==================== block 1
File: config.mk
export PLATFORM = sky130hd
export DESIGN_NAME = mmu_ptw_arb
export DESIGN_NICKNAME = d
export VERILOG_FILES = /design/src/rtl/mmu_ptw_arb.sv
export SDC_FILE = /design/constraint.sdc
export NUM_CORES = 1
export LEC_CHECK = 0
export ABC_CLOCK_PERIOD_IN_PS = 1500
export CAP_MARGIN = 5
export CORE_AREA = 5 5 155 157
export CTS_BUF_LIST = sky130_fd_sc_hd__clkbuf_8
export CTS_CLUSTER_DIAMETER = 150
export CTS_CLUSTER_SIZE = 40
export DETAILED_ROUTE_END_ITERATION = 10
export DIE_AREA = 0 0 160 162
export PLACE_DENSITY_LB_ADDON = 0.25
export SLEW_MARGIN = 20
export SYNTH_ARGS = -nofsm -noshare
export SYNTH_HDL_FRONTEND = slang
export SYNTH_SLANG_ARGS = --single-unit
File: constraint.sdc
create_clock -name clk -period 1.5 [get_ports clk]
set_input_delay 0.3 -clock clk [delete_from_list [all_inputs] [get_ports clk]]
set_output_delay 0.3 -clock clk [all_outputs]
set_load 0.005 [all_outputs]
File: src/rtl/mmu_ptw_arb.sv
// -----------------------------------------------------------------------------
// mmu_ptw_arb
//
// Shares the single page-table-walk read port into the dcache between the
// instruction MMU (immu) and the data MMU (dmmu) walkers. One request is
// granted at a time and exactly one transaction is outstanding downstream.
// The read response is routed back to the walker that owns the transaction.
//
// Optional feature macro: MMU_ARB_ROUND_ROBIN_EN
//   defined   : round-robin between walkers. After each completed transaction
//               the pointer moves to the walker that did not own it, and the
//               pointed walker wins simultaneous requests.
//   undefined : fixed priority. immu always wins, and no pointer is kept.
//
// Ports
//   clk, rst_n                 clock, synchronous active-low reset
//   immu_ar*/dmmu_ar*          walker read-address channels (valid/ready/user/addr)
//   immu_r*/dmmu_r*            walker read-data channels (valid/ready/resp/data)
//   mmu_ar*                    downstream read-address channel to the dcache
//   mmu_r*                     downstream read-data channel from the dcache
// -----------------------------------------------------------------------------
module mmu_ptw_arb (
    input  logic        clk,
    input  logic        rst_n,

    input  logic        immu_arvalid,
    output logic        immu_arready,
    input  logic        immu_aruser,
    input  logic [63:0] immu_araddr,
    output logic        immu_rvalid,
    input  logic        immu_rready,
    output logic [1:0]  immu_rresp,
    output logic [63:0] immu_rdata,

    input  logic        dmmu_arvalid,
    output logic        dmmu_arready,
    input  logic        dmmu_aruser,
    input  logic [63:0] dmmu_araddr,
    output logic        dmmu_rvalid,
    input  logic        dmmu_rready,
    output logic [1:0]  dmmu_rresp,
    output logic [63:0] dmmu_rdata,

    output logic        mmu_arvalid,
    input  logic        mmu_arready,
    output logic        mmu_aruser,
    output logic [63:0] mmu_araddr,
    input  logic        mmu_rvalid,
    output logic        mmu_rready,
    input  logic [1:0]  mmu_rresp,
    input  logic [63:0] mmu_rdata
);

    typedef enum logic [1:0] {
        ST_IDLE,
        ST_ADDR,
        ST_RESP
    } state_e;

    state_e      state_q, state_d;
    logic        owner_q, owner_d;     // 0 = immu, 1 = dmmu
    logic [63:0] araddr_q, araddr_d;
    logic        aruser_q, aruser_d;
    logic        grant_dmmu;

`ifdef MMU_ARB_ROUND_ROBIN_EN
    logic        ptr_q, ptr_d;         // 0 = immu favoured, 1 = dmmu favoured

    always_comb begin
        // The pointer only matters when both walkers request together.
        if (immu_arvalid && dmmu_arvalid) begin
            grant_dmmu = ptr_q;
        end else begin
            grant_dmmu = dmmu_arvalid;
        end
    end
`else
    always_comb begin
        grant_dmmu = dmmu_arvalid && !immu_arvalid;
    end
`endif

    assign mmu_arvalid = (state_q == ST_ADDR);
    assign mmu_araddr  = araddr_q;
    assign mmu_aruser  = aruser_q;

    always_comb begin
        state_d      = state_q;
        owner_d      = owner_q;
        araddr_d     = araddr_q;
        aruser_d     = aruser_q;
`ifdef MMU_ARB_ROUND_ROBIN_EN
        ptr_d        = ptr_q;
`endif
        immu_arready = 1'b0;
        dmmu_arready = 1'b0;
        mmu_rready   = 1'b0;
        immu_rvalid  = 1'b0;
        immu_rresp   = '0;
        immu_rdata   = '0;
        dmmu_rvalid  = 1'b0;
        dmmu_rresp   = '0;
        dmmu_rdata   = '0;

        case (state_q)
            ST_IDLE: begin
                if (immu_arvalid || dmmu_arvalid) begin
                    immu_arready = !grant_dmmu;
                    dmmu_arready = grant_dmmu;
                    owner_d      = grant_dmmu;
                    araddr_d     = grant_dmmu ? dmmu_araddr : immu_araddr;
                    aruser_d     = grant_dmmu ? dmmu_aruser : immu_aruser;
                    state_d      = ST_ADDR;
                end
            end
            ST_ADDR: begin
                if (mmu_arready) begin
                    state_d = ST_RESP;
                end
            end
            ST_RESP: begin
                // Response path is purely combinational through the owner mux.
                if (owner_q) begin
                    mmu_rready  = dmmu_rready;
                    dmmu_rvalid = mmu_rvalid;
                    dmmu_rresp  = mmu_rresp;
                    dmmu_rdata  = mmu_rdata;
                end else begin
                    mmu_rready  = immu_rready;
                    immu_rvalid = mmu_rvalid;
                    immu_rresp  = mmu_rresp;
                    immu_rdata  = mmu_rdata;
                end
                if (mmu_rvalid && mmu_rready) begin
                    state_d = ST_IDLE;
`ifdef MMU_ARB_ROUND_ROBIN_EN
                    ptr_d   = !owner_q;
`endif
                end
            end
            default: begin
                state_d = ST_IDLE;
            end
        endcase
    end

    always_ff @(posedge clk) begin
        if (!rst_n) begin
            state_q  <= ST_IDLE;
            owner_q  <= 1'b0;
            araddr_q <= '0;
            aruser_q <= 1'b0;
`ifdef MMU_ARB_ROUND_ROBIN_EN
            ptr_q    <= 1'b0;
`endif
        end else begin
            state_q  <= state_d;
            owner_q  <= owner_d;
            araddr_q <= araddr_d;
            aruser_q <= aruser_d;
`ifdef MMU_ARB_ROUND_ROBIN_EN
            ptr_q    <= ptr_d;
`endif
        end
    end

endmodule

==> deck_impl_summary.md <==
Physical Implementation Snapshot

Logic synthesis
  – Largest logic family: simple AND/OR/NAND/NOR gates
  – EDFF count, synth: 0
  – Area share, top type: 0.320

Setup path
  – Crit path max fanout: 8
  – CP most frequent cell: buf_6
  – Crit end category: output pin

Power and ir drop
  – Comb power frac: 0.434

Outcome
  – Run status: finished with violations
  – Failing checks: negative setup slack

Timing
  – Setup WS post-layout: -0.403 ns
  – Min Hold Slack: between 0.4 and 0.5 ns
  – # setup viols final: 202
  – Skew final: around 0.0090 ns

Finish
  – Final Cell Area: between 0.01 and 0.015 mm²

Worst hold path
  – Worst hold path class: in2reg

Global route
  – GRT overflow: 0
## state kept, by name (all words and copies together), names as in the netlist
name        cells
mmu_araddr     64
mmu_aruser      1
owner_q         1
state_q         2
## placed cells by master, fill, tap and decap left out, drive strengths merged
master,count
nor3,2
clkbuf,25
nand2,130
a311oi,65
o31ai,1
clkinvlp,2
and2b,1
o21a,1
buf,211
dfxtp,68
nand2b,2
dlygate4sd2,66
clkdlybuf4s50,201
or2,1
mux2i,1
a21oi,66
inv,2
dlymetal6s2s,1
clkinv,2
and2,136
nor2,4
bufinv,1
nor2b,3
nand3,1
## worst paths after layout
path	start	to	slack (ns)	depth (start not counted)
max reg2reg	state_q[1]$_SDFFE_PN0P_	mmu_araddr[32]$_SDFFE_PN0P_	-0.08	8
max	state_q[0]$_SDFFE_PN0P_	immu_rdata[34]	-0.40	8
min	dmmu_arvalid	owner_q$_SDFFE_PN0P_	0.46	4
min reg2reg	mmu_araddr[40]$_SDFFE_PN0P_	mmu_araddr[40]$_SDFFE_PN0P_	0.53	2
## layer usage
metal,vias to the layer above,GRT usage,part of all wire
li1,2756,-,-
met5,-,0,0
met1,2688,0.243,0.43
met4,0,0.0403,0.012
met2,218,0.303,0.49
met3,24,0.0495,0.069
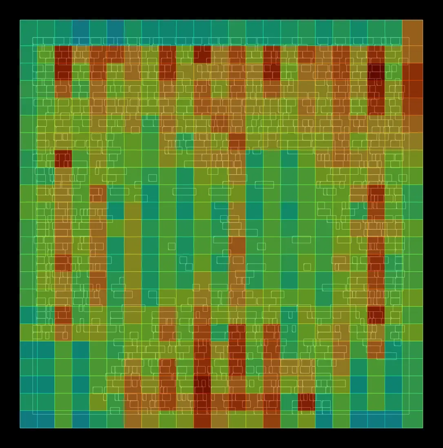
**Above:** block 1 (track usage over the die).
M2 GR Usage: 0.303
gr usage total: 0.185

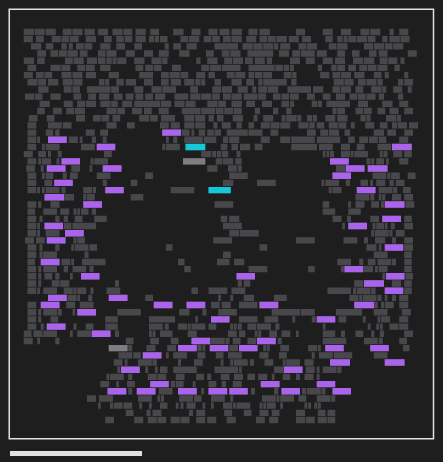
**Above:** block 1 (register map, names as in the netlist).
Scale bar: 50 µm.
| colour | signal | sequential cells |
|---|---|---|
| cyan | state_q | 2 |
| purple | mmu_araddr | 64 |
not coloured: 2


==================== block 2
**Block 2: placed cells, one colour a class**

Scale bar: 20 µm.
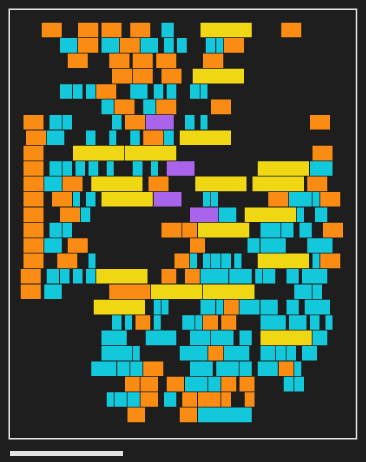
**Block 2: track usage over the die**

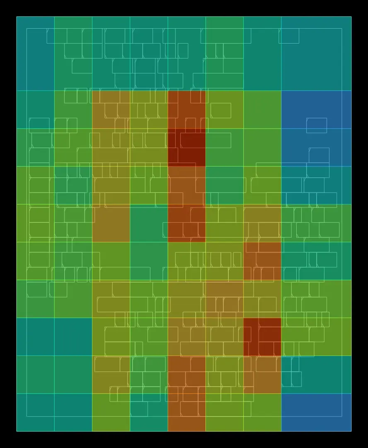
===== src/rtl/rr_push_arbiter.sv =====
// Round-robin merge of NREQ requester streams into one FIFO push port,
// with a one-shot start tag. Define ARB_STRICT_PRIO0_EN for requester-0 priority.
module rr_push_arbiter #(
    parameter int WIDTH = 8,
    parameter int NREQ  = 4,
    parameter int QWID  = 2
) (
    input  logic                  clk,
    input  logic                  rst,
    input  logic [NREQ-1:0]       req_vld,
    input  logic [NREQ*WIDTH-1:0] req_data,
    output logic [NREQ-1:0]       req_rdy,
    input  logic                  full,
    output logic                  push,
    output logic [WIDTH-1:0]      data_out,
    output logic                  start,
    output logic [QWID-1:0]       grant_id,
    input  logic                  track_en,
    input  logic [QWID-1:0]       track_id
);

    typedef enum logic [1:0] {
        ST_IDLE  = 2'd0,
        ST_ARMED = 2'd1,
        ST_SENT  = 2'd2
    } trk_st_e;

    trk_st_e          st_q, st_d;
    logic [QWID-1:0]  trk_id_q, trk_id_d;
    logic [QWID-1:0]  ptr_q, ptr_d;
    logic             out_vld_q, out_vld_d;
    logic [WIDTH-1:0] data_q, data_d;
    logic [QWID-1:0]  gid_q, gid_d;
    logic             tag_q, tag_d;

    logic             load_en;
    logic             accept;
    logic             gnt_found;
    logic [QWID-1:0]  gnt;
    logic [QWID-1:0]  idx;
    logic [WIDTH-1:0] gnt_data;
    logic             hit_trk;

    assign push     = out_vld_q & ~full;
    assign load_en  = ~out_vld_q | push;
    assign accept   = load_en & gnt_found;
    assign start    = push & tag_q;
    assign data_out = data_q;
    assign grant_id = gid_q;
    assign hit_trk  = (st_q == ST_ARMED) && (gnt == trk_id_q);

    // Descending scan so the candidate closest to ptr wins last.
    always_comb begin
        gnt       = '0;
        gnt_found = 1'b0;
        idx       = '0;
        for (int k = NREQ - 1; k >= 0; k--) begin
            idx = ptr_q + QWID'(k);
            if (req_vld[idx]) begin
                gnt       = idx;
                gnt_found = 1'b1;
            end
        end
`ifdef ARB_STRICT_PRIO0_EN
        if (req_vld[0]) begin
            gnt       = '0;
            gnt_found = 1'b1;
        end
`endif
    end

    always_comb begin
        gnt_data = '0;
        for (int i = 0; i < NREQ; i++) begin
            if (gnt == QWID'(i)) begin
                gnt_data = req_data[i*WIDTH +: WIDTH];
            end
        end
    end

    always_comb begin
        req_rdy = '0;
        if (accept) begin
            req_rdy[gnt] = 1'b1;
        end
    end

    always_comb begin
        ptr_d = ptr_q;
        if (accept) begin
`ifdef ARB_STRICT_PRIO0_EN
            if (gnt != '0) begin
                ptr_d = gnt + QWID'(1);
            end
`else
            ptr_d = gnt + QWID'(1);
`endif
        end
    end

    always_comb begin
        out_vld_d = out_vld_q;
        data_d    = data_q;
        gid_d     = gid_q;
        tag_d     = tag_q;
        if (accept) begin
            out_vld_d = 1'b1;
            data_d    = gnt_data;
            gid_d     = gnt;
            tag_d     = hit_trk;
        end else if (push) begin
            out_vld_d = 1'b0;
            tag_d     = 1'b0;
        end
    end

    // SENT is terminal: only reset re-arms tracking.
    always_comb begin
        st_d     = st_q;
        trk_id_d = trk_id_q;
        unique case (st_q)
            ST_IDLE: begin
                if (track_en) begin
                    st_d     = ST_ARMED;
                    trk_id_d = track_id;
                end
            end
            ST_ARMED: begin
                if (accept && hit_trk) begin
                    st_d = ST_SENT;
                end
            end
            ST_SENT: begin
                st_d = ST_SENT;
            end
            default: begin
                st_d = ST_IDLE;
            end
        endcase
    end

    always_ff @(posedge clk or negedge rst) begin
        if (!rst) begin
            st_q      <= ST_IDLE;
            trk_id_q  <= '0;
            ptr_q     <= '0;
            out_vld_q <= 1'b0;
            data_q    <= '0;
            gid_q     <= '0;
            tag_q     <= 1'b0;
        end else begin
            st_q      <= st_d;
            trk_id_q  <= trk_id_d;
            ptr_q     <= ptr_d;
            out_vld_q <= out_vld_d;
            data_q    <= data_d;
            gid_q     <= gid_d;
            tag_q     <= tag_d;
        end
    end

endmodule


===== config.mk =====
export PLATFORM = sky130hd
export DESIGN_NAME = rr_push_arbiter
export DESIGN_NICKNAME = d
export VERILOG_FILES = /design/src/rtl/rr_push_arbiter.sv
export SDC_FILE = /design/constraint.sdc
export NUM_CORES = 1
export LEC_CHECK = 0
export CORE_ASPECT_RATIO = 1.25
export CORE_MARGIN = 1.5
export CORE_UTILIZATION = 30
export CTS_CLUSTER_DIAMETER = 60
export DETAILED_ROUTE_END_ITERATION = 16
export PLACE_DENSITY = 0.7
export SLEW_MARGIN = 30
export SYNTH_ARGS = -nofsm -noshare
export SYNTH_HDL_FRONTEND = slang
export SYNTH_SLANG_ARGS = --single-unit

===== constraint.sdc =====
create_clock -name clk -period 3.1 [get_ports clk]
set_clock_uncertainty 0.05 [all_clocks]
set_input_delay 0.775 -clock clk [delete_from_list [all_inputs] [get_ports clk]]
set_output_delay 0.775 -clock clk [all_outputs]
set_load 0.01 [all_outputs]

==> deck_impl_summary.md <==
Physical Implementation Snapshot

Clock tree
  – CTS Sinks: 18
  – CTS Buf Count: 3
  – Hold_buf cts: 0

Logic synthesis
  – Post-synth top flop: dfrtp_1
  – Synth Cell Area: about 0.0013 mm²
  – Yosys Warn Count: 0
  – Syn nets: about 200
  – Synth Seq Share: 0.356
  – Largest logic family: simple AND/OR/NAND/NOR gates

Drt
  – Initial DRC Count: around 45
  – DRC: 0

Outcome
  – Run status: finished clean

Timing
  – Worst-Margin Slew: roughly 0.81 ns
  – Min Hold Slack: 0.425 ns

Setup path
  – Crit Path Class: in2out

Finish
  – Area Growth Syn to Fin: 67.5%
## Picture notes: 'placed cells, one colour a class' of block 2
| colour | class | cells |
|---|---|---|
| cyan | combinational and other logic | 124 |
| purple | clock drivers and dummy loads | 4 |
| orange | remaining buffers and delay cells | 73 |
| yellow | sequential cells | 18 |

## Picture notes: 'track usage over the die' of block 2
gr usage total: 0.160
Routed wire per std cell: 12.9 µm
met1 Usage GRT: 0.199

## where the power goes
part	internal, mW	total [mW]	leakage [nW]	switching, mW
sequential	0.330	0.402	0.220	0.0725
combinational	0.440	0.843	0.662	0.402
clock	0.112	0.185	0.0288	0.0728
## per-stage QoR
step	util	power [mW]
after global placement	0.489	1.19
after CTS	0.519	1.44
after detailed placement	0.489	1.21
after floorplan	-	0.855
after global routing	0.521	1.56
final	0.521	1.43
## how the worst max path moves through the flow
| stage | startpoint | cells past startpoint | slack (ns) | endpoint |
|---|---|---|---|---|
| 2_1_floorplan | req_vld[2] | 7 | 0.11 | req_rdy[3] |
| 3_3_place_gp | req_vld[2] | 8 | -0.54 | req_rdy[1] |
| 3_5_place_dp | req_vld[2] | 8 | -0.62 | req_rdy[1] |
| 4_1_cts | req_vld[1] | 8 | 0.08 | req_rdy[1] |
| 5_1_grt | req_vld[1] | 8 | 0.008 | req_rdy[0] |
| 6_report | req_vld[1] | 8 | 0.09 | req_rdy[0] |
## cell type report
class	count	area, µm²
multi-input combinational	117	828
tap	56	70.1
inverter	7	26.3
clock buffer	4	55.1
fill	382	1950
sequential	18	450
timing repair buffer	73	688

==================== block 3
**Block 3: placed cells, one colour a class**

Scale bar: 20 µm.
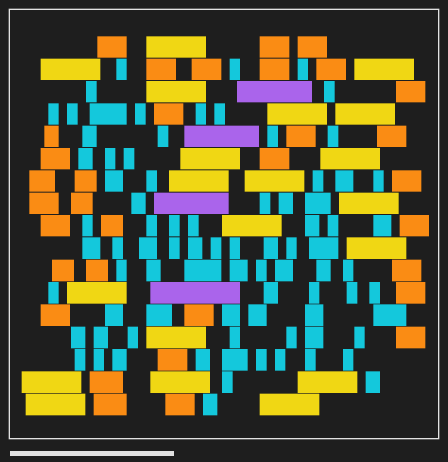
**Block 3: register map, names as in the netlist**

Scale bar: 20 µm.
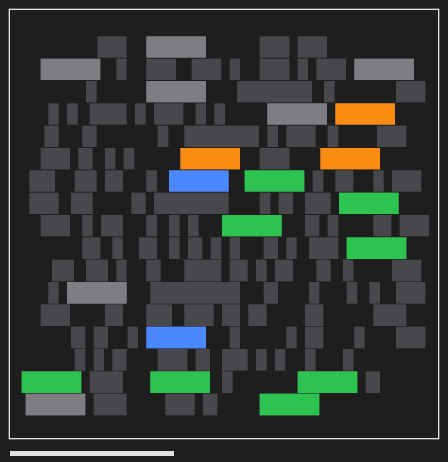
**Block 3: metal layers overlaid**

Scale bar: 20 µm. Two of the layers only.
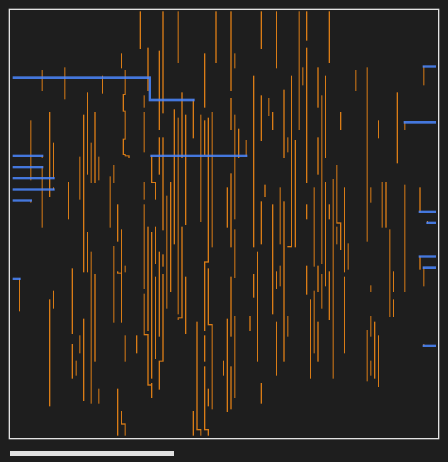
**config.mk**
```make
export PLATFORM = sky130hd
export DESIGN_NAME = pipeline_stall_ctrl
export DESIGN_NICKNAME = d
export VERILOG_FILES = /design/src/rtl/mcu_pkg.sv /design/src/rtl/pipe_ctrl_reg.sv /design/src/rtl/pipeline_stall_ctrl.sv
export SDC_FILE = /design/constraint.sdc
export NUM_CORES = 1
export LEC_CHECK = 0
export ABC_AREA = 1
export CELL_PAD_IN_SITES_DETAIL_PLACEMENT = 1
export CELL_PAD_IN_SITES_GLOBAL_PLACEMENT = 1
export CORE_UTILIZATION = 33
export CTS_BUF_LIST = sky130_fd_sc_hd__clkbuf_16
export DETAILED_ROUTE_END_ITERATION = 12
export HOLD_SLACK_MARGIN = 0.02
export PLACE_DENSITY_LB_ADDON = 0.3
export SYNTH_ARGS = -nofsm -noshare
export SYNTH_HDL_FRONTEND = slang
export SYNTH_SLANG_ARGS = --single-unit
```
**constraint.sdc**
```tcl
create_clock -name clk -period 1.7 [get_ports clk]
set_input_delay 0.34 -clock clk [delete_from_list [all_inputs] [get_ports clk]]
set_output_delay 0.34 -clock clk [all_outputs]
set_load 0.01 [all_outputs]
```
**src/rtl/mcu_pkg.sv**
```systemverilog
// Shared MCU datapath definitions: register address width, no-op destination and
// the stall-controller state encoding.
package mcu_pkg;

  localparam int unsigned REG_ADDR_W = 3;
  localparam logic [REG_ADDR_W-1:0] NOP_DA = 3'b000;

  typedef enum logic {
    ST_RUN   = 1'b0,
    ST_STALL = 1'b1
  } stall_state_e;

endpackage

```
**src/rtl/pipe_ctrl_reg.sv**
```systemverilog
// DA/RW pipeline register with synchronous clear and bubble insertion; used once per stage.
module pipe_ctrl_reg
  import mcu_pkg::*;
(
  input  logic                  clk_i,
  input  logic                  clr_i,
  input  logic                  bubble_i,
  input  logic [REG_ADDR_W-1:0] da_i,
  input  logic                  rw_i,
  output logic [REG_ADDR_W-1:0] da_o,
  output logic                  rw_o
);

  logic [REG_ADDR_W-1:0] da_d, da_q;
  logic                  rw_d, rw_q;

  always_comb begin
    da_d = da_i;
    rw_d = rw_i;
    if (clr_i || bubble_i) begin
      da_d = NOP_DA;
      rw_d = 1'b0;
    end
  end

  always_ff @(posedge clk_i) begin
    da_q <= da_d;
    rw_q <= rw_d;
  end

  assign da_o = da_q;
  assign rw_o = rw_q;

endmodule

```
**src/rtl/pipeline_stall_ctrl.sv**
```systemverilog
// Hazard-driven stall/flush control for the decode stage, carrying the EX/WB control
// fields and tracking stall statistics.
module pipeline_stall_ctrl
  import mcu_pkg::*;
#(
  parameter int unsigned MAX_STALL = 2,
  parameter int unsigned CNT_W     = 8
) (
  input  logic                  clk,
  input  logic                  reset_n,
  input  logic                  DHS,
  input  logic                  BHS,
  input  logic [REG_ADDR_W-1:0] id_DA,
  input  logic                  id_RW,
  output logic                  pc_en,
  output logic                  ir_en,
  output logic                  ir_flush,
  output logic                  bubble,
  output logic [REG_ADDR_W-1:0] ex_DA,
  output logic                  ex_RW,
  output logic [REG_ADDR_W-1:0] wb_DA,
  output logic                  wb_RW,
  output logic [CNT_W-1:0]      stall_cnt,
  output logic                  stall_err
);

  localparam int unsigned RunW = (MAX_STALL < 1) ? 1 : $clog2(MAX_STALL + 1);
  localparam logic [RunW-1:0] RunMax = RunW'(MAX_STALL);

  logic flush, hazard;
  stall_state_e state_d, state_q;
  logic [RunW-1:0]  run_len_d, run_len_q;
  logic [CNT_W-1:0] stall_cnt_d, stall_cnt_q;
  logic             stall_err_d, stall_err_q;

  // A taken branch squashes the stalled instruction, so flush masks the data hazard.
  assign flush  = ~BHS;
  assign hazard = ~DHS & ~flush;

  assign bubble   = reset_n & (hazard | flush);
  assign pc_en    = reset_n & ~hazard;
  assign ir_en    = reset_n & ~hazard;
  assign ir_flush = reset_n & flush;

  always_comb begin
    state_d     = state_q;
    run_len_d   = run_len_q;
    stall_cnt_d = stall_cnt_q;
    stall_err_d = stall_err_q;

    unique case (state_q)
      ST_RUN: begin
        if (hazard) begin
          state_d   = ST_STALL;
          run_len_d = RunW'(1);
        end else begin
          run_len_d = '0;
        end
      end
      ST_STALL: begin
        if (hazard) begin
          if (run_len_q == RunMax) begin
            stall_err_d = 1'b1;
          end else begin
            run_len_d = run_len_q + RunW'(1);
          end
        end else begin
          state_d   = ST_RUN;
          run_len_d = '0;
        end
      end
      default: begin
        state_d   = ST_RUN;
        run_len_d = '0;
      end
    endcase

    if (hazard && (stall_cnt_q != {CNT_W{1'b1}})) begin
      stall_cnt_d = stall_cnt_q + CNT_W'(1);
    end
  end

  always_ff @(posedge clk) begin
    if (!reset_n) begin
      state_q     <= ST_RUN;
      run_len_q   <= '0;
      stall_cnt_q <= '0;
      stall_err_q <= 1'b0;
    end else begin
      state_q     <= state_d;
      run_len_q   <= run_len_d;
      stall_cnt_q <= stall_cnt_d;
      stall_err_q <= stall_err_d;
    end
  end

  pipe_ctrl_reg u_ex_reg (
    .clk_i    (clk),
    .clr_i    (~reset_n),
    .bubble_i (bubble),
    .da_i     (id_DA),
    .rw_i     (id_RW),
    .da_o     (ex_DA),
    .rw_o     (ex_RW)
  );

  pipe_ctrl_reg u_wb_reg (
    .clk_i    (clk),
    .clr_i    (~reset_n),
    .bubble_i (1'b0),
    .da_i     (ex_DA),
    .rw_i     (ex_RW),
    .da_o     (wb_DA),
    .rw_o     (wb_RW)
  );

  assign stall_cnt = stall_cnt_q;
  assign stall_err = stall_err_q;

endmodule

```
==> deck_impl_summary.md <==
Physical Implementation Snapshot

Outcome
  – Run status: finished clean

Floorplanning
  – I/O pins: 29
  – Die ar.: between 0.002 and 0.003 mm²
  – Rows: 17
  – Core ar.: about 0.0023 mm²
  – Floorplan utilization: 0.361

Timing
  – Slew headroom: 0.825
  – Hold Vio Cnt, Final: 0

Finish
  – Nets: about 150
  – Fraction of layout cells with a size suffix above 1: 0.173
  – Final Cell Area: around 0.0013 mm²

Logic synthesis
  – Yosys reg bits: 20
  – Area share, top type: 0.483
  – Distinct lib cells: 20

Setup path
  – Critical path data arrival time: between 1 and 1.5 ns

Global route
  – Most used routing layer: met2

Clock tree
  – Worst-case clock buffer depth: 2
  – CTS Root Cell: clkbuf_16

Power and ir drop
  – Sw Ratio: 0.186
  – Sequential Power Share: 0.396
  – Worst vdd ir: about 550 µV

Drt
  – Router iterations before antenna repair: 4
  – Via count: slightly below 800
Notes on 'placed cells, one colour a class' of block 3 above:
| colour | class | cells |
|---|---|---|
| purple | clock drivers and dummy loads | 4 |
| orange | remaining buffers and delay cells | 33 |
| yellow | sequential cells | 20 |
| cyan | combinational and other logic | 82 |

Notes on 'register map, names as in the netlist' of block 3 above:
| colour | signal | sequential cells |
|---|---|---|
| orange | u_wb_reg.da_o | 3 |
| blue | run_len_q | 2 |
| green | stall_cnt | 8 |
Register Area: 400 µm²
Seq/total area: 0.318
Util after Layout: 0.548
seq pwr: 0.484 mW

Notes on 'metal layers overlaid' of block 3 above:
| colour | layer | wire length |
|---|---|---|
| blue | metal 3 | 67.5 µm |
| orange | metal 2 | 1190 µm |
gr usage total: 0.189
WL final: 2220 µm

==> timing repair <==
item / in CTS / in global routing
hold buffers: 0 / 0
resized: 9 / 2
endpoints found under the setup margin: 4 / 1
==> area by class of cell <==
type                            count  area (µm²)
Fill cell                         283        1040
Sequential cell                    20         400
Multi-Input combinational cell     64         337
Timing Repair Buffer               33         314
Clock buffer                        3        75.1
Inverter                           18        67.6
Tap cell                           28        35.0
Clock inverter                      1        30.0
==> kinds of logic after synthesis <==
| family | after synthesis | share of synthesized area |
|---|---|---|
| compound gates | 12 | 0.0846 |
| xor+xnor | 1 | 0.0106 |
| fa+ha+maj | 2 | 0.0302 |
| buf+inv | 21 | 0.113 |
| flops | 20 | 0.483 |
| simple gates | 49 | 0.278 |
==> worst max-delay path, delay by kind of cell <==
family / cells / cell delay (ns)
buf+inv: 4 / 0.80
simple gates: 2 / 0.16
==> layout by cell type (no fill, tap or decap), types with 3 or more instances in the layout <==
cell type and count:
dfxtp_1 20, clkdlybuf4s50_1 24, nand3_1 8, nor2_2 4, inv_1 17, nand2_1 16, clkbuf_16 3, nand2_2 3
nor2_1 13, a21oi_1 7, buf_4 5

==================== block 4
### src/rtl/fifo_pkg.sv
// Shared definitions for the FIFO read-side word packer.
package fifo_pkg;

  localparam int FIFO_WIDTH = 8;
  localparam int FIFO_LANES = 4;

  typedef enum logic [1:0] {
    IDLE = 2'd0,
    FILL = 2'd1,
    HOLD = 2'd2
  } pack_state_t;

endpackage

### src/rtl/fifo_word_packer.sv
// Packs LANES consecutive FIFO read elements into one wide word with a lane keep mask.
//   state | meaning
//   IDLE  | no lanes filled
//   FILL  | 1..LANES-1 lanes filled
//   HOLD  | word presented on out_*, waiting for out_ready
module fifo_word_packer
  import fifo_pkg::*;
#(
  parameter int WIDTH = FIFO_WIDTH,
  parameter int LANES = FIFO_LANES
) (
  input  logic                   clk,
  input  logic                   rst,
  input  logic                   in_valid,
  input  logic [WIDTH-1:0]       in_data,
  output logic                   in_ready,
  input  logic                   flush,
  output logic                   out_valid,
  output logic [WIDTH*LANES-1:0] out_data,
  output logic [LANES-1:0]       out_keep,
  input  logic                   out_ready,
  output logic [15:0]            word_count
);

  localparam int DW = WIDTH * LANES;
  localparam int CW = $clog2(LANES + 1);

  pack_state_t    state_q, state_d;
  logic [CW-1:0]  cnt_q, cnt_d;
  logic [DW-1:0]  data_q, data_d;
  logic [LANES-1:0] keep_q, keep_d;
  logic [15:0]    word_count_q;
  logic           accept;
  logic           handshake;

  // In HOLD the upstream may only advance when the held word leaves this cycle.
  assign in_ready  = (state_q != HOLD) || out_ready;
  assign accept    = in_valid && in_ready;
  assign handshake = (state_q == HOLD) && out_ready;

  assign out_valid  = (state_q == HOLD);
  assign out_data   = data_q;
  assign out_keep   = keep_q;
  assign word_count = word_count_q;

  always_comb begin
    state_d = state_q;
    cnt_d   = cnt_q;
    data_d  = data_q;
    keep_d  = keep_q;
    case (state_q)
      IDLE, FILL: begin
        if (accept) begin
          data_d = data_q | (DW'(in_data) << (WIDTH * int'(cnt_q)));
          keep_d = keep_q | (LANES'(1) << cnt_q);
          cnt_d  = cnt_q + CW'(1);
          // the accepted element is folded in before a concurrent flush is honoured
          if ((int'(cnt_q) == LANES - 1) || flush) state_d = HOLD;
          else                                     state_d = FILL;
        end else if (flush && (state_q == FILL)) begin
          state_d = HOLD;
        end
      end
      HOLD: begin
        if (out_ready) begin
          if (in_valid) begin
            data_d  = DW'(in_data);
            keep_d  = LANES'(1);
            cnt_d   = CW'(1);
            state_d = FILL;
          end else begin
            data_d  = '0;
            keep_d  = '0;
            cnt_d   = '0;
            state_d = IDLE;
          end
        end
      end
      default: begin
        data_d  = '0;
        keep_d  = '0;
        cnt_d   = '0;
        state_d = IDLE;
      end
    endcase
  end

  always_ff @(posedge clk or posedge rst) begin
    if (rst) begin
      state_q      <= IDLE;
      cnt_q        <= '0;
      data_q       <= '0;
      keep_q       <= '0;
      word_count_q <= '0;
    end else begin
      state_q <= state_d;
      cnt_q   <= cnt_d;
      data_q  <= data_d;
      keep_q  <= keep_d;
      if (handshake && (word_count_q != 16'hFFFF)) word_count_q <= word_count_q + 16'd1;
    end
  end

endmodule

### config.mk
export PLATFORM = sky130hd
export DESIGN_NAME = fifo_word_packer
export DESIGN_NICKNAME = d
export VERILOG_FILES = /design/src/rtl/fifo_pkg.sv /design/src/rtl/fifo_word_packer.sv
export SDC_FILE = /design/constraint.sdc
export NUM_CORES = 1
export LEC_CHECK = 0
export CAP_MARGIN = 10
export CORE_MARGIN = 5
export CORE_UTILIZATION = 40
export CTS_BUF_LIST = sky130_fd_sc_hd__clkbuf_4
export CTS_CLUSTER_DIAMETER = 40
export DETAILED_ROUTE_END_ITERATION = 6
export GPL_TIMING_DRIVEN = 1
export PLACE_DENSITY = 0.68
export SYNTH_ARGS = -nofsm -noshare
export SYNTH_HDL_FRONTEND = slang
export SYNTH_SLANG_ARGS = --single-unit
### constraint.sdc
create_clock -name clk -period 2.5 [get_ports clk]
set_input_delay 0.375 -clock clk [delete_from_list [all_inputs] [get_ports clk]]
set_output_delay 0.375 -clock clk [all_outputs]
set_load 0.05 [all_outputs]
==> deck_impl_summary.md <==
Physical Implementation Snapshot

Finish
  – Fraction of layout cells with a size suffix above 1: 0.120
  – Area Growth Syn to Fin: 39.9%

Clock tree
  – CTS Buf Count: 9
  – Clk slew on worst S/H paths: approximately 0.11 ns
  – Clk latency late pin: a little over 0.4 ns

Power and ir drop
  – Internal power: between 2 and 3 mW
  – Sequential Power Share: 0.306

Timing
  – Skew final: approximately 0.016 ns
  – Fin. max-slew vios: 0

Logic synthesis
  – Yosys Warn Count: 0
  – EDFF count, synth: 0
  – FFs w/ async S/R, synth: 1.00

Setup path
  – Largest stage delay on the critical path: roughly 0.38 ns

Drt
  – Highest metal used: met4

Outcome
  – Run status: finished clean

Floorplanning
  – Core ar.: approximately 0.0063 mm²
## layout make-up
cell class              count  share of cell area
inverters                   8             0.00837
multi-input cells         150               0.298
repair buffers             77               0.216
clock buffers              10              0.0209
well taps                  77              0.0268
flip-flops and latches     57               0.397
clock inverters             6              0.0321
## synth_stat cells, drive strengths merged (7+ instances only)
library cell	n
a22o	24
dfrtp	57
clkbuf	7
inv	8
o22ai	10
a21oi	12
a31oi	11
nor2b	9
xor2	11
nor2	8
## registers in the layout, indices dropped and copies added (netlist names)
register    count
out_data       32
word_count     16
cnt_q           3
state_q         2
out_keep        4
## power groups by stage
| stage | registers, mW | clock network, mW | logic [mW] |
|---|---|---|---|
| 2_1_floorplan | 2.25 | 0 | 0.690 |
| 3_3_place_gp | 1.44 | 0 | 2.32 |
| 3_5_place_dp | 1.44 | 0 | 2.35 |
| 4_1_cts | 1.43 | 0.916 | 2.36 |
| 5_1_grt | 1.47 | 0.964 | 2.47 |
| 6_report | 1.43 | 0.900 | 2.34 |
## cell families after synthesis
group	count (synthesis)	share of synthesized area
mux	2	0.00829
flops	57	0.556
xor+xnor	15	0.0512
fa+ha+maj	6	0.0293
compound gates	72	0.199
simple gates	55	0.130
buf+inv	18	0.0268
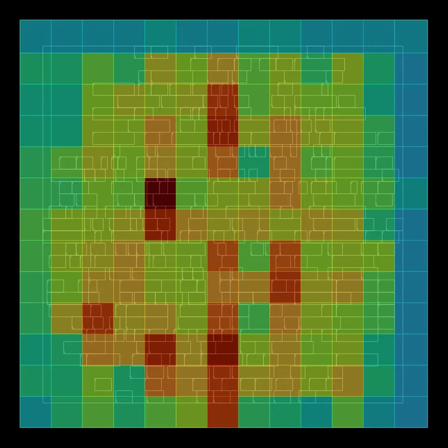
**Above:** block 4 (track usage over the die).
Util after Layout: 0.572
Routed wire per std cell: 16.7 µm


==================== block 5
**Block 5: register map, names as in the netlist**

Scale bar: 20 µm.
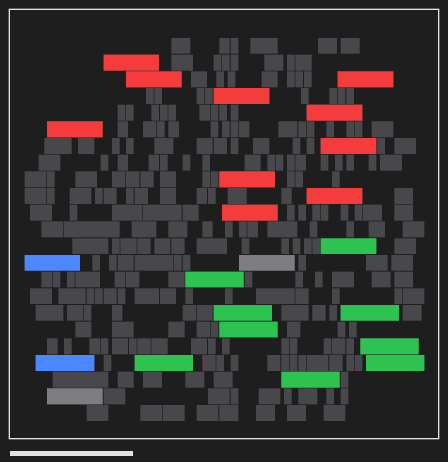
**Block 5: logic cells by family**

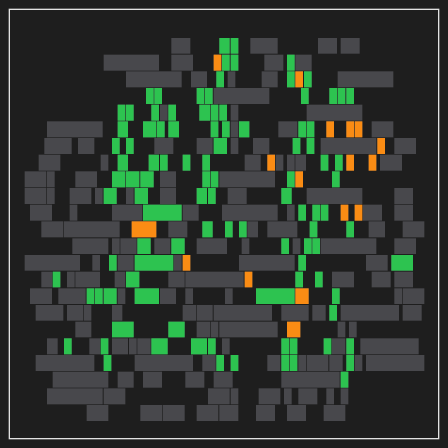
**src/rtl/isa_pkg.sv**
```systemverilog
// Shared ISA constants and fetch FSM state type for the instruction fetch unit.
package isa_pkg;

    localparam int IW = 9;

    localparam logic [IW-1:0] OP_NOP  = 9'b111111110;
    localparam logic [IW-1:0] OP_DONE = 9'b111111111;

    typedef enum logic [1:0] {
        ST_IDLE = 2'd0,
        ST_RUN  = 2'd1,
        ST_HALT = 2'd2
    } fetch_state_t;

endpackage

```
**src/rtl/program_counter.sv**
```systemverilog
// Program counter register with clear, branch load and wrapping increment.
module program_counter #(
    parameter int PC_WIDTH = 10
) (
    input  logic                clk,
    input  logic                rst_n,
    input  logic                clear,
    input  logic                load,
    input  logic                advance,
    input  logic [PC_WIDTH-1:0] load_value,
    output logic [PC_WIDTH-1:0] pc
);

    logic [PC_WIDTH-1:0] pc_reg;
    logic [PC_WIDTH-1:0] pc_next;

    // Increment wraps naturally at 2^PC_WIDTH.
    always_comb begin
        pc_next = pc_reg;
        if (clear) begin
            pc_next = '0;
        end else if (load) begin
            pc_next = load_value;
        end else if (advance) begin
            pc_next = pc_reg + PC_WIDTH'(1);
        end
    end

    always_ff @(posedge clk or negedge rst_n) begin
        if (!rst_n) begin
            pc_reg <= '0;
        end else begin
            pc_reg <= pc_next;
        end
    end

    assign pc = pc_reg;

endmodule

```
**src/rtl/instr_fetch.sv**
```systemverilog
// Instruction fetch unit: IDLE/RUN/HALT sequencing, branch bubble, DONE halt.
// Optional FETCH_PERF_EN adds cycle_count and bubble_count performance counters.
module instr_fetch #(
    parameter int PC_WIDTH = 10,
    parameter int IW       = isa_pkg::IW
) (
    input  logic                clk,
    input  logic                rst_n,
    input  logic                start,
    input  logic                stall,
    output logic [PC_WIDTH-1:0] imem_addr,
    input  logic [IW-1:0]       imem_data,
    output logic [IW-1:0]       instr,
    output logic                instr_valid,
    input  logic                branch,
    input  logic                branch_taken,
    input  logic [PC_WIDTH-1:0] target,
    output logic                done
`ifdef FETCH_PERF_EN
    ,
    output logic [31:0]         cycle_count,
    output logic [15:0]         bubble_count
`endif
);

    import isa_pkg::*;

    localparam logic [IW-1:0] NOP_WORD  = IW'(OP_NOP);
    localparam logic [IW-1:0] DONE_WORD = IW'(OP_DONE);

    fetch_state_t        state_reg, state_next;
    logic [IW-1:0]       instr_reg, instr_next;
    logic                valid_reg, valid_next;
    logic                done_reg, done_next;
    logic                pc_clear, pc_load, pc_advance;
    logic                bubble;
    logic [PC_WIDTH-1:0] pc;

    program_counter #(
        .PC_WIDTH(PC_WIDTH)
    ) u_pc (
        .clk        (clk),
        .rst_n      (rst_n),
        .clear      (pc_clear),
        .load       (pc_load),
        .advance    (pc_advance),
        .load_value (target),
        .pc         (pc)
    );

    always_comb begin
        state_next = state_reg;
        instr_next = instr_reg;
        valid_next = valid_reg;
        done_next  = done_reg;
        pc_clear   = 1'b0;
        pc_load    = 1'b0;
        pc_advance = 1'b0;
        bubble     = 1'b0;
        case (state_reg)
            ST_IDLE: begin
                instr_next = NOP_WORD;
                valid_next = 1'b0;
                done_next  = 1'b0;
                pc_clear   = 1'b1;
                if (start) begin
                    state_next = ST_RUN;
                end
            end
            ST_RUN: begin
                // Stall freezes everything, including DONE and redirect detection.
                if (!stall) begin
                    if (valid_reg && (instr_reg == DONE_WORD)) begin
                        state_next = ST_HALT;
                        instr_next = NOP_WORD;
                        valid_next = 1'b0;
                        done_next  = 1'b1;
                    end else if (valid_reg && branch && branch_taken) begin
                        pc_load    = 1'b1;
                        instr_next = NOP_WORD;
                        valid_next = 1'b0;
                        bubble     = 1'b1;
                    end else begin
                        instr_next = imem_data;
                        valid_next = 1'b1;
                        pc_advance = 1'b1;
                    end
                end
            end
            ST_HALT: begin
                instr_next = NOP_WORD;
                valid_next = 1'b0;
                done_next  = 1'b1;
                if (start) begin
                    state_next = ST_RUN;
                    done_next  = 1'b0;
                    pc_clear   = 1'b1;
                end
            end
            default: begin
                state_next = ST_IDLE;
                instr_next = NOP_WORD;
                valid_next = 1'b0;
                done_next  = 1'b0;
                pc_clear   = 1'b1;
            end
        endcase
    end

    always_ff @(posedge clk or negedge rst_n) begin
        if (!rst_n) begin
            state_reg <= ST_IDLE;
            instr_reg <= NOP_WORD;
            valid_reg <= 1'b0;
            done_reg  <= 1'b0;
        end else begin
            state_reg <= state_next;
            instr_reg <= instr_next;
            valid_reg <= valid_next;
            done_reg  <= done_next;
        end
    end

    assign imem_addr   = pc;
    assign instr       = instr_reg;
    assign instr_valid = valid_reg;
    assign done        = done_reg;

`ifdef FETCH_PERF_EN
    logic [31:0] cycle_count_reg;
    logic [15:0] bubble_count_reg;
    logic        perf_clear;

    // Start is only accepted outside RUN, so only then does it restart the counters.
    assign perf_clear = start && (state_reg != ST_RUN);

    always_ff @(posedge clk or negedge rst_n) begin
        if (!rst_n) begin
            cycle_count_reg  <= '0;
            bubble_count_reg <= '0;
        end else if (perf_clear) begin
            cycle_count_reg  <= '0;
            bubble_count_reg <= '0;
        end else if (state_reg == ST_RUN) begin
            cycle_count_reg <= cycle_count_reg + 32'd1;
            if (bubble) begin
                bubble_count_reg <= bubble_count_reg + 16'd1;
            end
        end
    end

    assign cycle_count  = cycle_count_reg;
    assign bubble_count = bubble_count_reg;
`else
    logic unused_bubble;
    assign unused_bubble = bubble;
`endif

endmodule

```
**config.mk**
```make
export PLATFORM = sky130hd
export DESIGN_NAME = instr_fetch
export DESIGN_NICKNAME = d
export VERILOG_FILES = /design/src/rtl/isa_pkg.sv /design/src/rtl/program_counter.sv /design/src/rtl/instr_fetch.sv
export SDC_FILE = /design/constraint.sdc
export NUM_CORES = 1
export LEC_CHECK = 0
export ABC_AREA = 1
export ABC_CLOCK_PERIOD_IN_PS = 1600
export CORE_MARGIN = 2
export CORE_UTILIZATION = 35
export CTS_BUF_LIST = sky130_fd_sc_hd__clkbuf_2 sky130_fd_sc_hd__clkbuf_4 sky130_fd_sc_hd__clkbuf_8
export DETAILED_ROUTE_END_ITERATION = 10
export SLEW_MARGIN = 10
export SYNTH_ARGS = -nofsm -noshare
export SYNTH_HDL_FRONTEND = slang
export SYNTH_SLANG_ARGS = --single-unit
```
**constraint.sdc**
```tcl
create_clock -name clk -period 1.6 [get_ports clk]
set_input_delay 0.32 -clock clk [delete_from_list [all_inputs] [get_ports clk]]
set_output_delay 0.32 -clock clk [all_outputs]
set_load 0.02 [all_outputs]
```
==> deck_impl_summary.md <==
Physical Implementation Snapshot

Outcome
  – Run status: finished clean

Drt
  – WL final: ~3600 µm
  – Highest metal used: met4
  – DRC: 0
  – Initial DRC Count: 102
  – WL met2: 1610 µm
  – Via count: between 1000 and 1500
  – Routed wire per std cell: 11.1 µm

Worst hold path
  – Worst hold path class: in2async

Setup path
  – Cell family with most CP delay: buffers and inverters
  – CP endpoint: done
  – CP cell instances: clkdlybuf4s50_1
  – R2R depth: 8

Global route
  – Global-route met3 utilization: 0.0407

Clock tree
  – Worst-case clock buffer depth: 2

Floorplanning
  – Rows: 23
  – Floorplan utilization: 0.370

Run
  – Tool warnings: 29

Timing
  – Post-layout min period: between 1.5 and 2 ns
  – Setup WS post-layout: ~0.059 ns
  – Skew final: ~0.0018 ns
  – # setup viols final: 0
  – Worst-Margin Slew: ~0.40 ns

Logic synthesis
  – Synth Seq Share: 0.387
  – Yosys chip area: about 0.0015 mm²
  – Number of cells in Yosys stat: roughly 210

Finish
  – Most frequent cells in the layout: nand2_1 (73), inv_1 (33), clkdlybuf4s50_1 (26)

Placement
  – Placed insts: 315
## Picture notes: 'register map, names as in the netlist' of block 5
| colour | signal | sequential cells |
|---|---|---|
| red | u_pc.pc | 10 |
| green | instr | 9 |
| blue | state_reg | 2 |
seq pwr: 0.836 mW
Seq/total area: 0.263
Register Area: 587 µm²
Util after Layout: 0.545

## Picture notes: 'logic cells by family' of block 5
| colour | family | cells |
|---|---|---|
| orange | nor cells | 17 |
| green | nand cells | 103 |
Finished Layout Cells: 324
most common logic cell in the routed design: nand2_1
multi-input gate share of total cell area: 0.363

[power breakdown]
group	switching, mW	total (mW)	internal (mW)
Clock	0.205	0.379	0.174
Combinational	0.669	1.15	0.484
Sequential	0.109	0.836	0.727
Total	0.983	2.37	1.39
[worst reg2reg max path: stages, from the launching register on]
cell	delay [ns]
dfstp_2	0.56
nand2_1	0.06
nor2_2	0.15
nand3_4	0.17
nand3_4	0.12
nor2_1	0.05
buf_4	0.15
nand3_1	0.07
nand2_1	0.05
[area by class of cell]
type                    count  area [µm²]  share of cell area
multi-input cells         146         808               0.363
flip-flops and latches     23         587               0.263
well taps                  50        62.6              0.0281
inverters                  37         144              0.0646
clock inverters             1        5.00             0.00225
clock buffers               3        41.3              0.0185
repair buffers             64         581               0.261
[cell families (layout without fill, tap and decap cells)]
logic type      after synthesis  in the layout  synth area share
fa+ha+maj                     5              5            0.0413
xor+xnor                      3              3            0.0174
simple gates                125            125             0.398
flops                        23             23             0.387
compound gates               13             13            0.0504
buf+inv                      40            105             0.107
[repair_timing]
item,CTS,global route
hold buffers,0,0
pin swaps,1,5
buffers inserted,0,5
gates resized,18,14
hold endpoints to repair,0,0
setup endpoints to repair,21,19

==================== block 6
`config.mk`:
```
export PLATFORM = sky130hd
export DESIGN_NAME = alu_seq_flat
export DESIGN_NICKNAME = d
export VERILOG_FILES = /design/src/rtl/alu_seq_if.sv /design/src/rtl/alu_seq.sv /design/src/flat_wrapper.sv
export SDC_FILE = /design/constraint.sdc
export NUM_CORES = 1
export LEC_CHECK = 0
export CORE_MARGIN = 2
export CORE_UTILIZATION = 64
export DETAILED_ROUTE_END_ITERATION = 6
export PLACE_DENSITY = 0.9
export RECOVER_POWER = 100
export SYNTH_ARGS = -nofsm -noshare
export SYNTH_HDL_FRONTEND = slang
export SYNTH_SLANG_ARGS = --single-unit
```
`constraint.sdc`:
```
create_clock -name i_clk -period 7.5 [get_ports i_clk]
set_input_delay 0.75 -clock i_clk [delete_from_list [all_inputs] [get_ports i_clk]]
set_output_delay 0.75 -clock i_clk [all_outputs]
set_load 0.02 [all_outputs]
```
`src/rtl/alu_seq_if.sv`:
```
// Request/result bus of the sequential ALU: operand/mode request handshake in, result
// plus flags handshake out. The master side drives requests and consumes results.
interface alu_seq_if #(
    parameter int unsigned DATA_WIDTH = 8,
    parameter int unsigned MODE_WIDTH = 6
);
    logic                  i_valid;
    logic                  o_ready;
    logic [DATA_WIDTH-1:0] i_A;
    logic [DATA_WIDTH-1:0] i_B;
    logic [MODE_WIDTH-1:0] i_mode;
    logic                  o_valid;
    logic                  i_ready;
    logic [DATA_WIDTH-1:0] o_result;
    logic [DATA_WIDTH-1:0] o_result_hi;
    logic                  o_zero;
    logic                  o_neg;
    logic                  o_carry;
    logic                  o_overflow;
    logic                  o_err;

    modport master (
        output i_valid, i_A, i_B, i_mode, i_ready,
        input  o_ready, o_valid, o_result, o_result_hi, o_zero, o_neg, o_carry, o_overflow,
               o_err
    );

    modport slave (
        input  i_valid, i_A, i_B, i_mode, i_ready,
        output o_ready, o_valid, o_result, o_result_hi, o_zero, o_neg, o_carry, o_overflow,
               o_err
    );
endinterface

```
`src/rtl/alu_seq.sv`:
```
// Sequential ALU: single-cycle ops registered at the accept edge, signed MULT done as an
// iterative shift-add on operand magnitudes with a final sign correction. One op in flight.
module alu_seq #(
    parameter int unsigned DATA_WIDTH = 8,
    parameter int unsigned MODE_WIDTH = 6
) (
    input logic     i_clk,
    input logic     i_reset,
    alu_seq_if.slave bus
);
    localparam int unsigned W    = DATA_WIDTH;
    localparam int unsigned CntW = $clog2(DATA_WIDTH + 1);

    // Codes compare zero-extended to the mode width.
    localparam logic [MODE_WIDTH-1:0] ModeAdd  = MODE_WIDTH'(6'b100000);
    localparam logic [MODE_WIDTH-1:0] ModeSub  = MODE_WIDTH'(6'b100010);
    localparam logic [MODE_WIDTH-1:0] ModeAnd  = MODE_WIDTH'(6'b100100);
    localparam logic [MODE_WIDTH-1:0] ModeOr   = MODE_WIDTH'(6'b100101);
    localparam logic [MODE_WIDTH-1:0] ModeXor  = MODE_WIDTH'(6'b100110);
    localparam logic [MODE_WIDTH-1:0] ModeNor  = MODE_WIDTH'(6'b100111);
    localparam logic [MODE_WIDTH-1:0] ModeSra  = MODE_WIDTH'(6'b000011);
    localparam logic [MODE_WIDTH-1:0] ModeSrl  = MODE_WIDTH'(6'b000010);
    localparam logic [MODE_WIDTH-1:0] ModeSll  = MODE_WIDTH'(6'b000000);
    localparam logic [MODE_WIDTH-1:0] ModeMult = MODE_WIDTH'(6'b011000);

    typedef enum logic [1:0] {StIdle, StMul, StDone} state_e;

    state_e            state_q, state_d;
    logic [CntW-1:0]   cnt_q, cnt_d;
    logic [W-1:0]      a_mag_q, a_mag_d;
    logic              sign_q, sign_d;
    logic [2*W-1:0]    prod_q, prod_d;
    logic [W-1:0]      result_q, result_d;
    logic [W-1:0]      result_hi_q, result_hi_d;
    logic              zero_q, zero_d;
    logic              neg_q, neg_d;
    logic              carry_q, carry_d;
    logic              overflow_q, overflow_d;
    logic              err_q, err_d;

    logic [W:0]        sum_ext, diff_ext;
    logic [W-1:0]      alu_res;
    logic              alu_carry, alu_ovf, alu_err, alu_is_mul;
    logic [W-1:0]      a_mag_in, b_mag_in;
    logic [W:0]        mul_add;
    logic [2*W-1:0]    mul_step, mul_final;

    // Single-cycle result from the live request inputs (used only at the accept edge).
    always_comb begin
        alu_res    = '0;
        alu_carry  = 1'b0;
        alu_ovf    = 1'b0;
        alu_err    = 1'b0;
        alu_is_mul = 1'b0;
        sum_ext    = {1'b0, bus.i_A} + {1'b0, bus.i_B};
        diff_ext   = {1'b0, bus.i_A} - {1'b0, bus.i_B};
        case (bus.i_mode)
            ModeAdd: begin
                alu_res   = sum_ext[W-1:0];
                alu_carry = sum_ext[W];
                alu_ovf   = (bus.i_A[W-1] == bus.i_B[W-1]) && (sum_ext[W-1] != bus.i_A[W-1]);
            end
            ModeSub: begin
                alu_res   = diff_ext[W-1:0];
                alu_carry = diff_ext[W];  // borrow: A < B unsigned
                alu_ovf   = (bus.i_A[W-1] != bus.i_B[W-1]) && (diff_ext[W-1] != bus.i_A[W-1]);
            end
            ModeAnd:  alu_res = bus.i_A & bus.i_B;
            ModeOr:   alu_res = bus.i_A | bus.i_B;
            ModeXor:  alu_res = bus.i_A ^ bus.i_B;
            ModeNor:  alu_res = ~(bus.i_A | bus.i_B);
            // Shift amounts >= W already yield 0 / sign fill under the language's semantics.
            ModeSra:  alu_res = $signed(bus.i_A) >>> bus.i_B;
            ModeSrl:  alu_res = bus.i_A >> bus.i_B;
            ModeSll:  alu_res = bus.i_A << bus.i_B;
            ModeMult: alu_is_mul = 1'b1;
            default:  alu_err = 1'b1;
        endcase
    end

    // Multiply datapath: operand magnitudes at accept, one shift-add step per MUL cycle.
    always_comb begin
        a_mag_in  = bus.i_A[W-1] ? -bus.i_A : bus.i_A;
        b_mag_in  = bus.i_B[W-1] ? -bus.i_B : bus.i_B;
        mul_add   = {1'b0, prod_q[2*W-1:W]} + (prod_q[0] ? {1'b0, a_mag_q} : '0);
        mul_step  = {mul_add, prod_q[W-1:1]};
        mul_final = sign_q ? -mul_step : mul_step;
    end

    // Next-state: FSM transitions and register updates on accept / completion.
    always_comb begin
        state_d     = state_q;
        cnt_d       = cnt_q;
        a_mag_d     = a_mag_q;
        sign_d      = sign_q;
        prod_d      = prod_q;
        result_d    = result_q;
        result_hi_d = result_hi_q;
        zero_d      = zero_q;
        neg_d       = neg_q;
        carry_d     = carry_q;
        overflow_d  = overflow_q;
        err_d       = err_q;
        case (state_q)
            StIdle: begin
                if (bus.i_valid) begin
                    if (alu_is_mul) begin
                        state_d = StMul;
                        cnt_d   = CntW'(W);
                        a_mag_d = a_mag_in;
                        sign_d  = bus.i_A[W-1] ^ bus.i_B[W-1];
                        prod_d  = {{W{1'b0}}, b_mag_in};
                    end else begin
                        state_d     = StDone;
                        result_d    = alu_res;
                        result_hi_d = '0;
                        zero_d      = !alu_err && (alu_res == '0);
                        neg_d       = alu_res[W-1];
                        carry_d     = alu_carry;
                        overflow_d  = alu_ovf;
                        err_d       = alu_err;
                    end
                end
            end
            StMul: begin
                prod_d = mul_step;
                cnt_d  = cnt_q - CntW'(1);
                // Last iteration: register the sign-corrected product directly.
                if (cnt_q == CntW'(1)) begin
                    state_d     = StDone;
                    result_d    = mul_final[W-1:0];
                    result_hi_d = mul_final[2*W-1:W];
                    zero_d      = (mul_final[W-1:0] == '0);
                    neg_d       = mul_final[W-1];
                    carry_d     = 1'b0;
                    overflow_d  = mul_final[2*W-1:W] != {W{mul_final[W-1]}};
                    err_d       = 1'b0;
                end
            end
            StDone: begin
                if (bus.i_ready) begin
                    state_d = StIdle;
                end
            end
            default: state_d = StIdle;
        endcase
    end

    // State and datapath registers, cleared by asynchronous reset.
    always_ff @(posedge i_clk or posedge i_reset) begin
        if (i_reset) begin
            state_q     <= StIdle;
            cnt_q       <= '0;
            a_mag_q     <= '0;
            sign_q      <= 1'b0;
            prod_q      <= '0;
            result_q    <= '0;
            result_hi_q <= '0;
            zero_q      <= 1'b0;
            neg_q       <= 1'b0;
            carry_q     <= 1'b0;
            overflow_q  <= 1'b0;
            err_q       <= 1'b0;
        end else begin
            state_q     <= state_d;
            cnt_q       <= cnt_d;
            a_mag_q     <= a_mag_d;
            sign_q      <= sign_d;
            prod_q      <= prod_d;
            result_q    <= result_d;
            result_hi_q <= result_hi_d;
            zero_q      <= zero_d;
            neg_q       <= neg_d;
            carry_q     <= carry_d;
            overflow_q  <= overflow_d;
            err_q       <= err_d;
        end
    end

    assign bus.o_ready     = (state_q == StIdle);
    assign bus.o_valid     = (state_q == StDone);
    assign bus.o_result    = result_q;
    assign bus.o_result_hi = result_hi_q;
    assign bus.o_zero      = zero_q;
    assign bus.o_neg       = neg_q;
    assign bus.o_carry     = carry_q;
    assign bus.o_overflow  = overflow_q;
    assign bus.o_err       = err_q;
endmodule

```
`src/flat_wrapper.sv`:
```
// flat-port wrapper written by rule: the top's interface ports become plain ports
module alu_seq_flat 
#(
    parameter int unsigned DATA_WIDTH = 8,
    parameter int unsigned MODE_WIDTH = 6
)
  (i_clk, i_reset, bus_i_valid, bus_i_A, bus_i_B, bus_i_mode, bus_i_ready, bus_o_ready, bus_o_valid, bus_o_result, bus_o_result_hi, bus_o_zero, bus_o_neg, bus_o_carry, bus_o_overflow, bus_o_err);
  alu_seq_if #(.DATA_WIDTH(DATA_WIDTH), .MODE_WIDTH(MODE_WIDTH)) bus_i ();
  input logic i_clk;
  input logic i_reset;
  input wire logic [$bits(bus_i.i_valid)-1:0] bus_i_valid;
  input wire logic [$bits(bus_i.i_A)-1:0] bus_i_A;
  input wire logic [$bits(bus_i.i_B)-1:0] bus_i_B;
  input wire logic [$bits(bus_i.i_mode)-1:0] bus_i_mode;
  input wire logic [$bits(bus_i.i_ready)-1:0] bus_i_ready;
  output wire logic [$bits(bus_i.o_ready)-1:0] bus_o_ready;
  output wire logic [$bits(bus_i.o_valid)-1:0] bus_o_valid;
  output wire logic [$bits(bus_i.o_result)-1:0] bus_o_result;
  output wire logic [$bits(bus_i.o_result_hi)-1:0] bus_o_result_hi;
  output wire logic [$bits(bus_i.o_zero)-1:0] bus_o_zero;
  output wire logic [$bits(bus_i.o_neg)-1:0] bus_o_neg;
  output wire logic [$bits(bus_i.o_carry)-1:0] bus_o_carry;
  output wire logic [$bits(bus_i.o_overflow)-1:0] bus_o_overflow;
  output wire logic [$bits(bus_i.o_err)-1:0] bus_o_err;
  assign bus_i.i_valid = bus_i_valid;
  assign bus_i.i_A = bus_i_A;
  assign bus_i.i_B = bus_i_B;
  assign bus_i.i_mode = bus_i_mode;
  assign bus_i.i_ready = bus_i_ready;
  assign bus_o_ready = bus_i.o_ready;
  assign bus_o_valid = bus_i.o_valid;
  assign bus_o_result = bus_i.o_result;
  assign bus_o_result_hi = bus_i.o_result_hi;
  assign bus_o_zero = bus_i.o_zero;
  assign bus_o_neg = bus_i.o_neg;
  assign bus_o_carry = bus_i.o_carry;
  assign bus_o_overflow = bus_i.o_overflow;
  assign bus_o_err = bus_i.o_err;
  alu_seq #(.DATA_WIDTH(DATA_WIDTH), .MODE_WIDTH(MODE_WIDTH)) u_core (.i_clk(i_clk), .i_reset(i_reset), .bus(bus_i));
endmodule
```
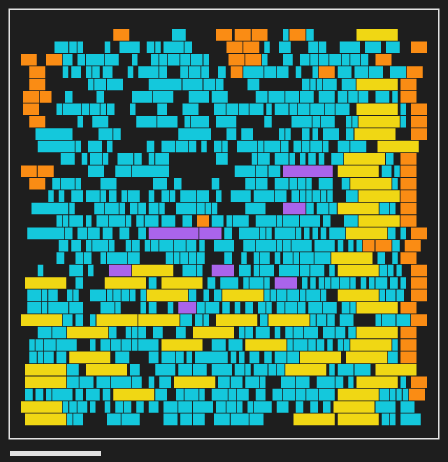
**Above:** block 6 (placed cells, one colour a class).
Scale bar: 20 µm.
| colour | class | cells |
|---|---|---|
| orange | remaining buffers and delay cells | 52 |
| purple | clock drivers and dummy loads | 8 |
| yellow | sequential cells | 51 |
| cyan | combinational and other logic | 568 |
Seq/total area: 0.219
Final Cell Area: 0.00581 mm²

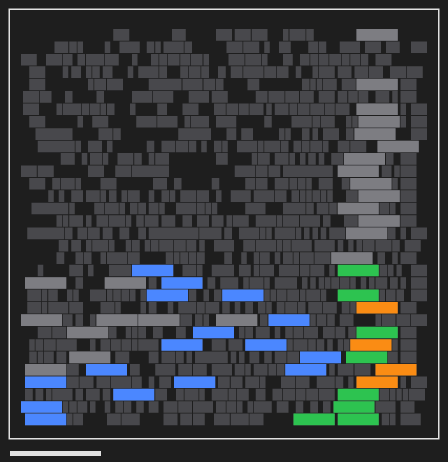
**Above:** block 6 (register map, names as in the netlist).
Scale bar: 20 µm.
| colour | signal | sequential cells |
|---|---|---|
| orange | u_core.cnt_q | 4 |
| green | u_core.bus.o_result_hi | 8 |
| blue | u_core.prod_q | 16 |
not coloured: 23
Util after Layout: 0.749
seq pwr: 0.354 mW

==> deck_impl_summary.md <==
Physical Implementation Snapshot

Setup path
  – FF-to-FF End: u_core.bus.o_overflow$_DFFE_PP0P_
  – Largest stage delay on the critical path: roughly 2.1 ns
  – Crit end category: register
  – Critical path data arrival time: between 5 and 6 ns
  – Worst reg2reg startpoint: u_core.prod_q[0]$_DFFE_PP0P_

Finish
  – Most frequent cells in the layout: nand2_1 (86), dfrtp_1 (51), nor2_1 (46), o21ai_0 (46), a21oi_1 (41)

Run
  – Tool warnings: 43
  – Max-cap violations: 2

Timing
  – Worst-Margin Slew: roughly 2.7 ns
  – Fin. max-slew vios: 81

Logic synthesis
  – Cell area leaders: dfrtp_1 (25%), ha_1 (9.0%), nand2_1 (6.2%)
  – Largest logic family: AND-OR/OR-AND gates
  – Syn avg cell area: 7.91 µm²

Outcome
  – Run status: finished with violations
  – Failing checks: max-capacitance violations, max-slew violations

Power and ir drop
  – Sw Pwr: ~0.38 mW

Clock tree
  – H-Tree Depth: 2
## area by class of cell
cell class	instances	area (µm²)
Clock inverter	3	71.3
Fill cell	579	1950
Inverter	35	131
Multi-Input combinational cell	533	3630
Antenna cell	1	2.50
Sequential cell	51	1280
Tap cell	102	128
Clock buffer	5	68.8
Timing Repair Buffer	52	510
## per-stage QoR
stage | instances | instance area (µm²)
floorplan | 653 | 5170
global placement | 773 | 5680
detailed placement | 773 | 5680
CTS | 781 | 5820
global route | 781 | 5810
finish | 782 | 5810
## cells in the mapped netlist (all sizes together) (14+ instances only)
master,count
a21oi,41
and2,14
clkbuf,30
dfrtp,51
ha,37
inv,33
mux2i,14
nand2,86
nand3,17
nor2,46
nor3,14
o211ai,14
o21ai,50
xnor2,20
## power by group through the flow
stage | Clock, mW | Combinational, mW | Sequential (mW)
final | 0.234 | 0.389 | 0.354
after global routing | 0.243 | 0.422 | 0.358
after CTS | 0.232 | 0.383 | 0.353
after detailed placement | 0 | 0.380 | 0.358
after global placement | 0 | 0.364 | 0.355
after floorplan | 0 | 0.252 | 0.358
## metal layers
metal,routed length (µm),share of wire
met2,7780,0.46
met4,676,0.040
met3,1700,0.10
met5,0,0
met1,6760,0.40

==================== block 7
<file path="config.mk">
export PLATFORM = sky130hd
export DESIGN_NAME = mcu_control_sequencer
export DESIGN_NICKNAME = d
export VERILOG_FILES = /design/src/rtl/mcu_control_sequencer.sv
export SDC_FILE = /design/constraint.sdc
export NUM_CORES = 1
export LEC_CHECK = 0
export ABC_AREA = 1
export CAP_MARGIN = 5
export CORE_ASPECT_RATIO = 0.9
export CORE_MARGIN = 10
export CORE_UTILIZATION = 38
export DETAILED_ROUTE_END_ITERATION = 7
export GPL_TIMING_DRIVEN = 0
export HOLD_SLACK_MARGIN = 0.06
export PLACE_DENSITY = 0.83
export SETUP_SLACK_MARGIN = 0.3
export SYNTH_ARGS = -nofsm -noshare
export SYNTH_HDL_FRONTEND = slang
export SYNTH_SLANG_ARGS = --single-unit
</file>
<file path="constraint.sdc">
create_clock -name Clk -period 1.3 [get_ports Clk]
set_input_delay 0.26 -clock Clk [delete_from_list [all_inputs] [get_ports Clk]]
set_output_delay 0.26 -clock Clk [all_outputs]
set_load 0.05 [all_outputs]
</file>
<file path="src/rtl/mcu_control_sequencer.sv">
// ============================================================================
//  mcu_control_sequencer -- instruction sequencer and accumulator datapath
//  that feeds the 12-bit MCU ALU and writes its result back.
//  Rev 1.0
// ============================================================================
`default_nettype none

module mcu_control_sequencer #(
  parameter int PC_WIDTH    = 8,
  parameter int DADDR_WIDTH = 4,
  parameter int RESET_PC    = 0
) (
  input  logic                   Clk,
  input  logic                   Reset_n,
  output logic [PC_WIDTH-1:0]    ProgAddr,
  input  logic [11:0]            ProgData,
  output logic [DADDR_WIDTH-1:0] DataAddr,
  input  logic [7:0]             DataRdata,
  output logic [7:0]             DataWdata,
  output logic                   DataWe,
  output logic                   AluEnable,
  output logic [7:0]             AluOperand1,
  output logic [7:0]             AluOperand2,
  output logic [3:0]             AluMode,
  output logic [3:0]             AluCflags,
  input  logic [7:0]             AluResult,
  input  logic [3:0]             AluFlags,
  output logic [7:0]             Acc,
  output logic [3:0]             Flags,
  output logic                   Halted
);

  localparam logic [PC_WIDTH-1:0] RESET_PC_V = PC_WIDTH'(RESET_PC);

  localparam logic [3:0] OP_JMP  = 4'b0001;
  localparam logic [3:0] OP_JZ   = 4'b0010;
  localparam logic [3:0] OP_JC   = 4'b0011;
  localparam logic [3:0] OP_ALU  = 4'b0100;
  localparam logic [3:0] OP_LDI  = 4'b0101;
  localparam logic [3:0] OP_HALT = 4'b1111;

  typedef enum logic [2:0] {
    S_FETCH  = 3'd0,
    S_DECODE = 3'd1,
    S_MEMRD  = 3'd2,
    S_EXEC   = 3'd3,
    S_HALT   = 3'd4
  } state_t;

  state_t              state;
  state_t              state_nxt;
  logic [PC_WIDTH-1:0] pc;
  logic [7:0]          ir;
  logic [7:0]          mdr;
  logic [7:0]          acc;
  logic [3:0]          flag_reg;

  logic [3:0] opcode;
  logic       jump_taken;
  logic       is_store;
  logic       keep_flags;

  assign opcode = ProgData[11:8];
  // Branches see the flag register as already updated by the preceding EXEC.
  assign jump_taken = (opcode == OP_JMP) ||
                      ((opcode == OP_JZ) && flag_reg[3]) ||
                      ((opcode == OP_JC) && flag_reg[2]);
  assign is_store   = (ir[7:4] == 4'b0010);
  assign keep_flags = (ir[7:5] == 3'b001);

  always_ff @(posedge Clk or negedge Reset_n) begin
    if (!Reset_n) state <= S_FETCH;
    else          state <= state_nxt;
  end

  always_comb begin
    state_nxt = state;
    DataAddr  = '0;
    DataWe    = 1'b0;
    AluEnable = 1'b0;
    case (state)
      S_FETCH:  state_nxt = S_DECODE;
      S_DECODE: begin
        case (opcode)
          OP_ALU: begin
            state_nxt = S_MEMRD;
            DataAddr  = DADDR_WIDTH'(ProgData[3:0]);
          end
          OP_HALT: state_nxt = S_HALT;
          default: state_nxt = S_FETCH;
        endcase
      end
      S_MEMRD:  state_nxt = S_EXEC;
      S_EXEC: begin
        AluEnable = 1'b1;
        if (is_store) begin
          DataWe   = 1'b1;
          DataAddr = DADDR_WIDTH'(ir[3:0]);
        end
        state_nxt = S_FETCH;
      end
      S_HALT:   state_nxt = S_HALT;
      default:  state_nxt = S_FETCH;
    endcase
  end

  always_ff @(posedge Clk or negedge Reset_n) begin
    if (!Reset_n) begin
      pc       <= RESET_PC_V;
      ir       <= '0;
      mdr      <= '0;
      acc      <= '0;
      flag_reg <= '0;
    end else begin
      case (state)
        S_DECODE: begin
          pc <= jump_taken ? PC_WIDTH'(ProgData[7:0]) : pc + PC_WIDTH'(1);
          if (opcode == OP_ALU) ir  <= ProgData[7:0];
          if (opcode == OP_LDI) acc <= ProgData[7:0];
        end
        S_MEMRD: mdr <= DataRdata;
        S_EXEC: begin
          if (!is_store)   acc      <= AluResult;
          if (!keep_flags) flag_reg <= AluFlags;
        end
        default: ;
      endcase
    end
  end

  assign ProgAddr    = pc;
  assign DataWdata   = AluResult;
  assign AluOperand1 = acc;
  assign AluOperand2 = mdr;
  assign AluMode     = ir[7:4];
  assign AluCflags   = flag_reg;
  assign Acc         = acc;
  assign Flags       = flag_reg;
  assign Halted      = (state == S_HALT);

endmodule

`default_nettype wire

</file>
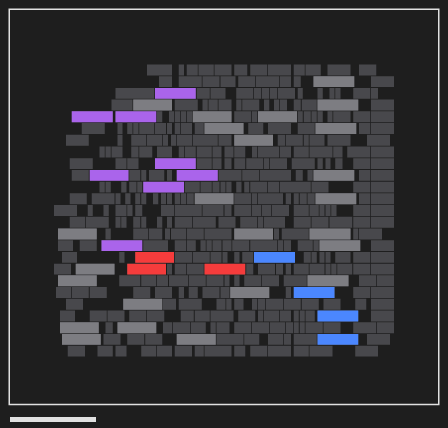
**Above:** block 7 (register map, names as in the netlist).
Scale bar: 20 µm.
| colour | signal | sequential cells |
|---|---|---|
| red | state | 3 |
| blue | AluCflags | 4 |
| purple | ProgAddr | 8 |
not coloured: 24

==> deck_impl_summary.md <==
Physical Implementation Snapshot

Outcome
  – Run status: finished with violations
  – Failing checks: negative setup slack

Setup path
  – Critical path data arrival time: 1.65 ns
  – Crit end category: output pin

Floorplanning
  – I/O pins: between 90 and 100

Placement
  – Pre-CTS WS: -1.29 ns
  – Final HPWL DP: about 5100 µm

Timing
  – Fin Setup TNS: -9.61 ns
  – Setup WS post-layout: -0.608 ns
  – # setup viols final: roughly 42

Finish
  – Nets: 444
  – Final Cell Area: around 0.0043 mm²
  – Most common logic cell in the routed design: nand2_1

Power and ir drop
  – Clock share of power: 0.073

Drt
  – WL final: roughly 8400 µm

Clock tree
  – Post-CTS Setup Bufs: 26
  – CTS Buf Count: 5

Logic synthesis
  – Post-synth top flop: dfrtp_1
  – Syn avg cell area: between 8 and 9 µm²
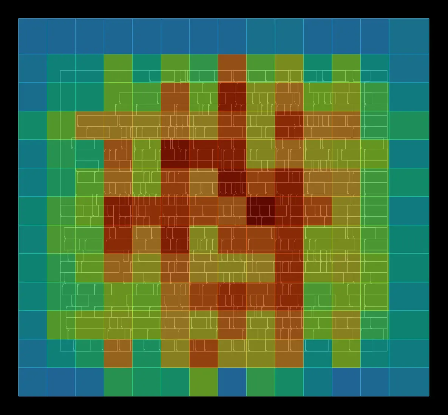
**Above:** block 7 (track usage over the die).
Util after Layout: 0.805
gr usage total: 0.163
global-route met3 utilization: 0.0667
met1 Usage GRT: 0.176
M2 GR Usage: 0.287

-- power groups by stage --
stage	logic [mW]	registers, mW	clock network [mW]
after floorplan	2.64	3.81	0
after global placement	5.86	2.36	0
after detailed placement	5.95	2.40	0
after CTS	7.46	2.46	0.821
after global routing	8.29	2.55	0.876
final	7.90	2.49	0.824
-- flip-flops by register name, indices dropped and copies added (netlist names) --
name	cells
Acc	8
AluOperand2	8
ProgAddr	8
ir	8
AluCflags	4
state	3
-- worst max-delay path, delay by kind of cell, from the launching register on --
kind,cells,cell delay [ns]
buffers and inverters,2,0.31
and+or+nand+nor,4,0.47
AOI/OAI and AO/OA,1,0.14
DFF,1,0.43
-- cell type report --
cell class                 count  area share
buffer                        27      0.0650
clock buffer                   7      0.0176
clock inverter                 1     0.00116
inverter                      28      0.0289
multi-input combinational    172       0.274
sequential                    39       0.231
tap                           67      0.0194
timing repair buffer         136       0.362
-- per-layer routing --
| layer | share of wire | vias up | routed length [µm] |
|---|---|---|---|
| li1 | - | 1103 | - |
| met1 | 0.39 | 1179 | 3300 |
| met2 | 0.52 | 84 | 4410 |
| met3 | 0.066 | 14 | 560 |
| met4 | 0.019 | 0 | 161 |
| met5 | 0 | - | 0 |

==================== block 8
===== src/rtl/instr_loader_pkg.sv =====
// instr_loader shared definitions: FSM state encoding, memory limits,
// header layout and the header length validity check.
package instr_loader_pkg;

   localparam int IMEM_DEPTH = 1024;
   localparam int MAX_WORDS  = 1024;
   localparam int HDR_W      = 16;
   localparam int LEN_W      = 11;
   localparam int BYTE_W     = 8;

   typedef enum logic [2:0] {
      S_IDLE,
      S_LEN_HI,
      S_LEN_LO,
      S_DATA,
      S_CSUM,
      S_FINISH,
      S_ERR
   } state_t;

   // Header is bad when upper bits are set or the count exceeds memory
   function automatic logic hdr_bad(input logic [HDR_W-1:0] hdr);
      return (hdr[HDR_W-1:LEN_W] != '0) ||
             (hdr[LEN_W-1:0] > LEN_W'(MAX_WORDS));
   endfunction

endpackage


===== src/rtl/instr_loader_byte_packer.sv =====
// Big-endian byte-to-word packer: shifts bytes in MSB first and emits
// a registered word with a one-cycle word_valid on the last byte.
module instr_loader_byte_packer
   import instr_loader_pkg::*;
#(
   parameter int DATA_W = 32
) (
   input  logic              CLK_SYS,
   input  logic              RST_SYS,
   input  logic              clr,
   input  logic              take,
   input  logic [BYTE_W-1:0] in_byte,
   output logic              last,
   output logic [DATA_W-1:0] word,
   output logic              word_valid
);

   localparam int NB = DATA_W / BYTE_W;
   localparam int IW = $clog2(NB);

   logic [IW-1:0]        idx;
   logic [DATA_W-9:0]    sh;

   assign last = (idx == IW'(NB - 1));

   // Shift bytes in and publish the word when the final byte arrives
   always_ff @(posedge CLK_SYS or posedge RST_SYS) begin
      if (RST_SYS) begin
         idx        <= '0;
         sh         <= '0;
         word       <= '0;
         word_valid <= 1'b0;
      end else begin
         word_valid <= 1'b0;
         if (clr) begin
            idx <= '0;
         end else if (take) begin
            sh <= {sh[DATA_W-17:0], in_byte};
            if (last) begin
               word       <= {sh, in_byte};
               word_valid <= 1'b1;
               idx        <= '0;
            end else begin
               idx <= idx + IW'(1);
            end
         end
      end
   end

endmodule


===== src/rtl/instr_loader.sv =====
// Instruction memory loader: header + big-endian word stream to imem.
// Optional trailing XOR checksum byte: define INSTR_LOADER_CHECKSUM_EN.
module instr_loader
   import instr_loader_pkg::*;
#(
   parameter int ADDR_W = 10,
   parameter int DATA_W = 32
) (
   input  logic              CLK_SYS,
   input  logic              RST_SYS,
   input  logic              start,
   input  logic [7:0]        in_data,
   input  logic              in_valid,
   output logic              in_ready,
   output logic              imem_we,
   output logic [ADDR_W-1:0] imem_addr,
   output logic [DATA_W-1:0] imem_wdata,
   output logic              cpu_hold,
   output logic              busy,
   output logic              done,
   output logic              error,
   output logic [ADDR_W:0]   words_loaded
);

   localparam int CW = ADDR_W + 1;

   state_t            state;
   logic [7:0]        len_hi;
   logic [CW-1:0]     len;
   logic [HDR_W-1:0]  hdr;
   logic [CW-1:0]     hdr_len;
   logic              acc;
   logic              go;
   logic              pk_take;
   logic              pk_last;
   logic              pk_valid;
   logic [DATA_W-1:0] pk_word;

   assign acc     = in_valid && in_ready;
   assign go      = (state == S_IDLE) && start;
   assign pk_take = acc && (state == S_DATA);
   assign hdr     = {len_hi, in_data};
   assign hdr_len = CW'(hdr[LEN_W-1:0]);

   assign imem_we    = pk_valid;
   assign imem_wdata = pk_word;

   instr_loader_byte_packer #(
      .DATA_W     (DATA_W)
   ) u_packer (
      .CLK_SYS    (CLK_SYS),
      .RST_SYS    (RST_SYS),
      .clr        (go),
      .take       (pk_take),
      .in_byte    (in_data),
      .last       (pk_last),
      .word       (pk_word),
      .word_valid (pk_valid)
   );

`ifdef INSTR_LOADER_CHECKSUM_EN
   logic [7:0] csum;

   // Running XOR of every accepted header and payload byte
   always_ff @(posedge CLK_SYS or posedge RST_SYS) begin
      if (RST_SYS) begin
         csum <= '0;
      end else if (go) begin
         csum <= '0;
      end else if (acc && (state != S_CSUM)) begin
         csum <= csum ^ in_data;
      end
   end
`endif

   // Load sequencer with registered handshake and status outputs
   always_ff @(posedge CLK_SYS or posedge RST_SYS) begin
      if (RST_SYS) begin
         state        <= S_IDLE;
         in_ready     <= 1'b0;
         imem_addr    <= '0;
         cpu_hold     <= 1'b0;
         busy         <= 1'b0;
         done         <= 1'b0;
         error        <= 1'b0;
         words_loaded <= '0;
         len_hi       <= '0;
         len          <= '0;
      end else begin
         done <= 1'b0;
         case (state)
            S_IDLE: begin
               if (start) begin
                  state        <= S_LEN_HI;
                  in_ready     <= 1'b1;
                  busy         <= 1'b1;
                  cpu_hold     <= 1'b1;
                  error        <= 1'b0;
                  words_loaded <= '0;
                  imem_addr    <= '0;
               end
            end
            S_LEN_HI: begin
               if (acc) begin
                  len_hi <= in_data;
                  state  <= S_LEN_LO;
               end
            end
            S_LEN_LO: begin
               if (acc) begin
                  len <= hdr_len;
                  if (hdr_bad(hdr)) begin
                     state    <= S_ERR;
                     in_ready <= 1'b0;
                     error    <= 1'b1;
                  end else if (hdr_len == '0) begin
`ifdef INSTR_LOADER_CHECKSUM_EN
                     state    <= S_CSUM;
`else
                     state    <= S_FINISH;
                     in_ready <= 1'b0;
`endif
                  end else begin
                     state <= S_DATA;
                  end
               end
            end
            S_DATA: begin
               if (acc && pk_last) begin
                  imem_addr    <= words_loaded[ADDR_W-1:0];
                  words_loaded <= words_loaded + CW'(1);
                  if ((words_loaded + CW'(1)) == len) begin
`ifdef INSTR_LOADER_CHECKSUM_EN
                     state    <= S_CSUM;
`else
                     state    <= S_FINISH;
                     in_ready <= 1'b0;
`endif
                  end
               end
            end
`ifdef INSTR_LOADER_CHECKSUM_EN
            S_CSUM: begin
               if (acc) begin
                  in_ready <= 1'b0;
                  if (in_data == csum) begin
                     state <= S_FINISH;
                  end else begin
                     state <= S_ERR;
                     error <= 1'b1;
                  end
               end
            end
`endif
            S_FINISH: begin
               done     <= 1'b1;
               busy     <= 1'b0;
               cpu_hold <= 1'b0;
               state    <= S_IDLE;
            end
            S_ERR: begin
               state <= S_FINISH;
            end
            default: begin
               state    <= S_IDLE;
               in_ready <= 1'b0;
               busy     <= 1'b0;
               cpu_hold <= 1'b0;
            end
         endcase
      end
   end

endmodule


===== config.mk =====
export PLATFORM = sky130hd
export DESIGN_NAME = instr_loader
export DESIGN_NICKNAME = d
export VERILOG_FILES = /design/src/rtl/instr_loader_pkg.sv /design/src/rtl/instr_loader_byte_packer.sv /design/src/rtl/instr_loader.sv
export SDC_FILE = /design/constraint.sdc
export NUM_CORES = 1
export LEC_CHECK = 0
export CORE_MARGIN = 5
export CORE_UTILIZATION = 50
export CTS_CLUSTER_SIZE = 25
export DETAILED_ROUTE_END_ITERATION = 8
export PLACE_DENSITY = 0.85
export RECOVER_POWER = 25
export SYNTH_ARGS = -nofsm -noshare
export SYNTH_HDL_FRONTEND = slang
export SYNTH_SLANG_ARGS = --single-unit

===== constraint.sdc =====
create_clock -name CLK_SYS -period 6.55 [get_ports CLK_SYS]
set_input_delay 1.31 -clock CLK_SYS [delete_from_list [all_inputs] [get_ports CLK_SYS]]
set_output_delay 1.31 -clock CLK_SYS [all_outputs]
set_load 0.05 [all_outputs]

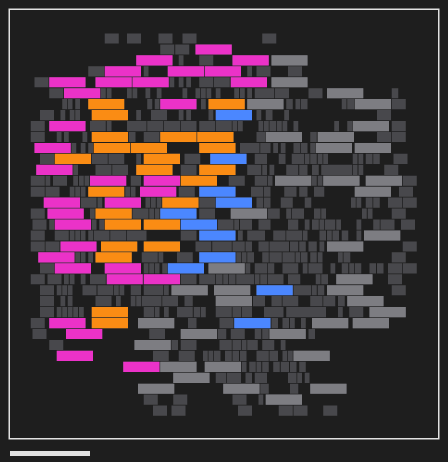
**Above:** block 8 (register map, names as in the netlist).
Scale bar: 20 µm.
| colour | signal | sequential cells |
|---|---|---|
| blue | len | 11 |
| magenta | u_packer.word | 32 |
| orange | u_packer.sh | 24 |
seq pwr: 0.965 mW
Seq/total area: 0.476
Util after Layout: 0.609

==> deck_impl_summary.md <==
Physical Implementation Snapshot

Outcome
  – Run status: finished with violations
  – Failing checks: max-capacitance violations, max-slew violations

Run
  – Max-cap violations: 2

Floorplanning
  – I/O pins: 71
  – Die ar.: roughly 0.011 mm²
  – Floorplan utilization: 0.507

Logic synthesis
  – Number of cells in Yosys stat: ~460
  – Yosys chip area: roughly 0.0046 mm²
  – Distinct lib cells: approximately 45
  – Yosys reg bits: 106
  – Area share, top type: 0.571

Drt
  – Antenna viol nets, final: 0
  – WL final: about 11000 µm

Timing
  – RSZ-0062 raised after global routing: no
  – Fin. max-slew vios: 109

Setup path
  – R2r setup slk: around 3.9 ns
  – Buf/Inv on CP: 3
  – Worst reg2reg startpoint: words_loaded[0]$_DFFE_PP0P_
  – Crit path max fanout: between 60 and 70
  – Startpoint Class: primary input

Clock tree
  – Post-CTS Resized: 0
  – CTS Sinks: about 110

Finish
  – Finished Layout Cells: between 600 and 700
  – Nets: roughly 530
  – Final Cell Area: about 0.0056 mm²

Global route
  – Gr usage total: 0.197
  – Largest net degree at the start of global routing: between 60 and 70

Power and ir drop
  – Leakage power: roughly 2.6 nW
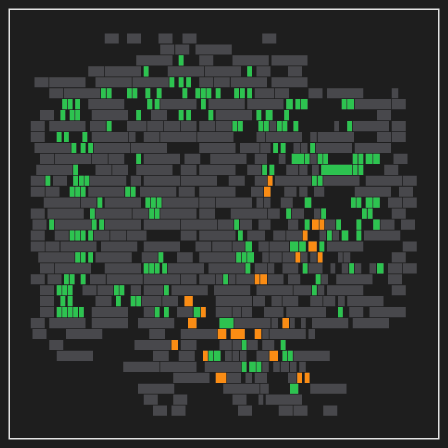
**Above:** block 8 (logic cells by family).
| colour | family | cells |
|---|---|---|
| orange | nor cells | 23 |
| green | nand cells | 173 |

where the power goes:
| part | internal (mW) | switching (mW) | total (mW) |
|---|---|---|---|
| logic | 0.256 | 0.292 | 0.548 |
| registers | 0.817 | 0.148 | 0.965 |
| clock network | 0.141 | 0.230 | 0.371 |
routing by layer:
layer	vias to the layer above	GRT usage	part of all wire
li1	1632	-	-
met1	1724	0.263	0.43
met2	144	0.317	0.49
met3	24	0.0419	0.062
met4	0	0.0694	0.022
met5	-	0	0
cell type report:
cell class / count / area share
Clock buffer: 9 / 0.0222
Inverter: 6 / 0.00426
Sequential cell: 106 / 0.476
Clock inverter: 6 / 0.00920
Timing Repair Buffer: 73 / 0.129
Multi-Input combinational cell: 318 / 0.335
Tap cell: 111 / 0.0249
sequential cells by signal, summed over array words and instances, names as in the netlist, 2 cells and up:
signal         flops
u_packer.sh       24
words_loaded      11
u_packer.word     32
len               11
state              3
u_packer.idx       2
len_hi             8
imem_addr         10
kinds of logic after synthesis:
family	after synthesis	share of synthesized area
and+or+nand+nor	206	0.191
buffers and inverters	31	0.0272
muxes	43	0.104
DFF	106	0.571
xor gates and xnor gates	15	0.0283
AOI/OAI and AO/OA	52	0.0722
adders and majority gates	2	0.00539

==================== block 9
--- src/rtl/psk_mapper_pkg.sv ---
// Shared definitions for the PSK symbol mapper: modulation enum, amplitude defaults,
// gray-label to constellation-position tables and position to axis/sign tables.
package psk_mapper_pkg;

  typedef enum logic {
    MOD_QPSK = 1'b0,
    MOD_8PSK = 1'b1
  } mod_t;

  localparam int IQ_W_DEF     = 10;
  localparam int AMP_QPSK_DEF = 180;
  localparam int AMP_HI_DEF   = 236;
  localparam int AMP_LO_DEF   = 98;

  // i_hi selects the large magnitude for I; 8-PSK Q always takes the other magnitude
  typedef struct packed {
    logic i_neg;
    logic q_neg;
    logic i_hi;
  } axes_t;

  function automatic logic [2:0] qpsk_pos(input logic [1:0] label);
    logic [2:0] pos;
    pos = 3'd0;
    case (label)
      2'b00: pos = 3'd0;
      2'b01: pos = 3'd1;
      2'b11: pos = 3'd2;
      2'b10: pos = 3'd3;
      default: pos = 3'd0;
    endcase
    return pos;
  endfunction

  function automatic logic [2:0] psk8_pos(input logic [2:0] label);
    logic [2:0] pos;
    pos = 3'd0;
    case (label)
      3'b000: pos = 3'd0;
      3'b001: pos = 3'd1;
      3'b011: pos = 3'd2;
      3'b010: pos = 3'd3;
      3'b110: pos = 3'd4;
      3'b111: pos = 3'd5;
      3'b101: pos = 3'd6;
      3'b100: pos = 3'd7;
      default: pos = 3'd0;
    endcase
    return pos;
  endfunction

  function automatic axes_t qpsk_axes(input logic [1:0] pos);
    axes_t a;
    a = '{i_neg: 1'b0, q_neg: 1'b0, i_hi: 1'b1};
    case (pos)
      2'd0: begin a.i_neg = 1'b0; a.q_neg = 1'b0; end
      2'd1: begin a.i_neg = 1'b1; a.q_neg = 1'b0; end
      2'd2: begin a.i_neg = 1'b1; a.q_neg = 1'b1; end
      2'd3: begin a.i_neg = 1'b0; a.q_neg = 1'b1; end
      default: a = '{i_neg: 1'b0, q_neg: 1'b0, i_hi: 1'b1};
    endcase
    return a;
  endfunction

  function automatic axes_t psk8_axes(input logic [2:0] pos);
    axes_t a;
    a = '{i_neg: 1'b0, q_neg: 1'b0, i_hi: 1'b1};
    case (pos)
      3'd0: a = '{i_neg: 1'b0, q_neg: 1'b0, i_hi: 1'b1};
      3'd1: a = '{i_neg: 1'b0, q_neg: 1'b0, i_hi: 1'b0};
      3'd2: a = '{i_neg: 1'b1, q_neg: 1'b0, i_hi: 1'b0};
      3'd3: a = '{i_neg: 1'b1, q_neg: 1'b0, i_hi: 1'b1};
      3'd4: a = '{i_neg: 1'b1, q_neg: 1'b1, i_hi: 1'b1};
      3'd5: a = '{i_neg: 1'b1, q_neg: 1'b1, i_hi: 1'b0};
      3'd6: a = '{i_neg: 1'b0, q_neg: 1'b1, i_hi: 1'b0};
      3'd7: a = '{i_neg: 1'b0, q_neg: 1'b1, i_hi: 1'b1};
      default: a = '{i_neg: 1'b0, q_neg: 1'b0, i_hi: 1'b1};
    endcase
    return a;
  endfunction

endpackage

--- src/rtl/psk_mapper_if.sv ---
// Word input and I/Q output bundle of the PSK mapper; master drives words, slave is the mapper.
interface psk_mapper_if #(
  parameter int IQ_W = 10
);
  logic                   i_mod_8psk;
  logic                   i_diff_en;
  logic                   i_vld;
  logic [1:0]             i_word;
  logic                   o_vld;
  logic signed [IQ_W-1:0] o_data_I;
  logic signed [IQ_W-1:0] o_data_Q;

  modport master (
    output i_mod_8psk, i_diff_en, i_vld, i_word,
    input  o_vld, o_data_I, o_data_Q
  );

  modport slave (
    input  i_mod_8psk, i_diff_en, i_vld, i_word,
    output o_vld, o_data_I, o_data_Q
  );
endinterface

--- src/rtl/psk_mapper_gearbox.sv ---
// 2-to-3 bit gearbox for 8-PSK: collects 2-bit words and releases 3-bit symbols,
// oldest bit in the symbol MSB. Symbol strobe is combinational from the incoming word.
module psk_mapper_gearbox (
  input  logic       clk,
  input  logic       reset_n,
  input  logic       vld,
  input  logic [1:0] bits,
  input  logic       flush,
  output logic       sym_vld,
  output logic [2:0] sym
);

  // Between words at most two bits remain, so only those are kept; the 4-bit view is rebuilt per word
  logic [1:0] pend_q, pend_next, pend_base;
  logic [2:0] cnt_q, cnt_next, cnt_base, sum;
  logic [3:0] joined;

  always_comb begin
    pend_base = flush ? 2'b00 : pend_q;
    cnt_base  = flush ? 3'd0 : cnt_q;
    joined    = {pend_base, bits};
    sum       = cnt_base + 3'd2;
    pend_next = pend_base;
    cnt_next  = cnt_base;
    sym_vld   = 1'b0;
    sym       = 3'b000;
    if (vld) begin
      pend_next = joined[1:0];
      if (sum >= 3'd3) begin
        sym_vld  = 1'b1;
        sym      = (sum == 3'd4) ? joined[3:1] : joined[2:0];
        cnt_next = sum - 3'd3;
      end else begin
        cnt_next = sum;
      end
    end
  end

  always_ff @(posedge clk or negedge reset_n) begin
    if (!reset_n) begin
      pend_q <= 2'b00;
      cnt_q  <= 3'd0;
    end else begin
      pend_q <= pend_next;
      cnt_q  <= cnt_next;
    end
  end

endmodule

--- src/rtl/psk_mapper.sv ---
// Transmit symbol mapper: 2-bit coded words to signed I/Q samples in QPSK or 8-PSK,
// with optional differential phase encoding and a one-cycle registered output.
module psk_mapper
  import psk_mapper_pkg::*;
#(
  parameter int IQ_W     = IQ_W_DEF,
  parameter int AMP_QPSK = AMP_QPSK_DEF,
  parameter int AMP_HI   = AMP_HI_DEF,
  parameter int AMP_LO   = AMP_LO_DEF
) (
  input  logic         clk,
  input  logic         reset_n,
  psk_mapper_if.slave  bus
);

  localparam logic signed [IQ_W-1:0] MAG_Q  = IQ_W'(AMP_QPSK);
  localparam logic signed [IQ_W-1:0] MAG_HI = IQ_W'(AMP_HI);
  localparam logic signed [IQ_W-1:0] MAG_LO = IQ_W'(AMP_LO);

  mod_t                   mode_q, mode_new;
  logic                   mode_change, is_8psk, emit;
  logic [2:0]             acc_q, acc_base, acc_next;
  logic [2:0]             pos_raw, pos, pos_mask;
  logic                   sym_vld;
  logic [2:0]             sym;
  axes_t                  axes;
  logic signed [IQ_W-1:0] mag_i, mag_q, i_val, q_val;
  logic                   vld_q;
  logic signed [IQ_W-1:0] i_q, q_q;

  assign mode_new    = mod_t'(bus.i_mod_8psk);
  assign mode_change = (mode_new != mode_q);
  assign is_8psk     = (mode_new == MOD_8PSK);

  // A mode switch empties the buffer in the same cycle, so a word arriving now starts the new mode
  psk_mapper_gearbox u_gearbox (
    .clk     (clk),
    .reset_n (reset_n),
    .vld     (bus.i_vld && is_8psk),
    .bits    (bus.i_word),
    .flush   (mode_change),
    .sym_vld (sym_vld),
    .sym     (sym)
  );

  // Phase rotation: the accumulator restarts from zero on mode switch or whenever diff is off
  always_comb begin
    acc_base = (mode_change || !bus.i_diff_en) ? 3'd0 : acc_q;
    emit     = is_8psk ? sym_vld : bus.i_vld;
    pos_raw  = is_8psk ? psk8_pos(sym) : qpsk_pos(bus.i_word);
    pos_mask = is_8psk ? 3'd7 : 3'd3;
    pos      = bus.i_diff_en ? ((acc_base + pos_raw) & pos_mask) : pos_raw;
    acc_next = acc_base;
    if (emit && bus.i_diff_en) begin
      acc_next = pos;
    end
  end

  always_comb begin
    axes  = is_8psk ? psk8_axes(pos) : qpsk_axes(pos[1:0]);
    mag_i = MAG_Q;
    mag_q = MAG_Q;
    if (is_8psk) begin
      mag_i = axes.i_hi ? MAG_HI : MAG_LO;
      mag_q = axes.i_hi ? MAG_LO : MAG_HI;
    end
    i_val = axes.i_neg ? -mag_i : mag_i;
    q_val = axes.q_neg ? -mag_q : mag_q;
  end

  // I/Q registers only load on a symbol, so they hold between strobes
  always_ff @(posedge clk or negedge reset_n) begin
    if (!reset_n) begin
      mode_q <= MOD_QPSK;
      acc_q  <= 3'd0;
      vld_q  <= 1'b0;
      i_q    <= '0;
      q_q    <= '0;
    end else begin
      mode_q <= mode_new;
      acc_q  <= acc_next;
      vld_q  <= emit;
      if (emit) begin
        i_q <= i_val;
        q_q <= q_val;
      end
    end
  end

  assign bus.o_vld    = vld_q;
  assign bus.o_data_I = i_q;
  assign bus.o_data_Q = q_q;

endmodule

--- src/flat_wrapper.sv ---
// flat-port wrapper written by rule: the top's interface ports become plain ports
module psk_mapper_flat import psk_mapper_pkg::*;
#(
  parameter int IQ_W     = IQ_W_DEF,
  parameter int AMP_QPSK = AMP_QPSK_DEF,
  parameter int AMP_HI   = AMP_HI_DEF,
  parameter int AMP_LO   = AMP_LO_DEF
)
  (clk, reset_n, bus_i_mod_8psk, bus_i_diff_en, bus_i_vld, bus_i_word, bus_o_vld, bus_o_data_I, bus_o_data_Q);
  psk_mapper_if #(.IQ_W(IQ_W)) bus_i ();
  input  logic clk;
  input  logic reset_n;
  input wire logic [$bits(bus_i.i_mod_8psk)-1:0] bus_i_mod_8psk;
  input wire logic [$bits(bus_i.i_diff_en)-1:0] bus_i_diff_en;
  input wire logic [$bits(bus_i.i_vld)-1:0] bus_i_vld;
  input wire logic [$bits(bus_i.i_word)-1:0] bus_i_word;
  output wire logic [$bits(bus_i.o_vld)-1:0] bus_o_vld;
  output wire logic [$bits(bus_i.o_data_I)-1:0] bus_o_data_I;
  output wire logic [$bits(bus_i.o_data_Q)-1:0] bus_o_data_Q;
  assign bus_i.i_mod_8psk = bus_i_mod_8psk;
  assign bus_i.i_diff_en = bus_i_diff_en;
  assign bus_i.i_vld = bus_i_vld;
  assign bus_i.i_word = bus_i_word;
  assign bus_o_vld = bus_i.o_vld;
  assign bus_o_data_I = bus_i.o_data_I;
  assign bus_o_data_Q = bus_i.o_data_Q;
  psk_mapper #(.IQ_W(IQ_W), .AMP_QPSK(AMP_QPSK), .AMP_HI(AMP_HI), .AMP_LO(AMP_LO)) u_core (.clk(clk), .reset_n(reset_n), .bus(bus_i));
endmodule
--- config.mk ---
export PLATFORM = sky130hd
export DESIGN_NAME = psk_mapper_flat
export DESIGN_NICKNAME = d
export VERILOG_FILES = /design/src/rtl/psk_mapper_pkg.sv /design/src/rtl/psk_mapper_if.sv /design/src/rtl/psk_mapper_gearbox.sv /design/src/rtl/psk_mapper.sv /design/src/flat_wrapper.sv
export SDC_FILE = /design/constraint.sdc
export NUM_CORES = 1
export LEC_CHECK = 0
export ABC_AREA = 1
export CAP_MARGIN = 20
export CORE_MARGIN = 2
export CORE_UTILIZATION = 50
export CTS_BUF_LIST = sky130_fd_sc_hd__clkbuf_2 sky130_fd_sc_hd__clkbuf_4 sky130_fd_sc_hd__clkbuf_8
export CTS_CLUSTER_SIZE = 8
export DETAILED_ROUTE_END_ITERATION = 10
export GPL_TIMING_DRIVEN = 0
export PLACE_DENSITY = 0.76
export REMOVE_ABC_BUFFERS = 1
export SLEW_MARGIN = 10
export SYNTH_ARGS = -nofsm -noshare
export SYNTH_HDL_FRONTEND = slang
export SYNTH_SLANG_ARGS = --single-unit
--- constraint.sdc ---
create_clock -name clk -period 10.8 [get_ports clk]
set_input_delay 1.62 -clock clk [delete_from_list [all_inputs] [get_ports clk]]
set_output_delay 1.62 -clock clk [all_outputs]
set_load 0.005 [all_outputs]
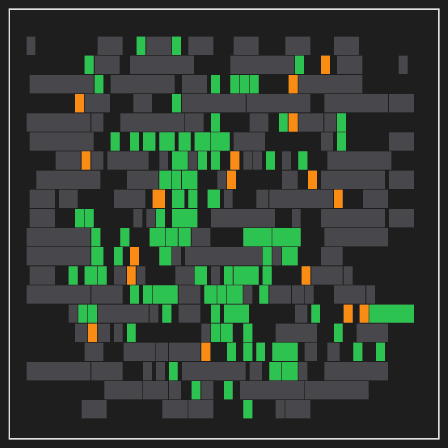
**Above:** block 9 (logic cells by family).
| colour | family | cells |
|---|---|---|
| green | nand cells | 86 |
| orange | nor cells | 17 |
multi-input gate share of total cell area: 0.424
Finished Layout Cells: 269

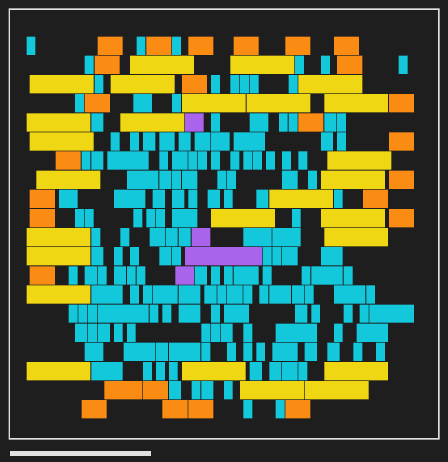
**Above:** block 9 (placed cells, one colour a class).
Scale bar: 20 µm.
| colour | class | cells |
|---|---|---|
| purple | clock drivers and dummy loads | 4 |
| orange | remaining buffers and delay cells | 26 |
| yellow | sequential cells | 26 |
| cyan | combinational and other logic | 169 |

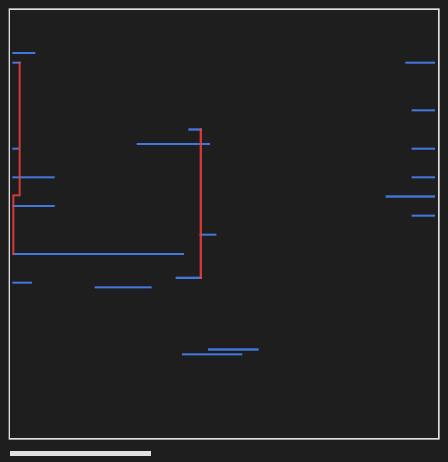
**Above:** block 9 (metal layers overlaid).
Scale bar: 20 µm. Two of the layers only.
| colour | layer | wire length |
|---|---|---|
| blue | metal 3 | 106 µm |
| red | metal 4 | 49.2 µm |

==> deck_impl_summary.md <==
Physical Implementation Snapshot

Outcome
  – Run status: finished clean

Setup path
  – Worst reg2reg startpoint: u_core.mode_q$_DFF_PN0_
  – Stages on the worst setup path: 26
  – CP endpoint: u_core.bus.o_data_I[2]$_DFFE_PN0P_
  – CP most frequent cell: nand2_1
  – Buf/Inv on CP: 6
  – Largest stage delay on the critical path: ~0.67 ns
  – Critical path origin: bus_i_mod_8psk
  – Slowest CP cell: clkdlybuf4s50_1

Clock tree
  – Worst-case clock buffer depth: 2
  – CTS Buf Count: 3
  – Clk slew on worst S/H paths: roughly 0.14 ns

Floorplanning
  – Rows: 20

Finish
  – Nets: between 200 and 250
  – Final Cell Area: 0.00195 mm²
  – Most common logic cell in the routed design: nand2_1

Run
  – Tool warnings: 28
  – Max-cap violations: 0

Global route
  – GRT overflow: 0

Logic synthesis
  – Yosys reg bits: 26
  – Number of cells in Yosys stat: approximately 200
  – Syn avg cell area: 8.04 µm²
  – Cell area leaders: dfrtp_1 (40%), nand2_1 (13%), ha_1 (7.7%)

Timing
  – Fin Setup TNS: 0 ns

Drt
  – Routed wire per std cell: around 11 µm

Worst hold path
  – Hold path depth: 2
cell families (layout without fill, tap and decap cells):
logic type,count (synthesis),after routing,share of synthesized area
flip-flops,26,26,0.402
buffers and inverters,33,56,0.0890
AND/OR/NAND/NOR,104,104,0.307
other,1,2,0.00232
XOR/XNOR,2,2,0.0108
adder cells (fa/ha/maj),11,11,0.0898
AND-OR/OR-AND,24,24,0.0983
layout make-up:
type	instances	area, µm²	share of cell area
clock buffers	3	22.5	0.0116
multi-input cells	143	826	0.424
flip-flops and latches	26	651	0.334
clock inverters	1	30.0	0.0154
well taps	44	55.1	0.0283
repair buffers	26	265	0.136
inverters	26	97.6	0.0501
sequential cells by signal, summed over array words and instances, names as in the netlist:
name	cells
u_core.bus.o_data_I	8
u_core.bus.o_data_Q	8
u_core.acc_q	3
u_core.u_gearbox.cnt_q	3
u_core.u_gearbox.pend_q	2
u_core.bus.o_vld	1
u_core.mode_q	1
routing by layer:
metal	share of wire	up-vias	global-route usage
met2	0.47	25	0.310
li1	-	682	-
met5	0	-	0
met4	0.016	0	0.0652
met3	0.035	5	0.0192
met1	0.48	605	0.267

==================== block 10
**Block 10: register map, names as in the netlist**

Scale bar: 20 µm.
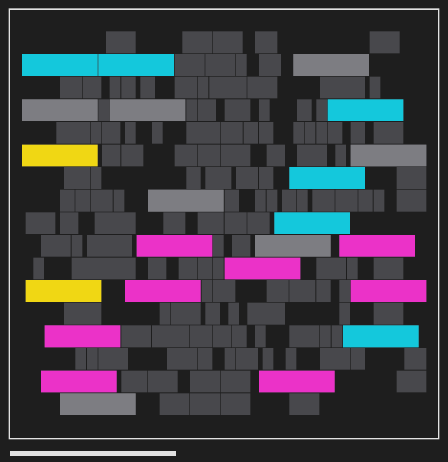
**Block 10: track usage over the die**

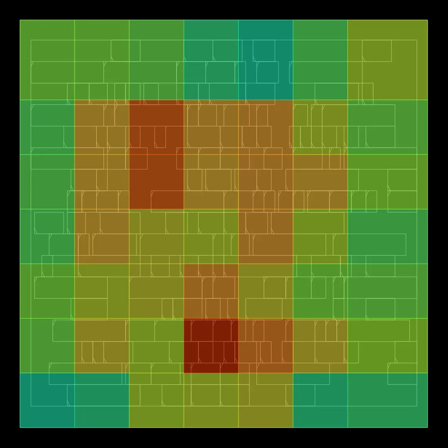
**Block 10: metal layers overlaid**

Scale bar: 20 µm. Two of the layers only.
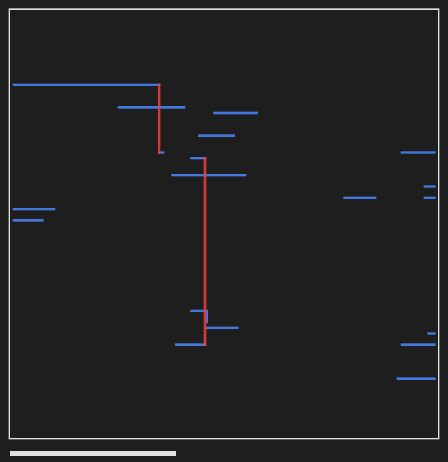
File: config.mk
export PLATFORM = sky130hd
export DESIGN_NAME = diff_sign_mag_stage
export DESIGN_NICKNAME = d
export VERILOG_FILES = /design/src/rtl/diff_sign_mag_stage.sv
export SDC_FILE = /design/constraint.sdc
export NUM_CORES = 1
export LEC_CHECK = 0
export ABC_AREA = 0
export ABC_CLOCK_PERIOD_IN_PS = 1980
export CAP_MARGIN = 20
export CORE_UTILIZATION = 50
export DETAILED_ROUTE_END_ITERATION = 12
export PLACE_DENSITY = 0.79
export SYNTH_ARGS = -nofsm -noshare
export SYNTH_HDL_FRONTEND = slang
export SYNTH_SLANG_ARGS = --single-unit
export TNS_END_PERCENT = 50
File: constraint.sdc
create_clock -name clk -period 1.98 [get_ports clk]
set_input_delay 0.297 -clock clk [delete_from_list [all_inputs] [get_ports clk]]
set_output_delay 0.297 -clock clk [all_outputs]
set_load 0.005 [all_outputs]
File: src/rtl/diff_sign_mag_stage.sv
// Registered stage after an n-bit subtractor: converts the (n+1)-bit borrow-extended
// difference to sign-magnitude and hands results out through a 2-entry valid/ready buffer.
module diff_sign_mag_stage #(
    parameter int n     = 4,
    parameter int CNT_W = 8
) (
    input  logic             clk,
    input  logic             rst_n,
    input  logic             in_valid,
    output logic             in_ready,
    input  logic [n:0]       in_s,
    output logic             out_valid,
    input  logic             out_ready,
    output logic [n-1:0]     out_mag,
    output logic             out_neg,
    output logic             out_zero,
    input  logic             cnt_clr,
    output logic [CNT_W-1:0] neg_cnt
);

    typedef enum logic [1:0] {EMPTY, ONE, TWO} state_t;

    // Entry layout: {mag, neg, zero}
    function automatic logic [n+1:0] to_sign_mag(input logic [n:0] s);
        logic signed [n:0] s_sgn;
        logic signed [n:0] s_neg;
        logic [n-1:0]      mag;
        logic              neg;
        logic              zero;
        s_sgn = s;
        s_neg = -s_sgn;
        neg   = s[n];
        zero  = (s == '0);
        if (!neg)
            mag = s[n-1:0];
        else if (s[n-1:0] == '0)
            mag = '1;  // -2^n has no n-bit magnitude; clamp to the largest one
        else
            mag = s_neg[n-1:0];
        return {mag, neg, zero};
    endfunction

    function automatic logic [CNT_W-1:0] sat_inc(input logic [CNT_W-1:0] c);
        return (c == '1) ? c : c + 1'b1;
    endfunction

    state_t             state_q, state_d;
    logic               rdy_q, rdy_d;
    logic [n+1:0]       head_q, head_d;
    logic [n+1:0]       tail_q, tail_d;
    logic [CNT_W-1:0]   cnt_q, cnt_d;
    logic [n+1:0]       conv;
    logic               push;
    logic               pop;

    assign conv = to_sign_mag(in_s);
    assign push = in_valid & rdy_q;
    assign pop  = (state_q != EMPTY) & out_ready;

    always_comb begin
        state_d = state_q;
        head_d  = head_q;
        tail_d  = tail_q;
        case (state_q)
            EMPTY: begin
                if (push) begin
                    head_d  = conv;
                    state_d = ONE;
                end
            end
            ONE: begin
                case ({push, pop})
                    2'b10: begin
                        tail_d  = conv;
                        state_d = TWO;
                    end
                    2'b01: state_d = EMPTY;
                    2'b11: head_d = conv;
                    default: ;
                endcase
            end
            TWO: begin
                if (pop) begin
                    head_d  = tail_q;
                    state_d = ONE;
                end
            end
            default: state_d = EMPTY;
        endcase
    end

    // Ready looks one cycle ahead so it never depends combinationally on out_ready
    assign rdy_d = (state_d != TWO);

    always_comb begin
        cnt_d = cnt_q;
        if (cnt_clr)
            cnt_d = '0;
        else if (push && in_s[n])
            cnt_d = sat_inc(cnt_q);
    end

    always_ff @(posedge clk or negedge rst_n) begin
        if (!rst_n) begin
            state_q <= EMPTY;
            rdy_q   <= 1'b0;
            head_q  <= '0;
            tail_q  <= '0;
            cnt_q   <= '0;
        end else begin
            state_q <= state_d;
            rdy_q   <= rdy_d;
            head_q  <= head_d;
            tail_q  <= tail_d;
            cnt_q   <= cnt_d;
        end
    end

    assign in_ready  = rdy_q;
    assign out_valid = (state_q != EMPTY);
    assign out_mag   = head_q[n+1:2];
    assign out_neg   = head_q[1];
    assign out_zero  = head_q[0];
    assign neg_cnt   = cnt_q;

endmodule

==> deck_impl_summary.md <==
Physical Implementation Snapshot

Finish
  – Most frequent cells in the layout: clkdlybuf4s50_1 (25), dfrtp_1 (23), nor2_1 (17)
  – Inserted Diodes: 0

Setup path
  – Critical path origin: state_q[1]$_DFF_PN0_

Clock tree
  – Clk slew on worst S/H paths: between 0.1 and 0.15 ns
  – TritonCTS clock tree: built
  – Post-CTS Setup Bufs: 0

Global route
  – Initial antenna violation count: 0
  – Met1 Usage GRT: 0.291

Floorplanning
  – Die width: roughly 50 µm

Power and ir drop
  – Seq pwr: between 0.7 and 0.8 mW
  – Worst vdd ir: slightly above 800 µV
  – PwrDens: 1030 mW/mm²

Run
  – Tool warnings: 26

Timing
  – Skew final: around 0.0027 ns
  – Fin. max-slew vios: 0

Logic synthesis
  – Top cells by count, synth: dfrtp_1 (23), nor2_1 (17), nand2_1 (16)
  – Post-Syn Instances: 127

Outcome
  – Run status: finished clean
## Picture notes: 'register map, names as in the netlist' of block 10
| colour | signal | sequential cells |
|---|---|---|
| magenta | neg_cnt | 8 |
| cyan | head_q | 6 |
| yellow | state_q | 2 |
not coloured: 7

## Picture notes: 'track usage over the die' of block 10
Util after Layout: 0.696
gr usage total: 0.232
global-route met3 utilization: 0.0263
M2 GR Usage: 0.405
Routed wire per std cell: 14.1 µm

## Picture notes: 'metal layers overlaid' of block 10
| colour | layer | wire length |
|---|---|---|
| blue | metal 3 | 82.5 µm |
| red | metal 4 | 30.6 µm |
WL final: 2640 µm
via count: 1056

==> critical path: stages, from the launching register on <==
cell and delay (ns):
dfrtp_1 0.49, or2_2 0.34, clkdlybuf4s50_1 0.45
==> stage by stage <==
| step | total power, mW | cell area (µm²) | setup WS, ns | hold slack, ns |
|---|---|---|---|---|
| after detailed placement | 1.40 | 1540 | 0.0753 | 0.477 |
| final | 1.61 | 1570 | 0.0948 | 0.314 |
| after floorplan | 1.07 | 1220 | 0.451 | 0.00141 |
| after global routing | 1.73 | 1570 | 0.0406 | 0.337 |
| after global placement | 1.36 | 1540 | 0.125 | 0.466 |
| after CTS | 1.62 | 1570 | 0.0992 | 0.328 |
==> area by class of cell <==
cell class | instances | area, µm²
Tap cell | 28 | 35.0
Fill cell | 186 | 684
Multi-Input combinational cell | 95 | 612
Timing Repair Buffer | 32 | 303
Inverter | 5 | 18.8
Sequential cell | 23 | 576
Clock buffer | 4 | 26.3
==> sequential cells by signal, summed over array words and instances, names as in the netlist <==
register	count
tail_q	6
in_ready	1
state_q	2
neg_cnt	8
head_q	6
==> logic make-up after synthesis <==
group           count (synthesis)
simple gates                   53
compound gates                 29
flops                          23
buf+inv                         9
mux                             7
xor+xnor                        3
fa+ha+maj                       3

==================== block 11
**Block 11: register map, names as in the netlist**

Scale bar: 100 µm.
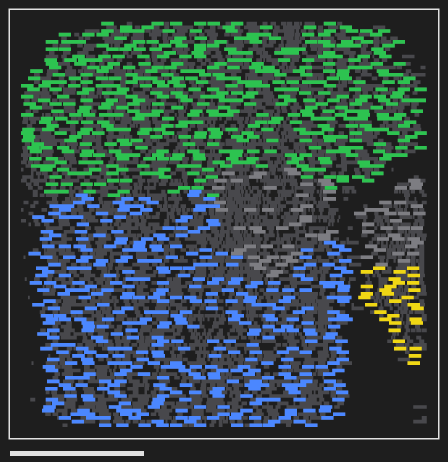
### config.mk
export PLATFORM = sky130hd
export DESIGN_NAME = branch_predictor_btb
export DESIGN_NICKNAME = d
export VERILOG_FILES = /design/src/rtl/branch_predictor_btb_pkg.sv /design/src/rtl/branch_predictor_btb_sat_counter.sv /design/src/rtl/branch_predictor_btb.sv
export SDC_FILE = /design/constraint.sdc
export NUM_CORES = 2
export LEC_CHECK = 0
export CAP_MARGIN = 30
export CORE_MARGIN = 8
export CORE_UTILIZATION = 56
export CTS_CLUSTER_DIAMETER = 100
export DETAILED_ROUTE_END_ITERATION = 16
export GPL_TIMING_DRIVEN = 0
export PLACE_DENSITY = 0.74
export SLEW_MARGIN = 10
export SYNTH_ARGS = -nofsm -noshare
export SYNTH_HDL_FRONTEND = slang
export SYNTH_SLANG_ARGS = --single-unit
### constraint.sdc
create_clock -name clk -period 4 [get_ports clk]
set_input_delay 0.4 -clock clk [delete_from_list [all_inputs] [get_ports clk]]
set_output_delay 0.4 -clock clk [all_outputs]
set_load 0.02 [all_outputs]
### src/rtl/branch_predictor_btb_pkg.sv
// Shared constants for the BTB next-PC predictor: prediction mode encodings.
package branch_predictor_btb_pkg;

    localparam int BP_MODE_STATIC  = 0;
    localparam int BP_MODE_BIMODAL = 1;
    localparam int BP_MODE_BTB     = 2;

endpackage

### src/rtl/branch_predictor_btb_sat_counter.sv
// Saturating up/down counter next-value logic, shared by the single update path.
module sat_counter #(
    parameter int CTR_W = 2
) (
    input  logic [CTR_W-1:0] i_cur,
    input  logic             i_inc,
    output logic [CTR_W-1:0] o_nxt
);

    always_comb begin
        o_nxt = i_cur;
        if (i_inc && (i_cur != {CTR_W{1'b1}})) begin
            o_nxt = i_cur + CTR_W'(1);
        end else if (!i_inc && (i_cur != {CTR_W{1'b0}})) begin
            o_nxt = i_cur - CTR_W'(1);
        end
    end

endmodule

### src/rtl/branch_predictor_btb.sv
// Direct-mapped BTB with per-entry direction counters; combinational lookup,
// trained by execute-stage resolutions, whole-table invalidate on fence.i.
module branch_predictor_btb
    import branch_predictor_btb_pkg::*;
#(
    parameter int ENTRIES = 16,
    parameter int CTR_W   = 2,
    parameter int MODE    = BP_MODE_BIMODAL
) (
    input  logic        clk,
    input  logic        cpu_resetn,
    input  logic [31:0] pc,
    output logic [31:0] next_pc,
    output logic        pred_taken,
    input  logic        upd_valid,
    input  logic        upd_stall,
    input  logic [31:0] upd_pc,
    input  logic        upd_is_cond,
    input  logic        upd_taken,
    input  logic [31:0] upd_target,
    input  logic        upd_mispredict,
    input  logic        inval,
    output logic [31:0] perf_branches,
    output logic [31:0] perf_mispredicts
);

    localparam int IDX_W = $clog2(ENTRIES);
    localparam int TAG_W = 30 - IDX_W;
    localparam logic [CTR_W-1:0] CTR_WEAK_NT = CTR_W'((1 << (CTR_W - 1)) - 1);
    localparam logic [CTR_W-1:0] CTR_WEAK_T  = CTR_W'(1 << (CTR_W - 1));
    localparam logic [CTR_W-1:0] CTR_MAX     = {CTR_W{1'b1}};

    logic             r_valid  [ENTRIES];
    logic [TAG_W-1:0] r_tag    [ENTRIES];
    logic [29:0]      r_target [ENTRIES];
    logic [CTR_W-1:0] r_ctr    [ENTRIES];

    logic [IDX_W-1:0] w_idx;
    logic [TAG_W-1:0] w_tag;
    logic             w_hit;
    logic             w_pred;
    logic [IDX_W-1:0] w_u_idx;
    logic [TAG_W-1:0] w_u_tag;
    logic             w_u_hit;
    logic             w_accept;
    logic [CTR_W-1:0] w_ctr_nxt;
    logic             w_unused_lsbs;

    assign w_idx = pc[IDX_W+1:2];
    assign w_tag = pc[31:IDX_W+2];
    assign w_hit = r_valid[w_idx] && (r_tag[w_idx] == w_tag);

    always_comb begin
        w_pred = 1'b0;
        if (MODE == BP_MODE_BIMODAL) begin
            w_pred = w_hit && r_ctr[w_idx][CTR_W-1];
        end else if (MODE == BP_MODE_BTB) begin
            w_pred = w_hit;
        end
    end

    assign pred_taken = w_pred;
    assign next_pc    = w_pred ? {r_target[w_idx], 2'b00} : pc + 32'd4;

    // PCs and targets are word aligned, so the two low bits carry no information.
    assign w_unused_lsbs = ^{pc[1:0], upd_pc[1:0], upd_target[1:0]};

    assign w_u_idx  = upd_pc[IDX_W+1:2];
    assign w_u_tag  = upd_pc[31:IDX_W+2];
    assign w_u_hit  = r_valid[w_u_idx] && (r_tag[w_u_idx] == w_u_tag);
    assign w_accept = upd_valid && !upd_stall && !inval;

    sat_counter #(.CTR_W(CTR_W)) u_sat_counter (
        .i_cur (r_ctr[w_u_idx]),
        .i_inc (upd_taken),
        .o_nxt (w_ctr_nxt)
    );

    always_ff @(posedge clk or negedge cpu_resetn) begin
        if (!cpu_resetn) begin
            for (int i = 0; i < ENTRIES; i++) begin
                r_valid[i]  <= 1'b0;
                r_tag[i]    <= '0;
                r_target[i] <= '0;
                r_ctr[i]    <= CTR_WEAK_NT;
            end
            perf_branches    <= '0;
            perf_mispredicts <= '0;
        end else if (inval) begin
            // Targets and counters survive; only the valid bits are dropped.
            for (int i = 0; i < ENTRIES; i++) begin
                r_valid[i] <= 1'b0;
            end
        end else if (w_accept) begin
            perf_branches <= perf_branches + 32'd1;
            if (upd_mispredict) begin
                perf_mispredicts <= perf_mispredicts + 32'd1;
            end
            if (w_u_hit) begin
                if (upd_is_cond) begin
                    r_ctr[w_u_idx] <= w_ctr_nxt;
                    if (upd_taken) begin
                        r_target[w_u_idx] <= upd_target[31:2];
                    end
                end else begin
                    r_target[w_u_idx] <= upd_target[31:2];
                    r_ctr[w_u_idx]    <= CTR_MAX;
                end
            end else if (upd_taken) begin
                r_valid[w_u_idx]  <= 1'b1;
                r_tag[w_u_idx]    <= w_u_tag;
                r_target[w_u_idx] <= upd_target[31:2];
                r_ctr[w_u_idx]    <= upd_is_cond ? CTR_WEAK_T : CTR_MAX;
            end
        end
    end

endmodule
==> deck_impl_summary.md <==
Physical Implementation Snapshot

Outcome
  – Run status: finished with violations
  – Failing checks: negative setup slack

Worst hold path
  – Worst Hold Path EP: r_tag[72]$_DFFE_PN0P_
  – Hold path start: upd_pc[26]

Drt
  – Router iterations before antenna repair: 7

Global route
  – Vias in the first global route: 35000
  – First-pass GRT wire length: about 240000 µm

Setup path
  – Stages on the worst setup path: 14
  – CP endpoint: next_pc[13]
  – R2R depth: 12

Run
  – Tool warnings: ~57

Timing
  – # setup viols final: about 51
  – FMAX: 0.216 GHz
  – Skew final: roughly 0.052 ns
  – Setup WS post-layout: -0.634 ns
  – Hold Vio Cnt, Final: 0
  – Min Hold Slack: just under 0.3 ns
  – Worst-Margin Slew: 1.08 ns

Power and ir drop
  – PwrDens: about 420 mW/mm²

Finish
  – Finished Layout Cells: between 5000 and 6000
  – # fillers: between 6000 and 7000

Clock tree
  – H-Tree Depth: 3

Logic synthesis
  – Syn nets: between 3000 and 4000
  – Synth top cell by count: dfrtp_1
  – Syn avg cell area: roughly 15 µm²
  – Distinct lib cells: roughly 70
## Picture notes: 'register map, names as in the netlist' of block 11
| colour | signal | sequential cells |
|---|---|---|
| blue | r_tag | 416 |
| yellow | perf_mispredicts | 32 |
| green | r_target | 480 |
not coloured: 80
Register Area: 0.0252 mm²
Seq/total area: 0.417
Util after Layout: 0.663

## report_power, final
group          total, mW  switching [mW]  internal, mW
registers           11.6           0.539          11.0
logic               3.53            1.73          1.80
clock network       10.4            4.22          6.16
## flip-flops by register name (all words and copies together), names as in the netlist
name	cells
perf_branches	32
perf_mispredicts	32
r_ctr	32
r_tag	416
r_target	480
r_valid	16
## timing repair
item / 4_1_cts / 5_1_grt
gates resized: 390 / 106
setup buffers: 42 / 12
hold buffers: 1 / 0
cloned: 1 / 5
endpoints found under the setup margin: 976 / 853
pin swaps: 20 / 13
endpoints found under the hold margin: 94 / 0
## worst reg2reg max path, delay by kind of cell, from the launching register on
family | cells | cell delay (ns)
and+or+nand+nor | 2 | 0.79
buffers and inverters | 4 | 0.74
muxes | 3 | 1.33
DFF | 1 | 0.40
xor gates and xnor gates | 1 | 0.28
AOI/OAI and AO/OA | 2 | 0.34
## cell type report
class	instances	area (µm²)	share of cell area
multi-input combinational	2068	24900	0.412
clock buffer	161	3210	0.0531
tap	1186	1480	0.0245
buffer	289	2120	0.0351
inverter	48	180	0.00298
antenna	5	12.5	0.000207
sequential	1008	25200	0.417
clock inverter	31	459	0.00759
timing repair buffer	267	2870	0.0474

==================== block 12
File: config.mk
export PLATFORM = sky130hd
export DESIGN_NAME = khani_sort_ctrl
export DESIGN_NICKNAME = d
export VERILOG_FILES = /design/src/rtl/khani_sort_pkg.sv /design/src/rtl/khani_sort.sv /design/src/rtl/khani_sort_ctrl.sv
export SDC_FILE = /design/constraint.sdc
export NUM_CORES = 1
export LEC_CHECK = 0
export CORE_ASPECT_RATIO = 0.7
export CORE_MARGIN = 2
export CORE_UTILIZATION = 40
export CTS_BUF_LIST = sky130_fd_sc_hd__clkbuf_4
export CTS_CLUSTER_SIZE = 40
export DETAILED_ROUTE_END_ITERATION = 10
export GPL_TIMING_DRIVEN = 0
export HOLD_SLACK_MARGIN = 0.15
export PLACE_DENSITY = 0.65
export SETUP_SLACK_MARGIN = 0.05
export SLEW_MARGIN = 5
export SYNTH_ARGS = -nofsm -noshare
export SYNTH_HDL_FRONTEND = slang
export SYNTH_SLANG_ARGS = --single-unit
File: constraint.sdc
create_clock -name clk -period 53 [get_ports clk]
set_clock_uncertainty 0.15 [all_clocks]
set_input_delay 10.6 -clock clk [delete_from_list [all_inputs] [get_ports clk]]
set_output_delay 10.6 -clock clk [all_outputs]
set_load 0.01 [all_outputs]
File: src/rtl/khani_sort_pkg.sv
// khani_sort_pkg: shared state encoding, counter sizing and default sizes for the KhaniSort frame controller
package khani_sort_pkg;

   typedef enum logic [1:0] {
      IDLE  = 2'd0,
      LOAD  = 2'd1,
      SORT  = 2'd2,
      DRAIN = 2'd3
   } ks_state_t;

   localparam int KS_N_DEF     = 6;
   localparam int KS_WIDTH_DEF = 8;

   // Width of the load/drain counters; a 2-element frame still needs one bit
   function automatic int ks_cnt_w(input int n);
      return (n <= 2) ? 1 : $clog2(n);
   endfunction

endpackage

File: src/rtl/khani_sort.sv
// khani_sort: combinational KhaniSort network, ascending order, element 0 is the smallest
module khani_sort #(
   parameter int N     = 6,
   parameter int WIDTH = 8
) (
   input  logic [N-1:0][WIDTH-1:0] din,
   output logic [N-1:0][WIDTH-1:0] dout
);

   logic [N-1:0][WIDTH-1:0] v;
   logic [WIDTH-1:0]        t;

   // Fully unrolled exchange network; equal values are left in place so duplicates pass through untouched
   always_comb begin
      v = din;
      t = '0;
      for (int i = 0; i < N - 1; i++)
         for (int j = 0; j < N - 1 - i; j++)
            if (v[j] > v[j+1]) begin
               t      = v[j];
               v[j]   = v[j+1];
               v[j+1] = t;
            end
      dout = v;
   end

endmodule

File: src/rtl/khani_sort_ctrl.sv
// khani_sort_ctrl: collects N stream elements, sorts them with one KhaniSort and replays the sorted frame;
// define KSORT_PIPE_EN to register the sorter input (SORT then lasts 2 cycles)
module khani_sort_ctrl
   import khani_sort_pkg::*;
#(
   parameter int N     = KS_N_DEF,
   parameter int WIDTH = KS_WIDTH_DEF
) (
   input  logic             clk,
   input  logic             rst_n,
   input  logic             flush,
   input  logic             in_valid,
   output logic             in_ready,
   input  logic [WIDTH-1:0] in_data,
   output logic             out_valid,
   input  logic             out_ready,
   output logic [WIDTH-1:0] out_data,
   output logic             out_last,
   output logic             busy
);

   localparam int            CW   = ks_cnt_w(N);
   localparam logic [CW-1:0] LAST = CW'(N - 1);

   ks_state_t               state, state_nx;
   logic [CW-1:0]           cnt, idx;
   logic [N-1:0][WIDTH-1:0] ld_buf, res_buf, srt_in, srt_out;
   logic                    flush_eff, in_fire, out_fire, sort_done;

   assign in_ready  = (state == IDLE) || (state == LOAD);
   assign out_valid = (state == DRAIN);
   assign out_data  = out_valid ? res_buf[idx] : '0;
   assign out_last  = out_valid && (idx == LAST);
   assign busy      = (state != IDLE);

   // flush only matters once a frame is in progress, and it beats any same-cycle handshake
   assign flush_eff = flush && (state != IDLE);
   assign in_fire   = in_valid && in_ready && !flush_eff;
   assign out_fire  = out_valid && out_ready && !flush_eff;

`ifdef KSORT_PIPE_EN
   logic                    ph;
   logic [N-1:0][WIDTH-1:0] pipe_q;

   // First SORT cycle snapshots the load buffer, second one captures the sorter result
   always_ff @(posedge clk or negedge rst_n) begin
      if (!rst_n) begin
         ph     <= 1'b0;
         pipe_q <= '0;
      end else begin
         ph <= (state == SORT) && !ph && !flush_eff;
         if ((state == SORT) && !ph) pipe_q <= ld_buf;
      end
   end

   assign srt_in    = pipe_q;
   assign sort_done = (state == SORT) && ph;
`else
   assign srt_in    = ld_buf;
   assign sort_done = (state == SORT);
`endif

   khani_sort #(.N(N), .WIDTH(WIDTH)) u_sort (
      .din  (srt_in),
      .dout (srt_out)
   );

   // State register
   always_ff @(posedge clk or negedge rst_n) begin
      if (!rst_n) state <= IDLE;
      else        state <= state_nx;
   end

   // Next-state: one frame at a time, load -> sort -> drain
   always_comb begin
      state_nx = state;
      case (state)
         IDLE:    if (in_fire) state_nx = LOAD;
         LOAD:    if (in_fire && (cnt == LAST)) state_nx = SORT;
         SORT:    if (sort_done) state_nx = DRAIN;
         DRAIN:   if (out_fire && (idx == LAST)) state_nx = IDLE;
         default: state_nx = IDLE;
      endcase
      if (flush_eff) state_nx = IDLE;
   end

   // Load and drain counters return to 0 at the end of their phase, so they never pass N-1
   always_ff @(posedge clk or negedge rst_n) begin
      if (!rst_n) begin
         cnt <= '0;
         idx <= '0;
      end else if (flush_eff) begin
         cnt <= '0;
         idx <= '0;
      end else begin
         if (in_fire)  cnt <= (cnt == LAST) ? '0 : cnt + CW'(1);
         if (out_fire) idx <= (idx == LAST) ? '0 : idx + CW'(1);
      end
   end

   // Load buffer fills in arrival order; result buffer holds the sorted frame during drain
   always_ff @(posedge clk or negedge rst_n) begin
      if (!rst_n) begin
         ld_buf  <= '0;
         res_buf <= '0;
      end else begin
         if (in_fire) ld_buf[cnt] <= in_data;
         if (sort_done && !flush_eff) res_buf <= srt_out;
      end
   end

endmodule
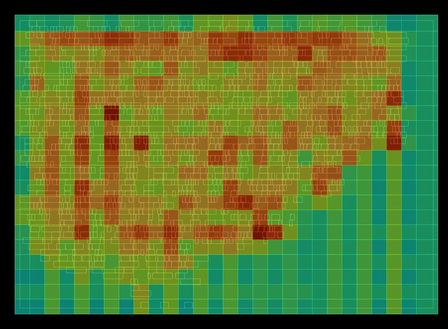
**Above:** block 12 (track usage over the die).
Routed wire per std cell: 17.9 µm
M2 GR Usage: 0.300
most used routing layer: met1

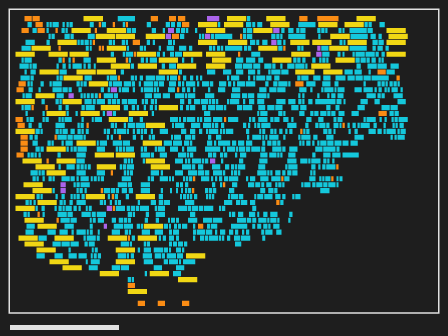
**Above:** block 12 (placed cells, one colour a class).
Scale bar: 50 µm.
| colour | class | cells |
|---|---|---|
| orange | remaining buffers and delay cells | 73 |
| yellow | sequential cells | 104 |
| purple | clock drivers and dummy loads | 16 |
| cyan | combinational and other logic | 1098 |

==> deck_impl_summary.md <==
Physical Implementation Snapshot

Logic synthesis
  – Yosys reg bits: 104
  – EDFF count, synth: 0
  – Synth top cell by count: nand2_1
  – Top cells by count, synth: nand2_1 (139), inv_1 (114), o21ai_0 (112)

Clock tree
  – Hold_buf cts: 0
  – CTS Root Cell: clkbuf_4
  – TritonCTS clock tree: built
  – Worst-case clock buffer depth: 2

Setup path
  – Startpoint Class: register
  – Stages on the worst setup path: 85
  – Crit path max fanout: 10

Drt
  – Met3 wire len: about 2000 µm
  – Router iterations before antenna repair: 7
  – Highest metal used: met4

Finish
  – # fillers: ~2500
  – Non-clock buffers: ~73
  – Multi-input gate share of total cell area: 0.637
  – Most common logic cell in the routed design: nand2_1

Global route
  – GRT overflow: 0

Placement
  – Port Buffer Count: 24

Timing
  – # setup viols final: 0
  – Slew headroom: 0.391
  – RSZ-0062 raised after global routing: no

Outcome
  – Run status: finished clean

Floorplanning
  – Core ar.: between 0.02 and 0.03 mm²
  – Die ar.: between 0.02 and 0.03 mm²

Run
  – Tool warnings: 29
==> cells by family (layout without fill, tap and decap cells) <==
group	count (synthesis)	in the layout	share of synthesized area
AND-OR/OR-AND	375	375	0.230
AND/OR/NAND/NOR	339	339	0.151
buffers and inverters	162	203	0.0615
multiplexers	151	151	0.165
adder cells (fa/ha/maj)	113	113	0.136
flip-flops	104	104	0.251
XOR/XNOR	6	6	0.00580
other	0	2	0
==> per-stage QoR <==
stage / instance area, µm² / setup slack [ns] / instances / utilization
2_1_floorplan: 10400 / 36.15 / 1250 / -
3_3_place_gp: 11000 / 33.37 / 1605 / 0.431
3_5_place_dp: 11000 / 33.24 / 1606 / 0.432
4_1_cts: 11200 / 33.05 / 1622 / 0.437
5_1_grt: 11200 / 31.08 / 1624 / 0.437
6_report: 11200 / 32.66 / 1624 / 0.437


==> screenshots <==
Placed cells, one colour a class.
shot_01.png
Scale bar: 20 µm.
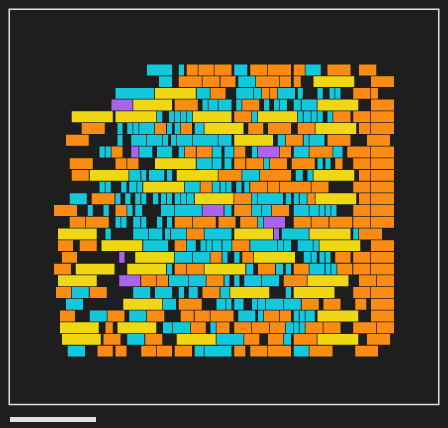
shot_02.png
Scale bar: 20 µm.
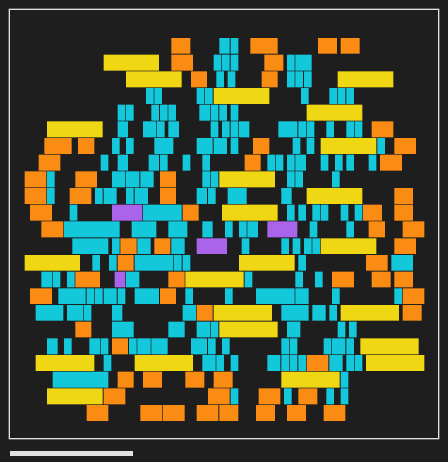
shot_03.png
Scale bar: 20 µm.
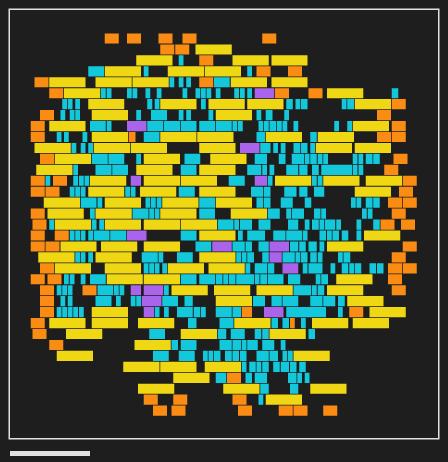
shot_04.png
Scale bar: 20 µm.
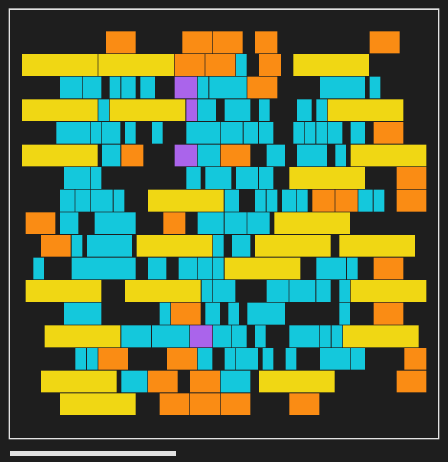
shot_05.png
Scale bar: 100 µm.
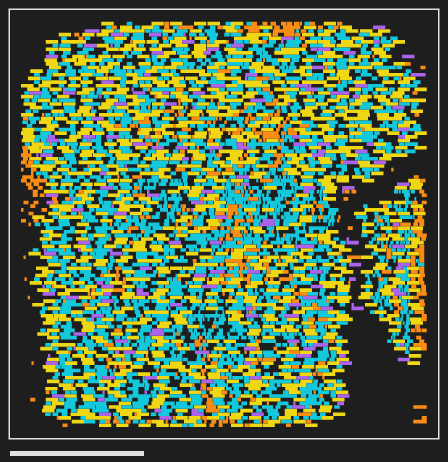
shot_06.png
Scale bar: 50 µm.
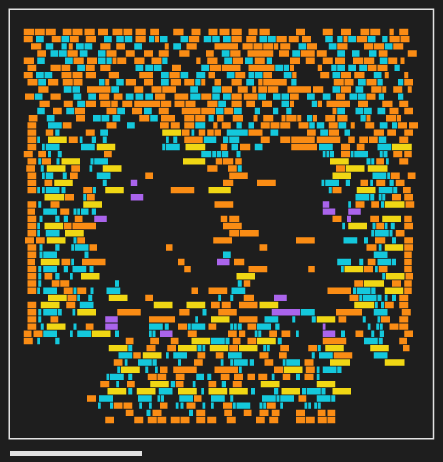
Block 11 is shot_05.png.
Block 7 is shot_01.png.
Block 10 is shot_04.png.
Block 5 is shot_02.png.
Block 1 is shot_06.png.
Block 8 is shot_03.png.
The one with the highest utilization is shot_01.png.
The one with the most cells is shot_05.png.

Key to shot_05.png:
| colour | class | cells |
|---|---|---|
| purple | clock drivers and dummy loads | 192 |
| cyan | combinational and other logic | 2116 |
| yellow | sequential cells | 1008 |
| orange | remaining buffers and delay cells | 556 |


==> notes/layouts.md <==
Pictures saved along the way, in no particular order.

Logic cells by family.
image #1
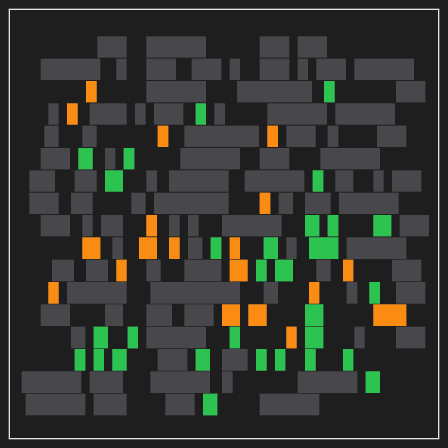
image #2
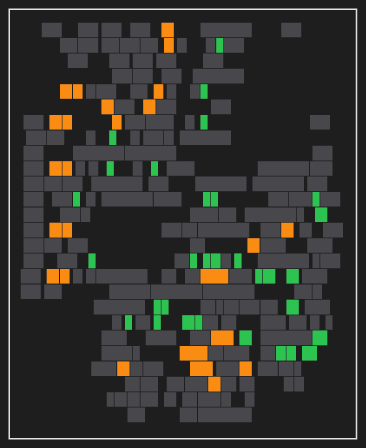
image #3
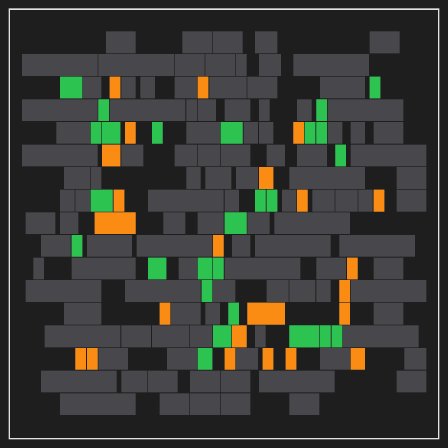
image #4
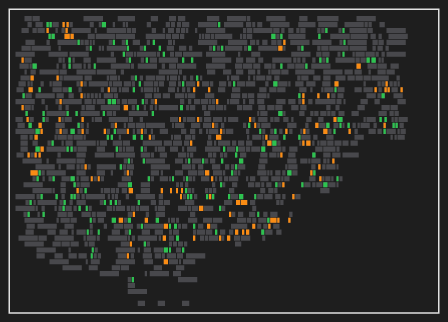
image #5
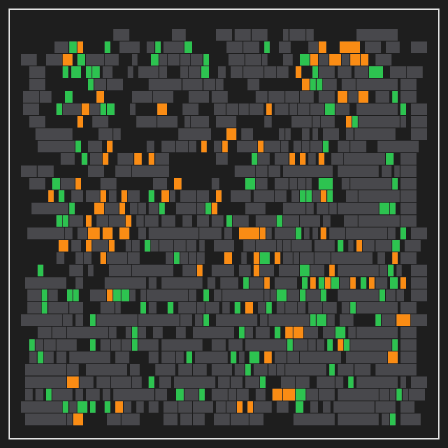
image #6
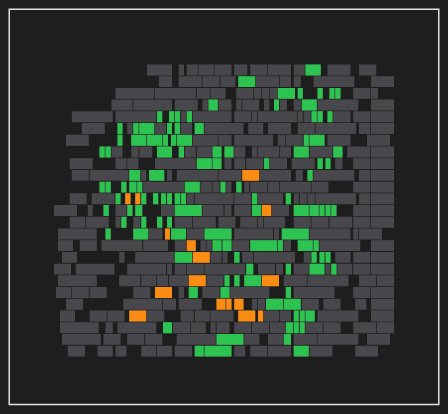
Of these, most cells: image #4
- image #3 = block 10
- image #1 = block 3
- image #4 = block 12
- image #2 = block 2
- image #5 = block 6
- image #6 = block 7

Key to image #6:
| colour | family | cells |
|---|---|---|
| orange | nor cells | 16 |
| green | nand cells | 118 |

Power figures rest on the tool's default switching activity, not on a simulated workload.
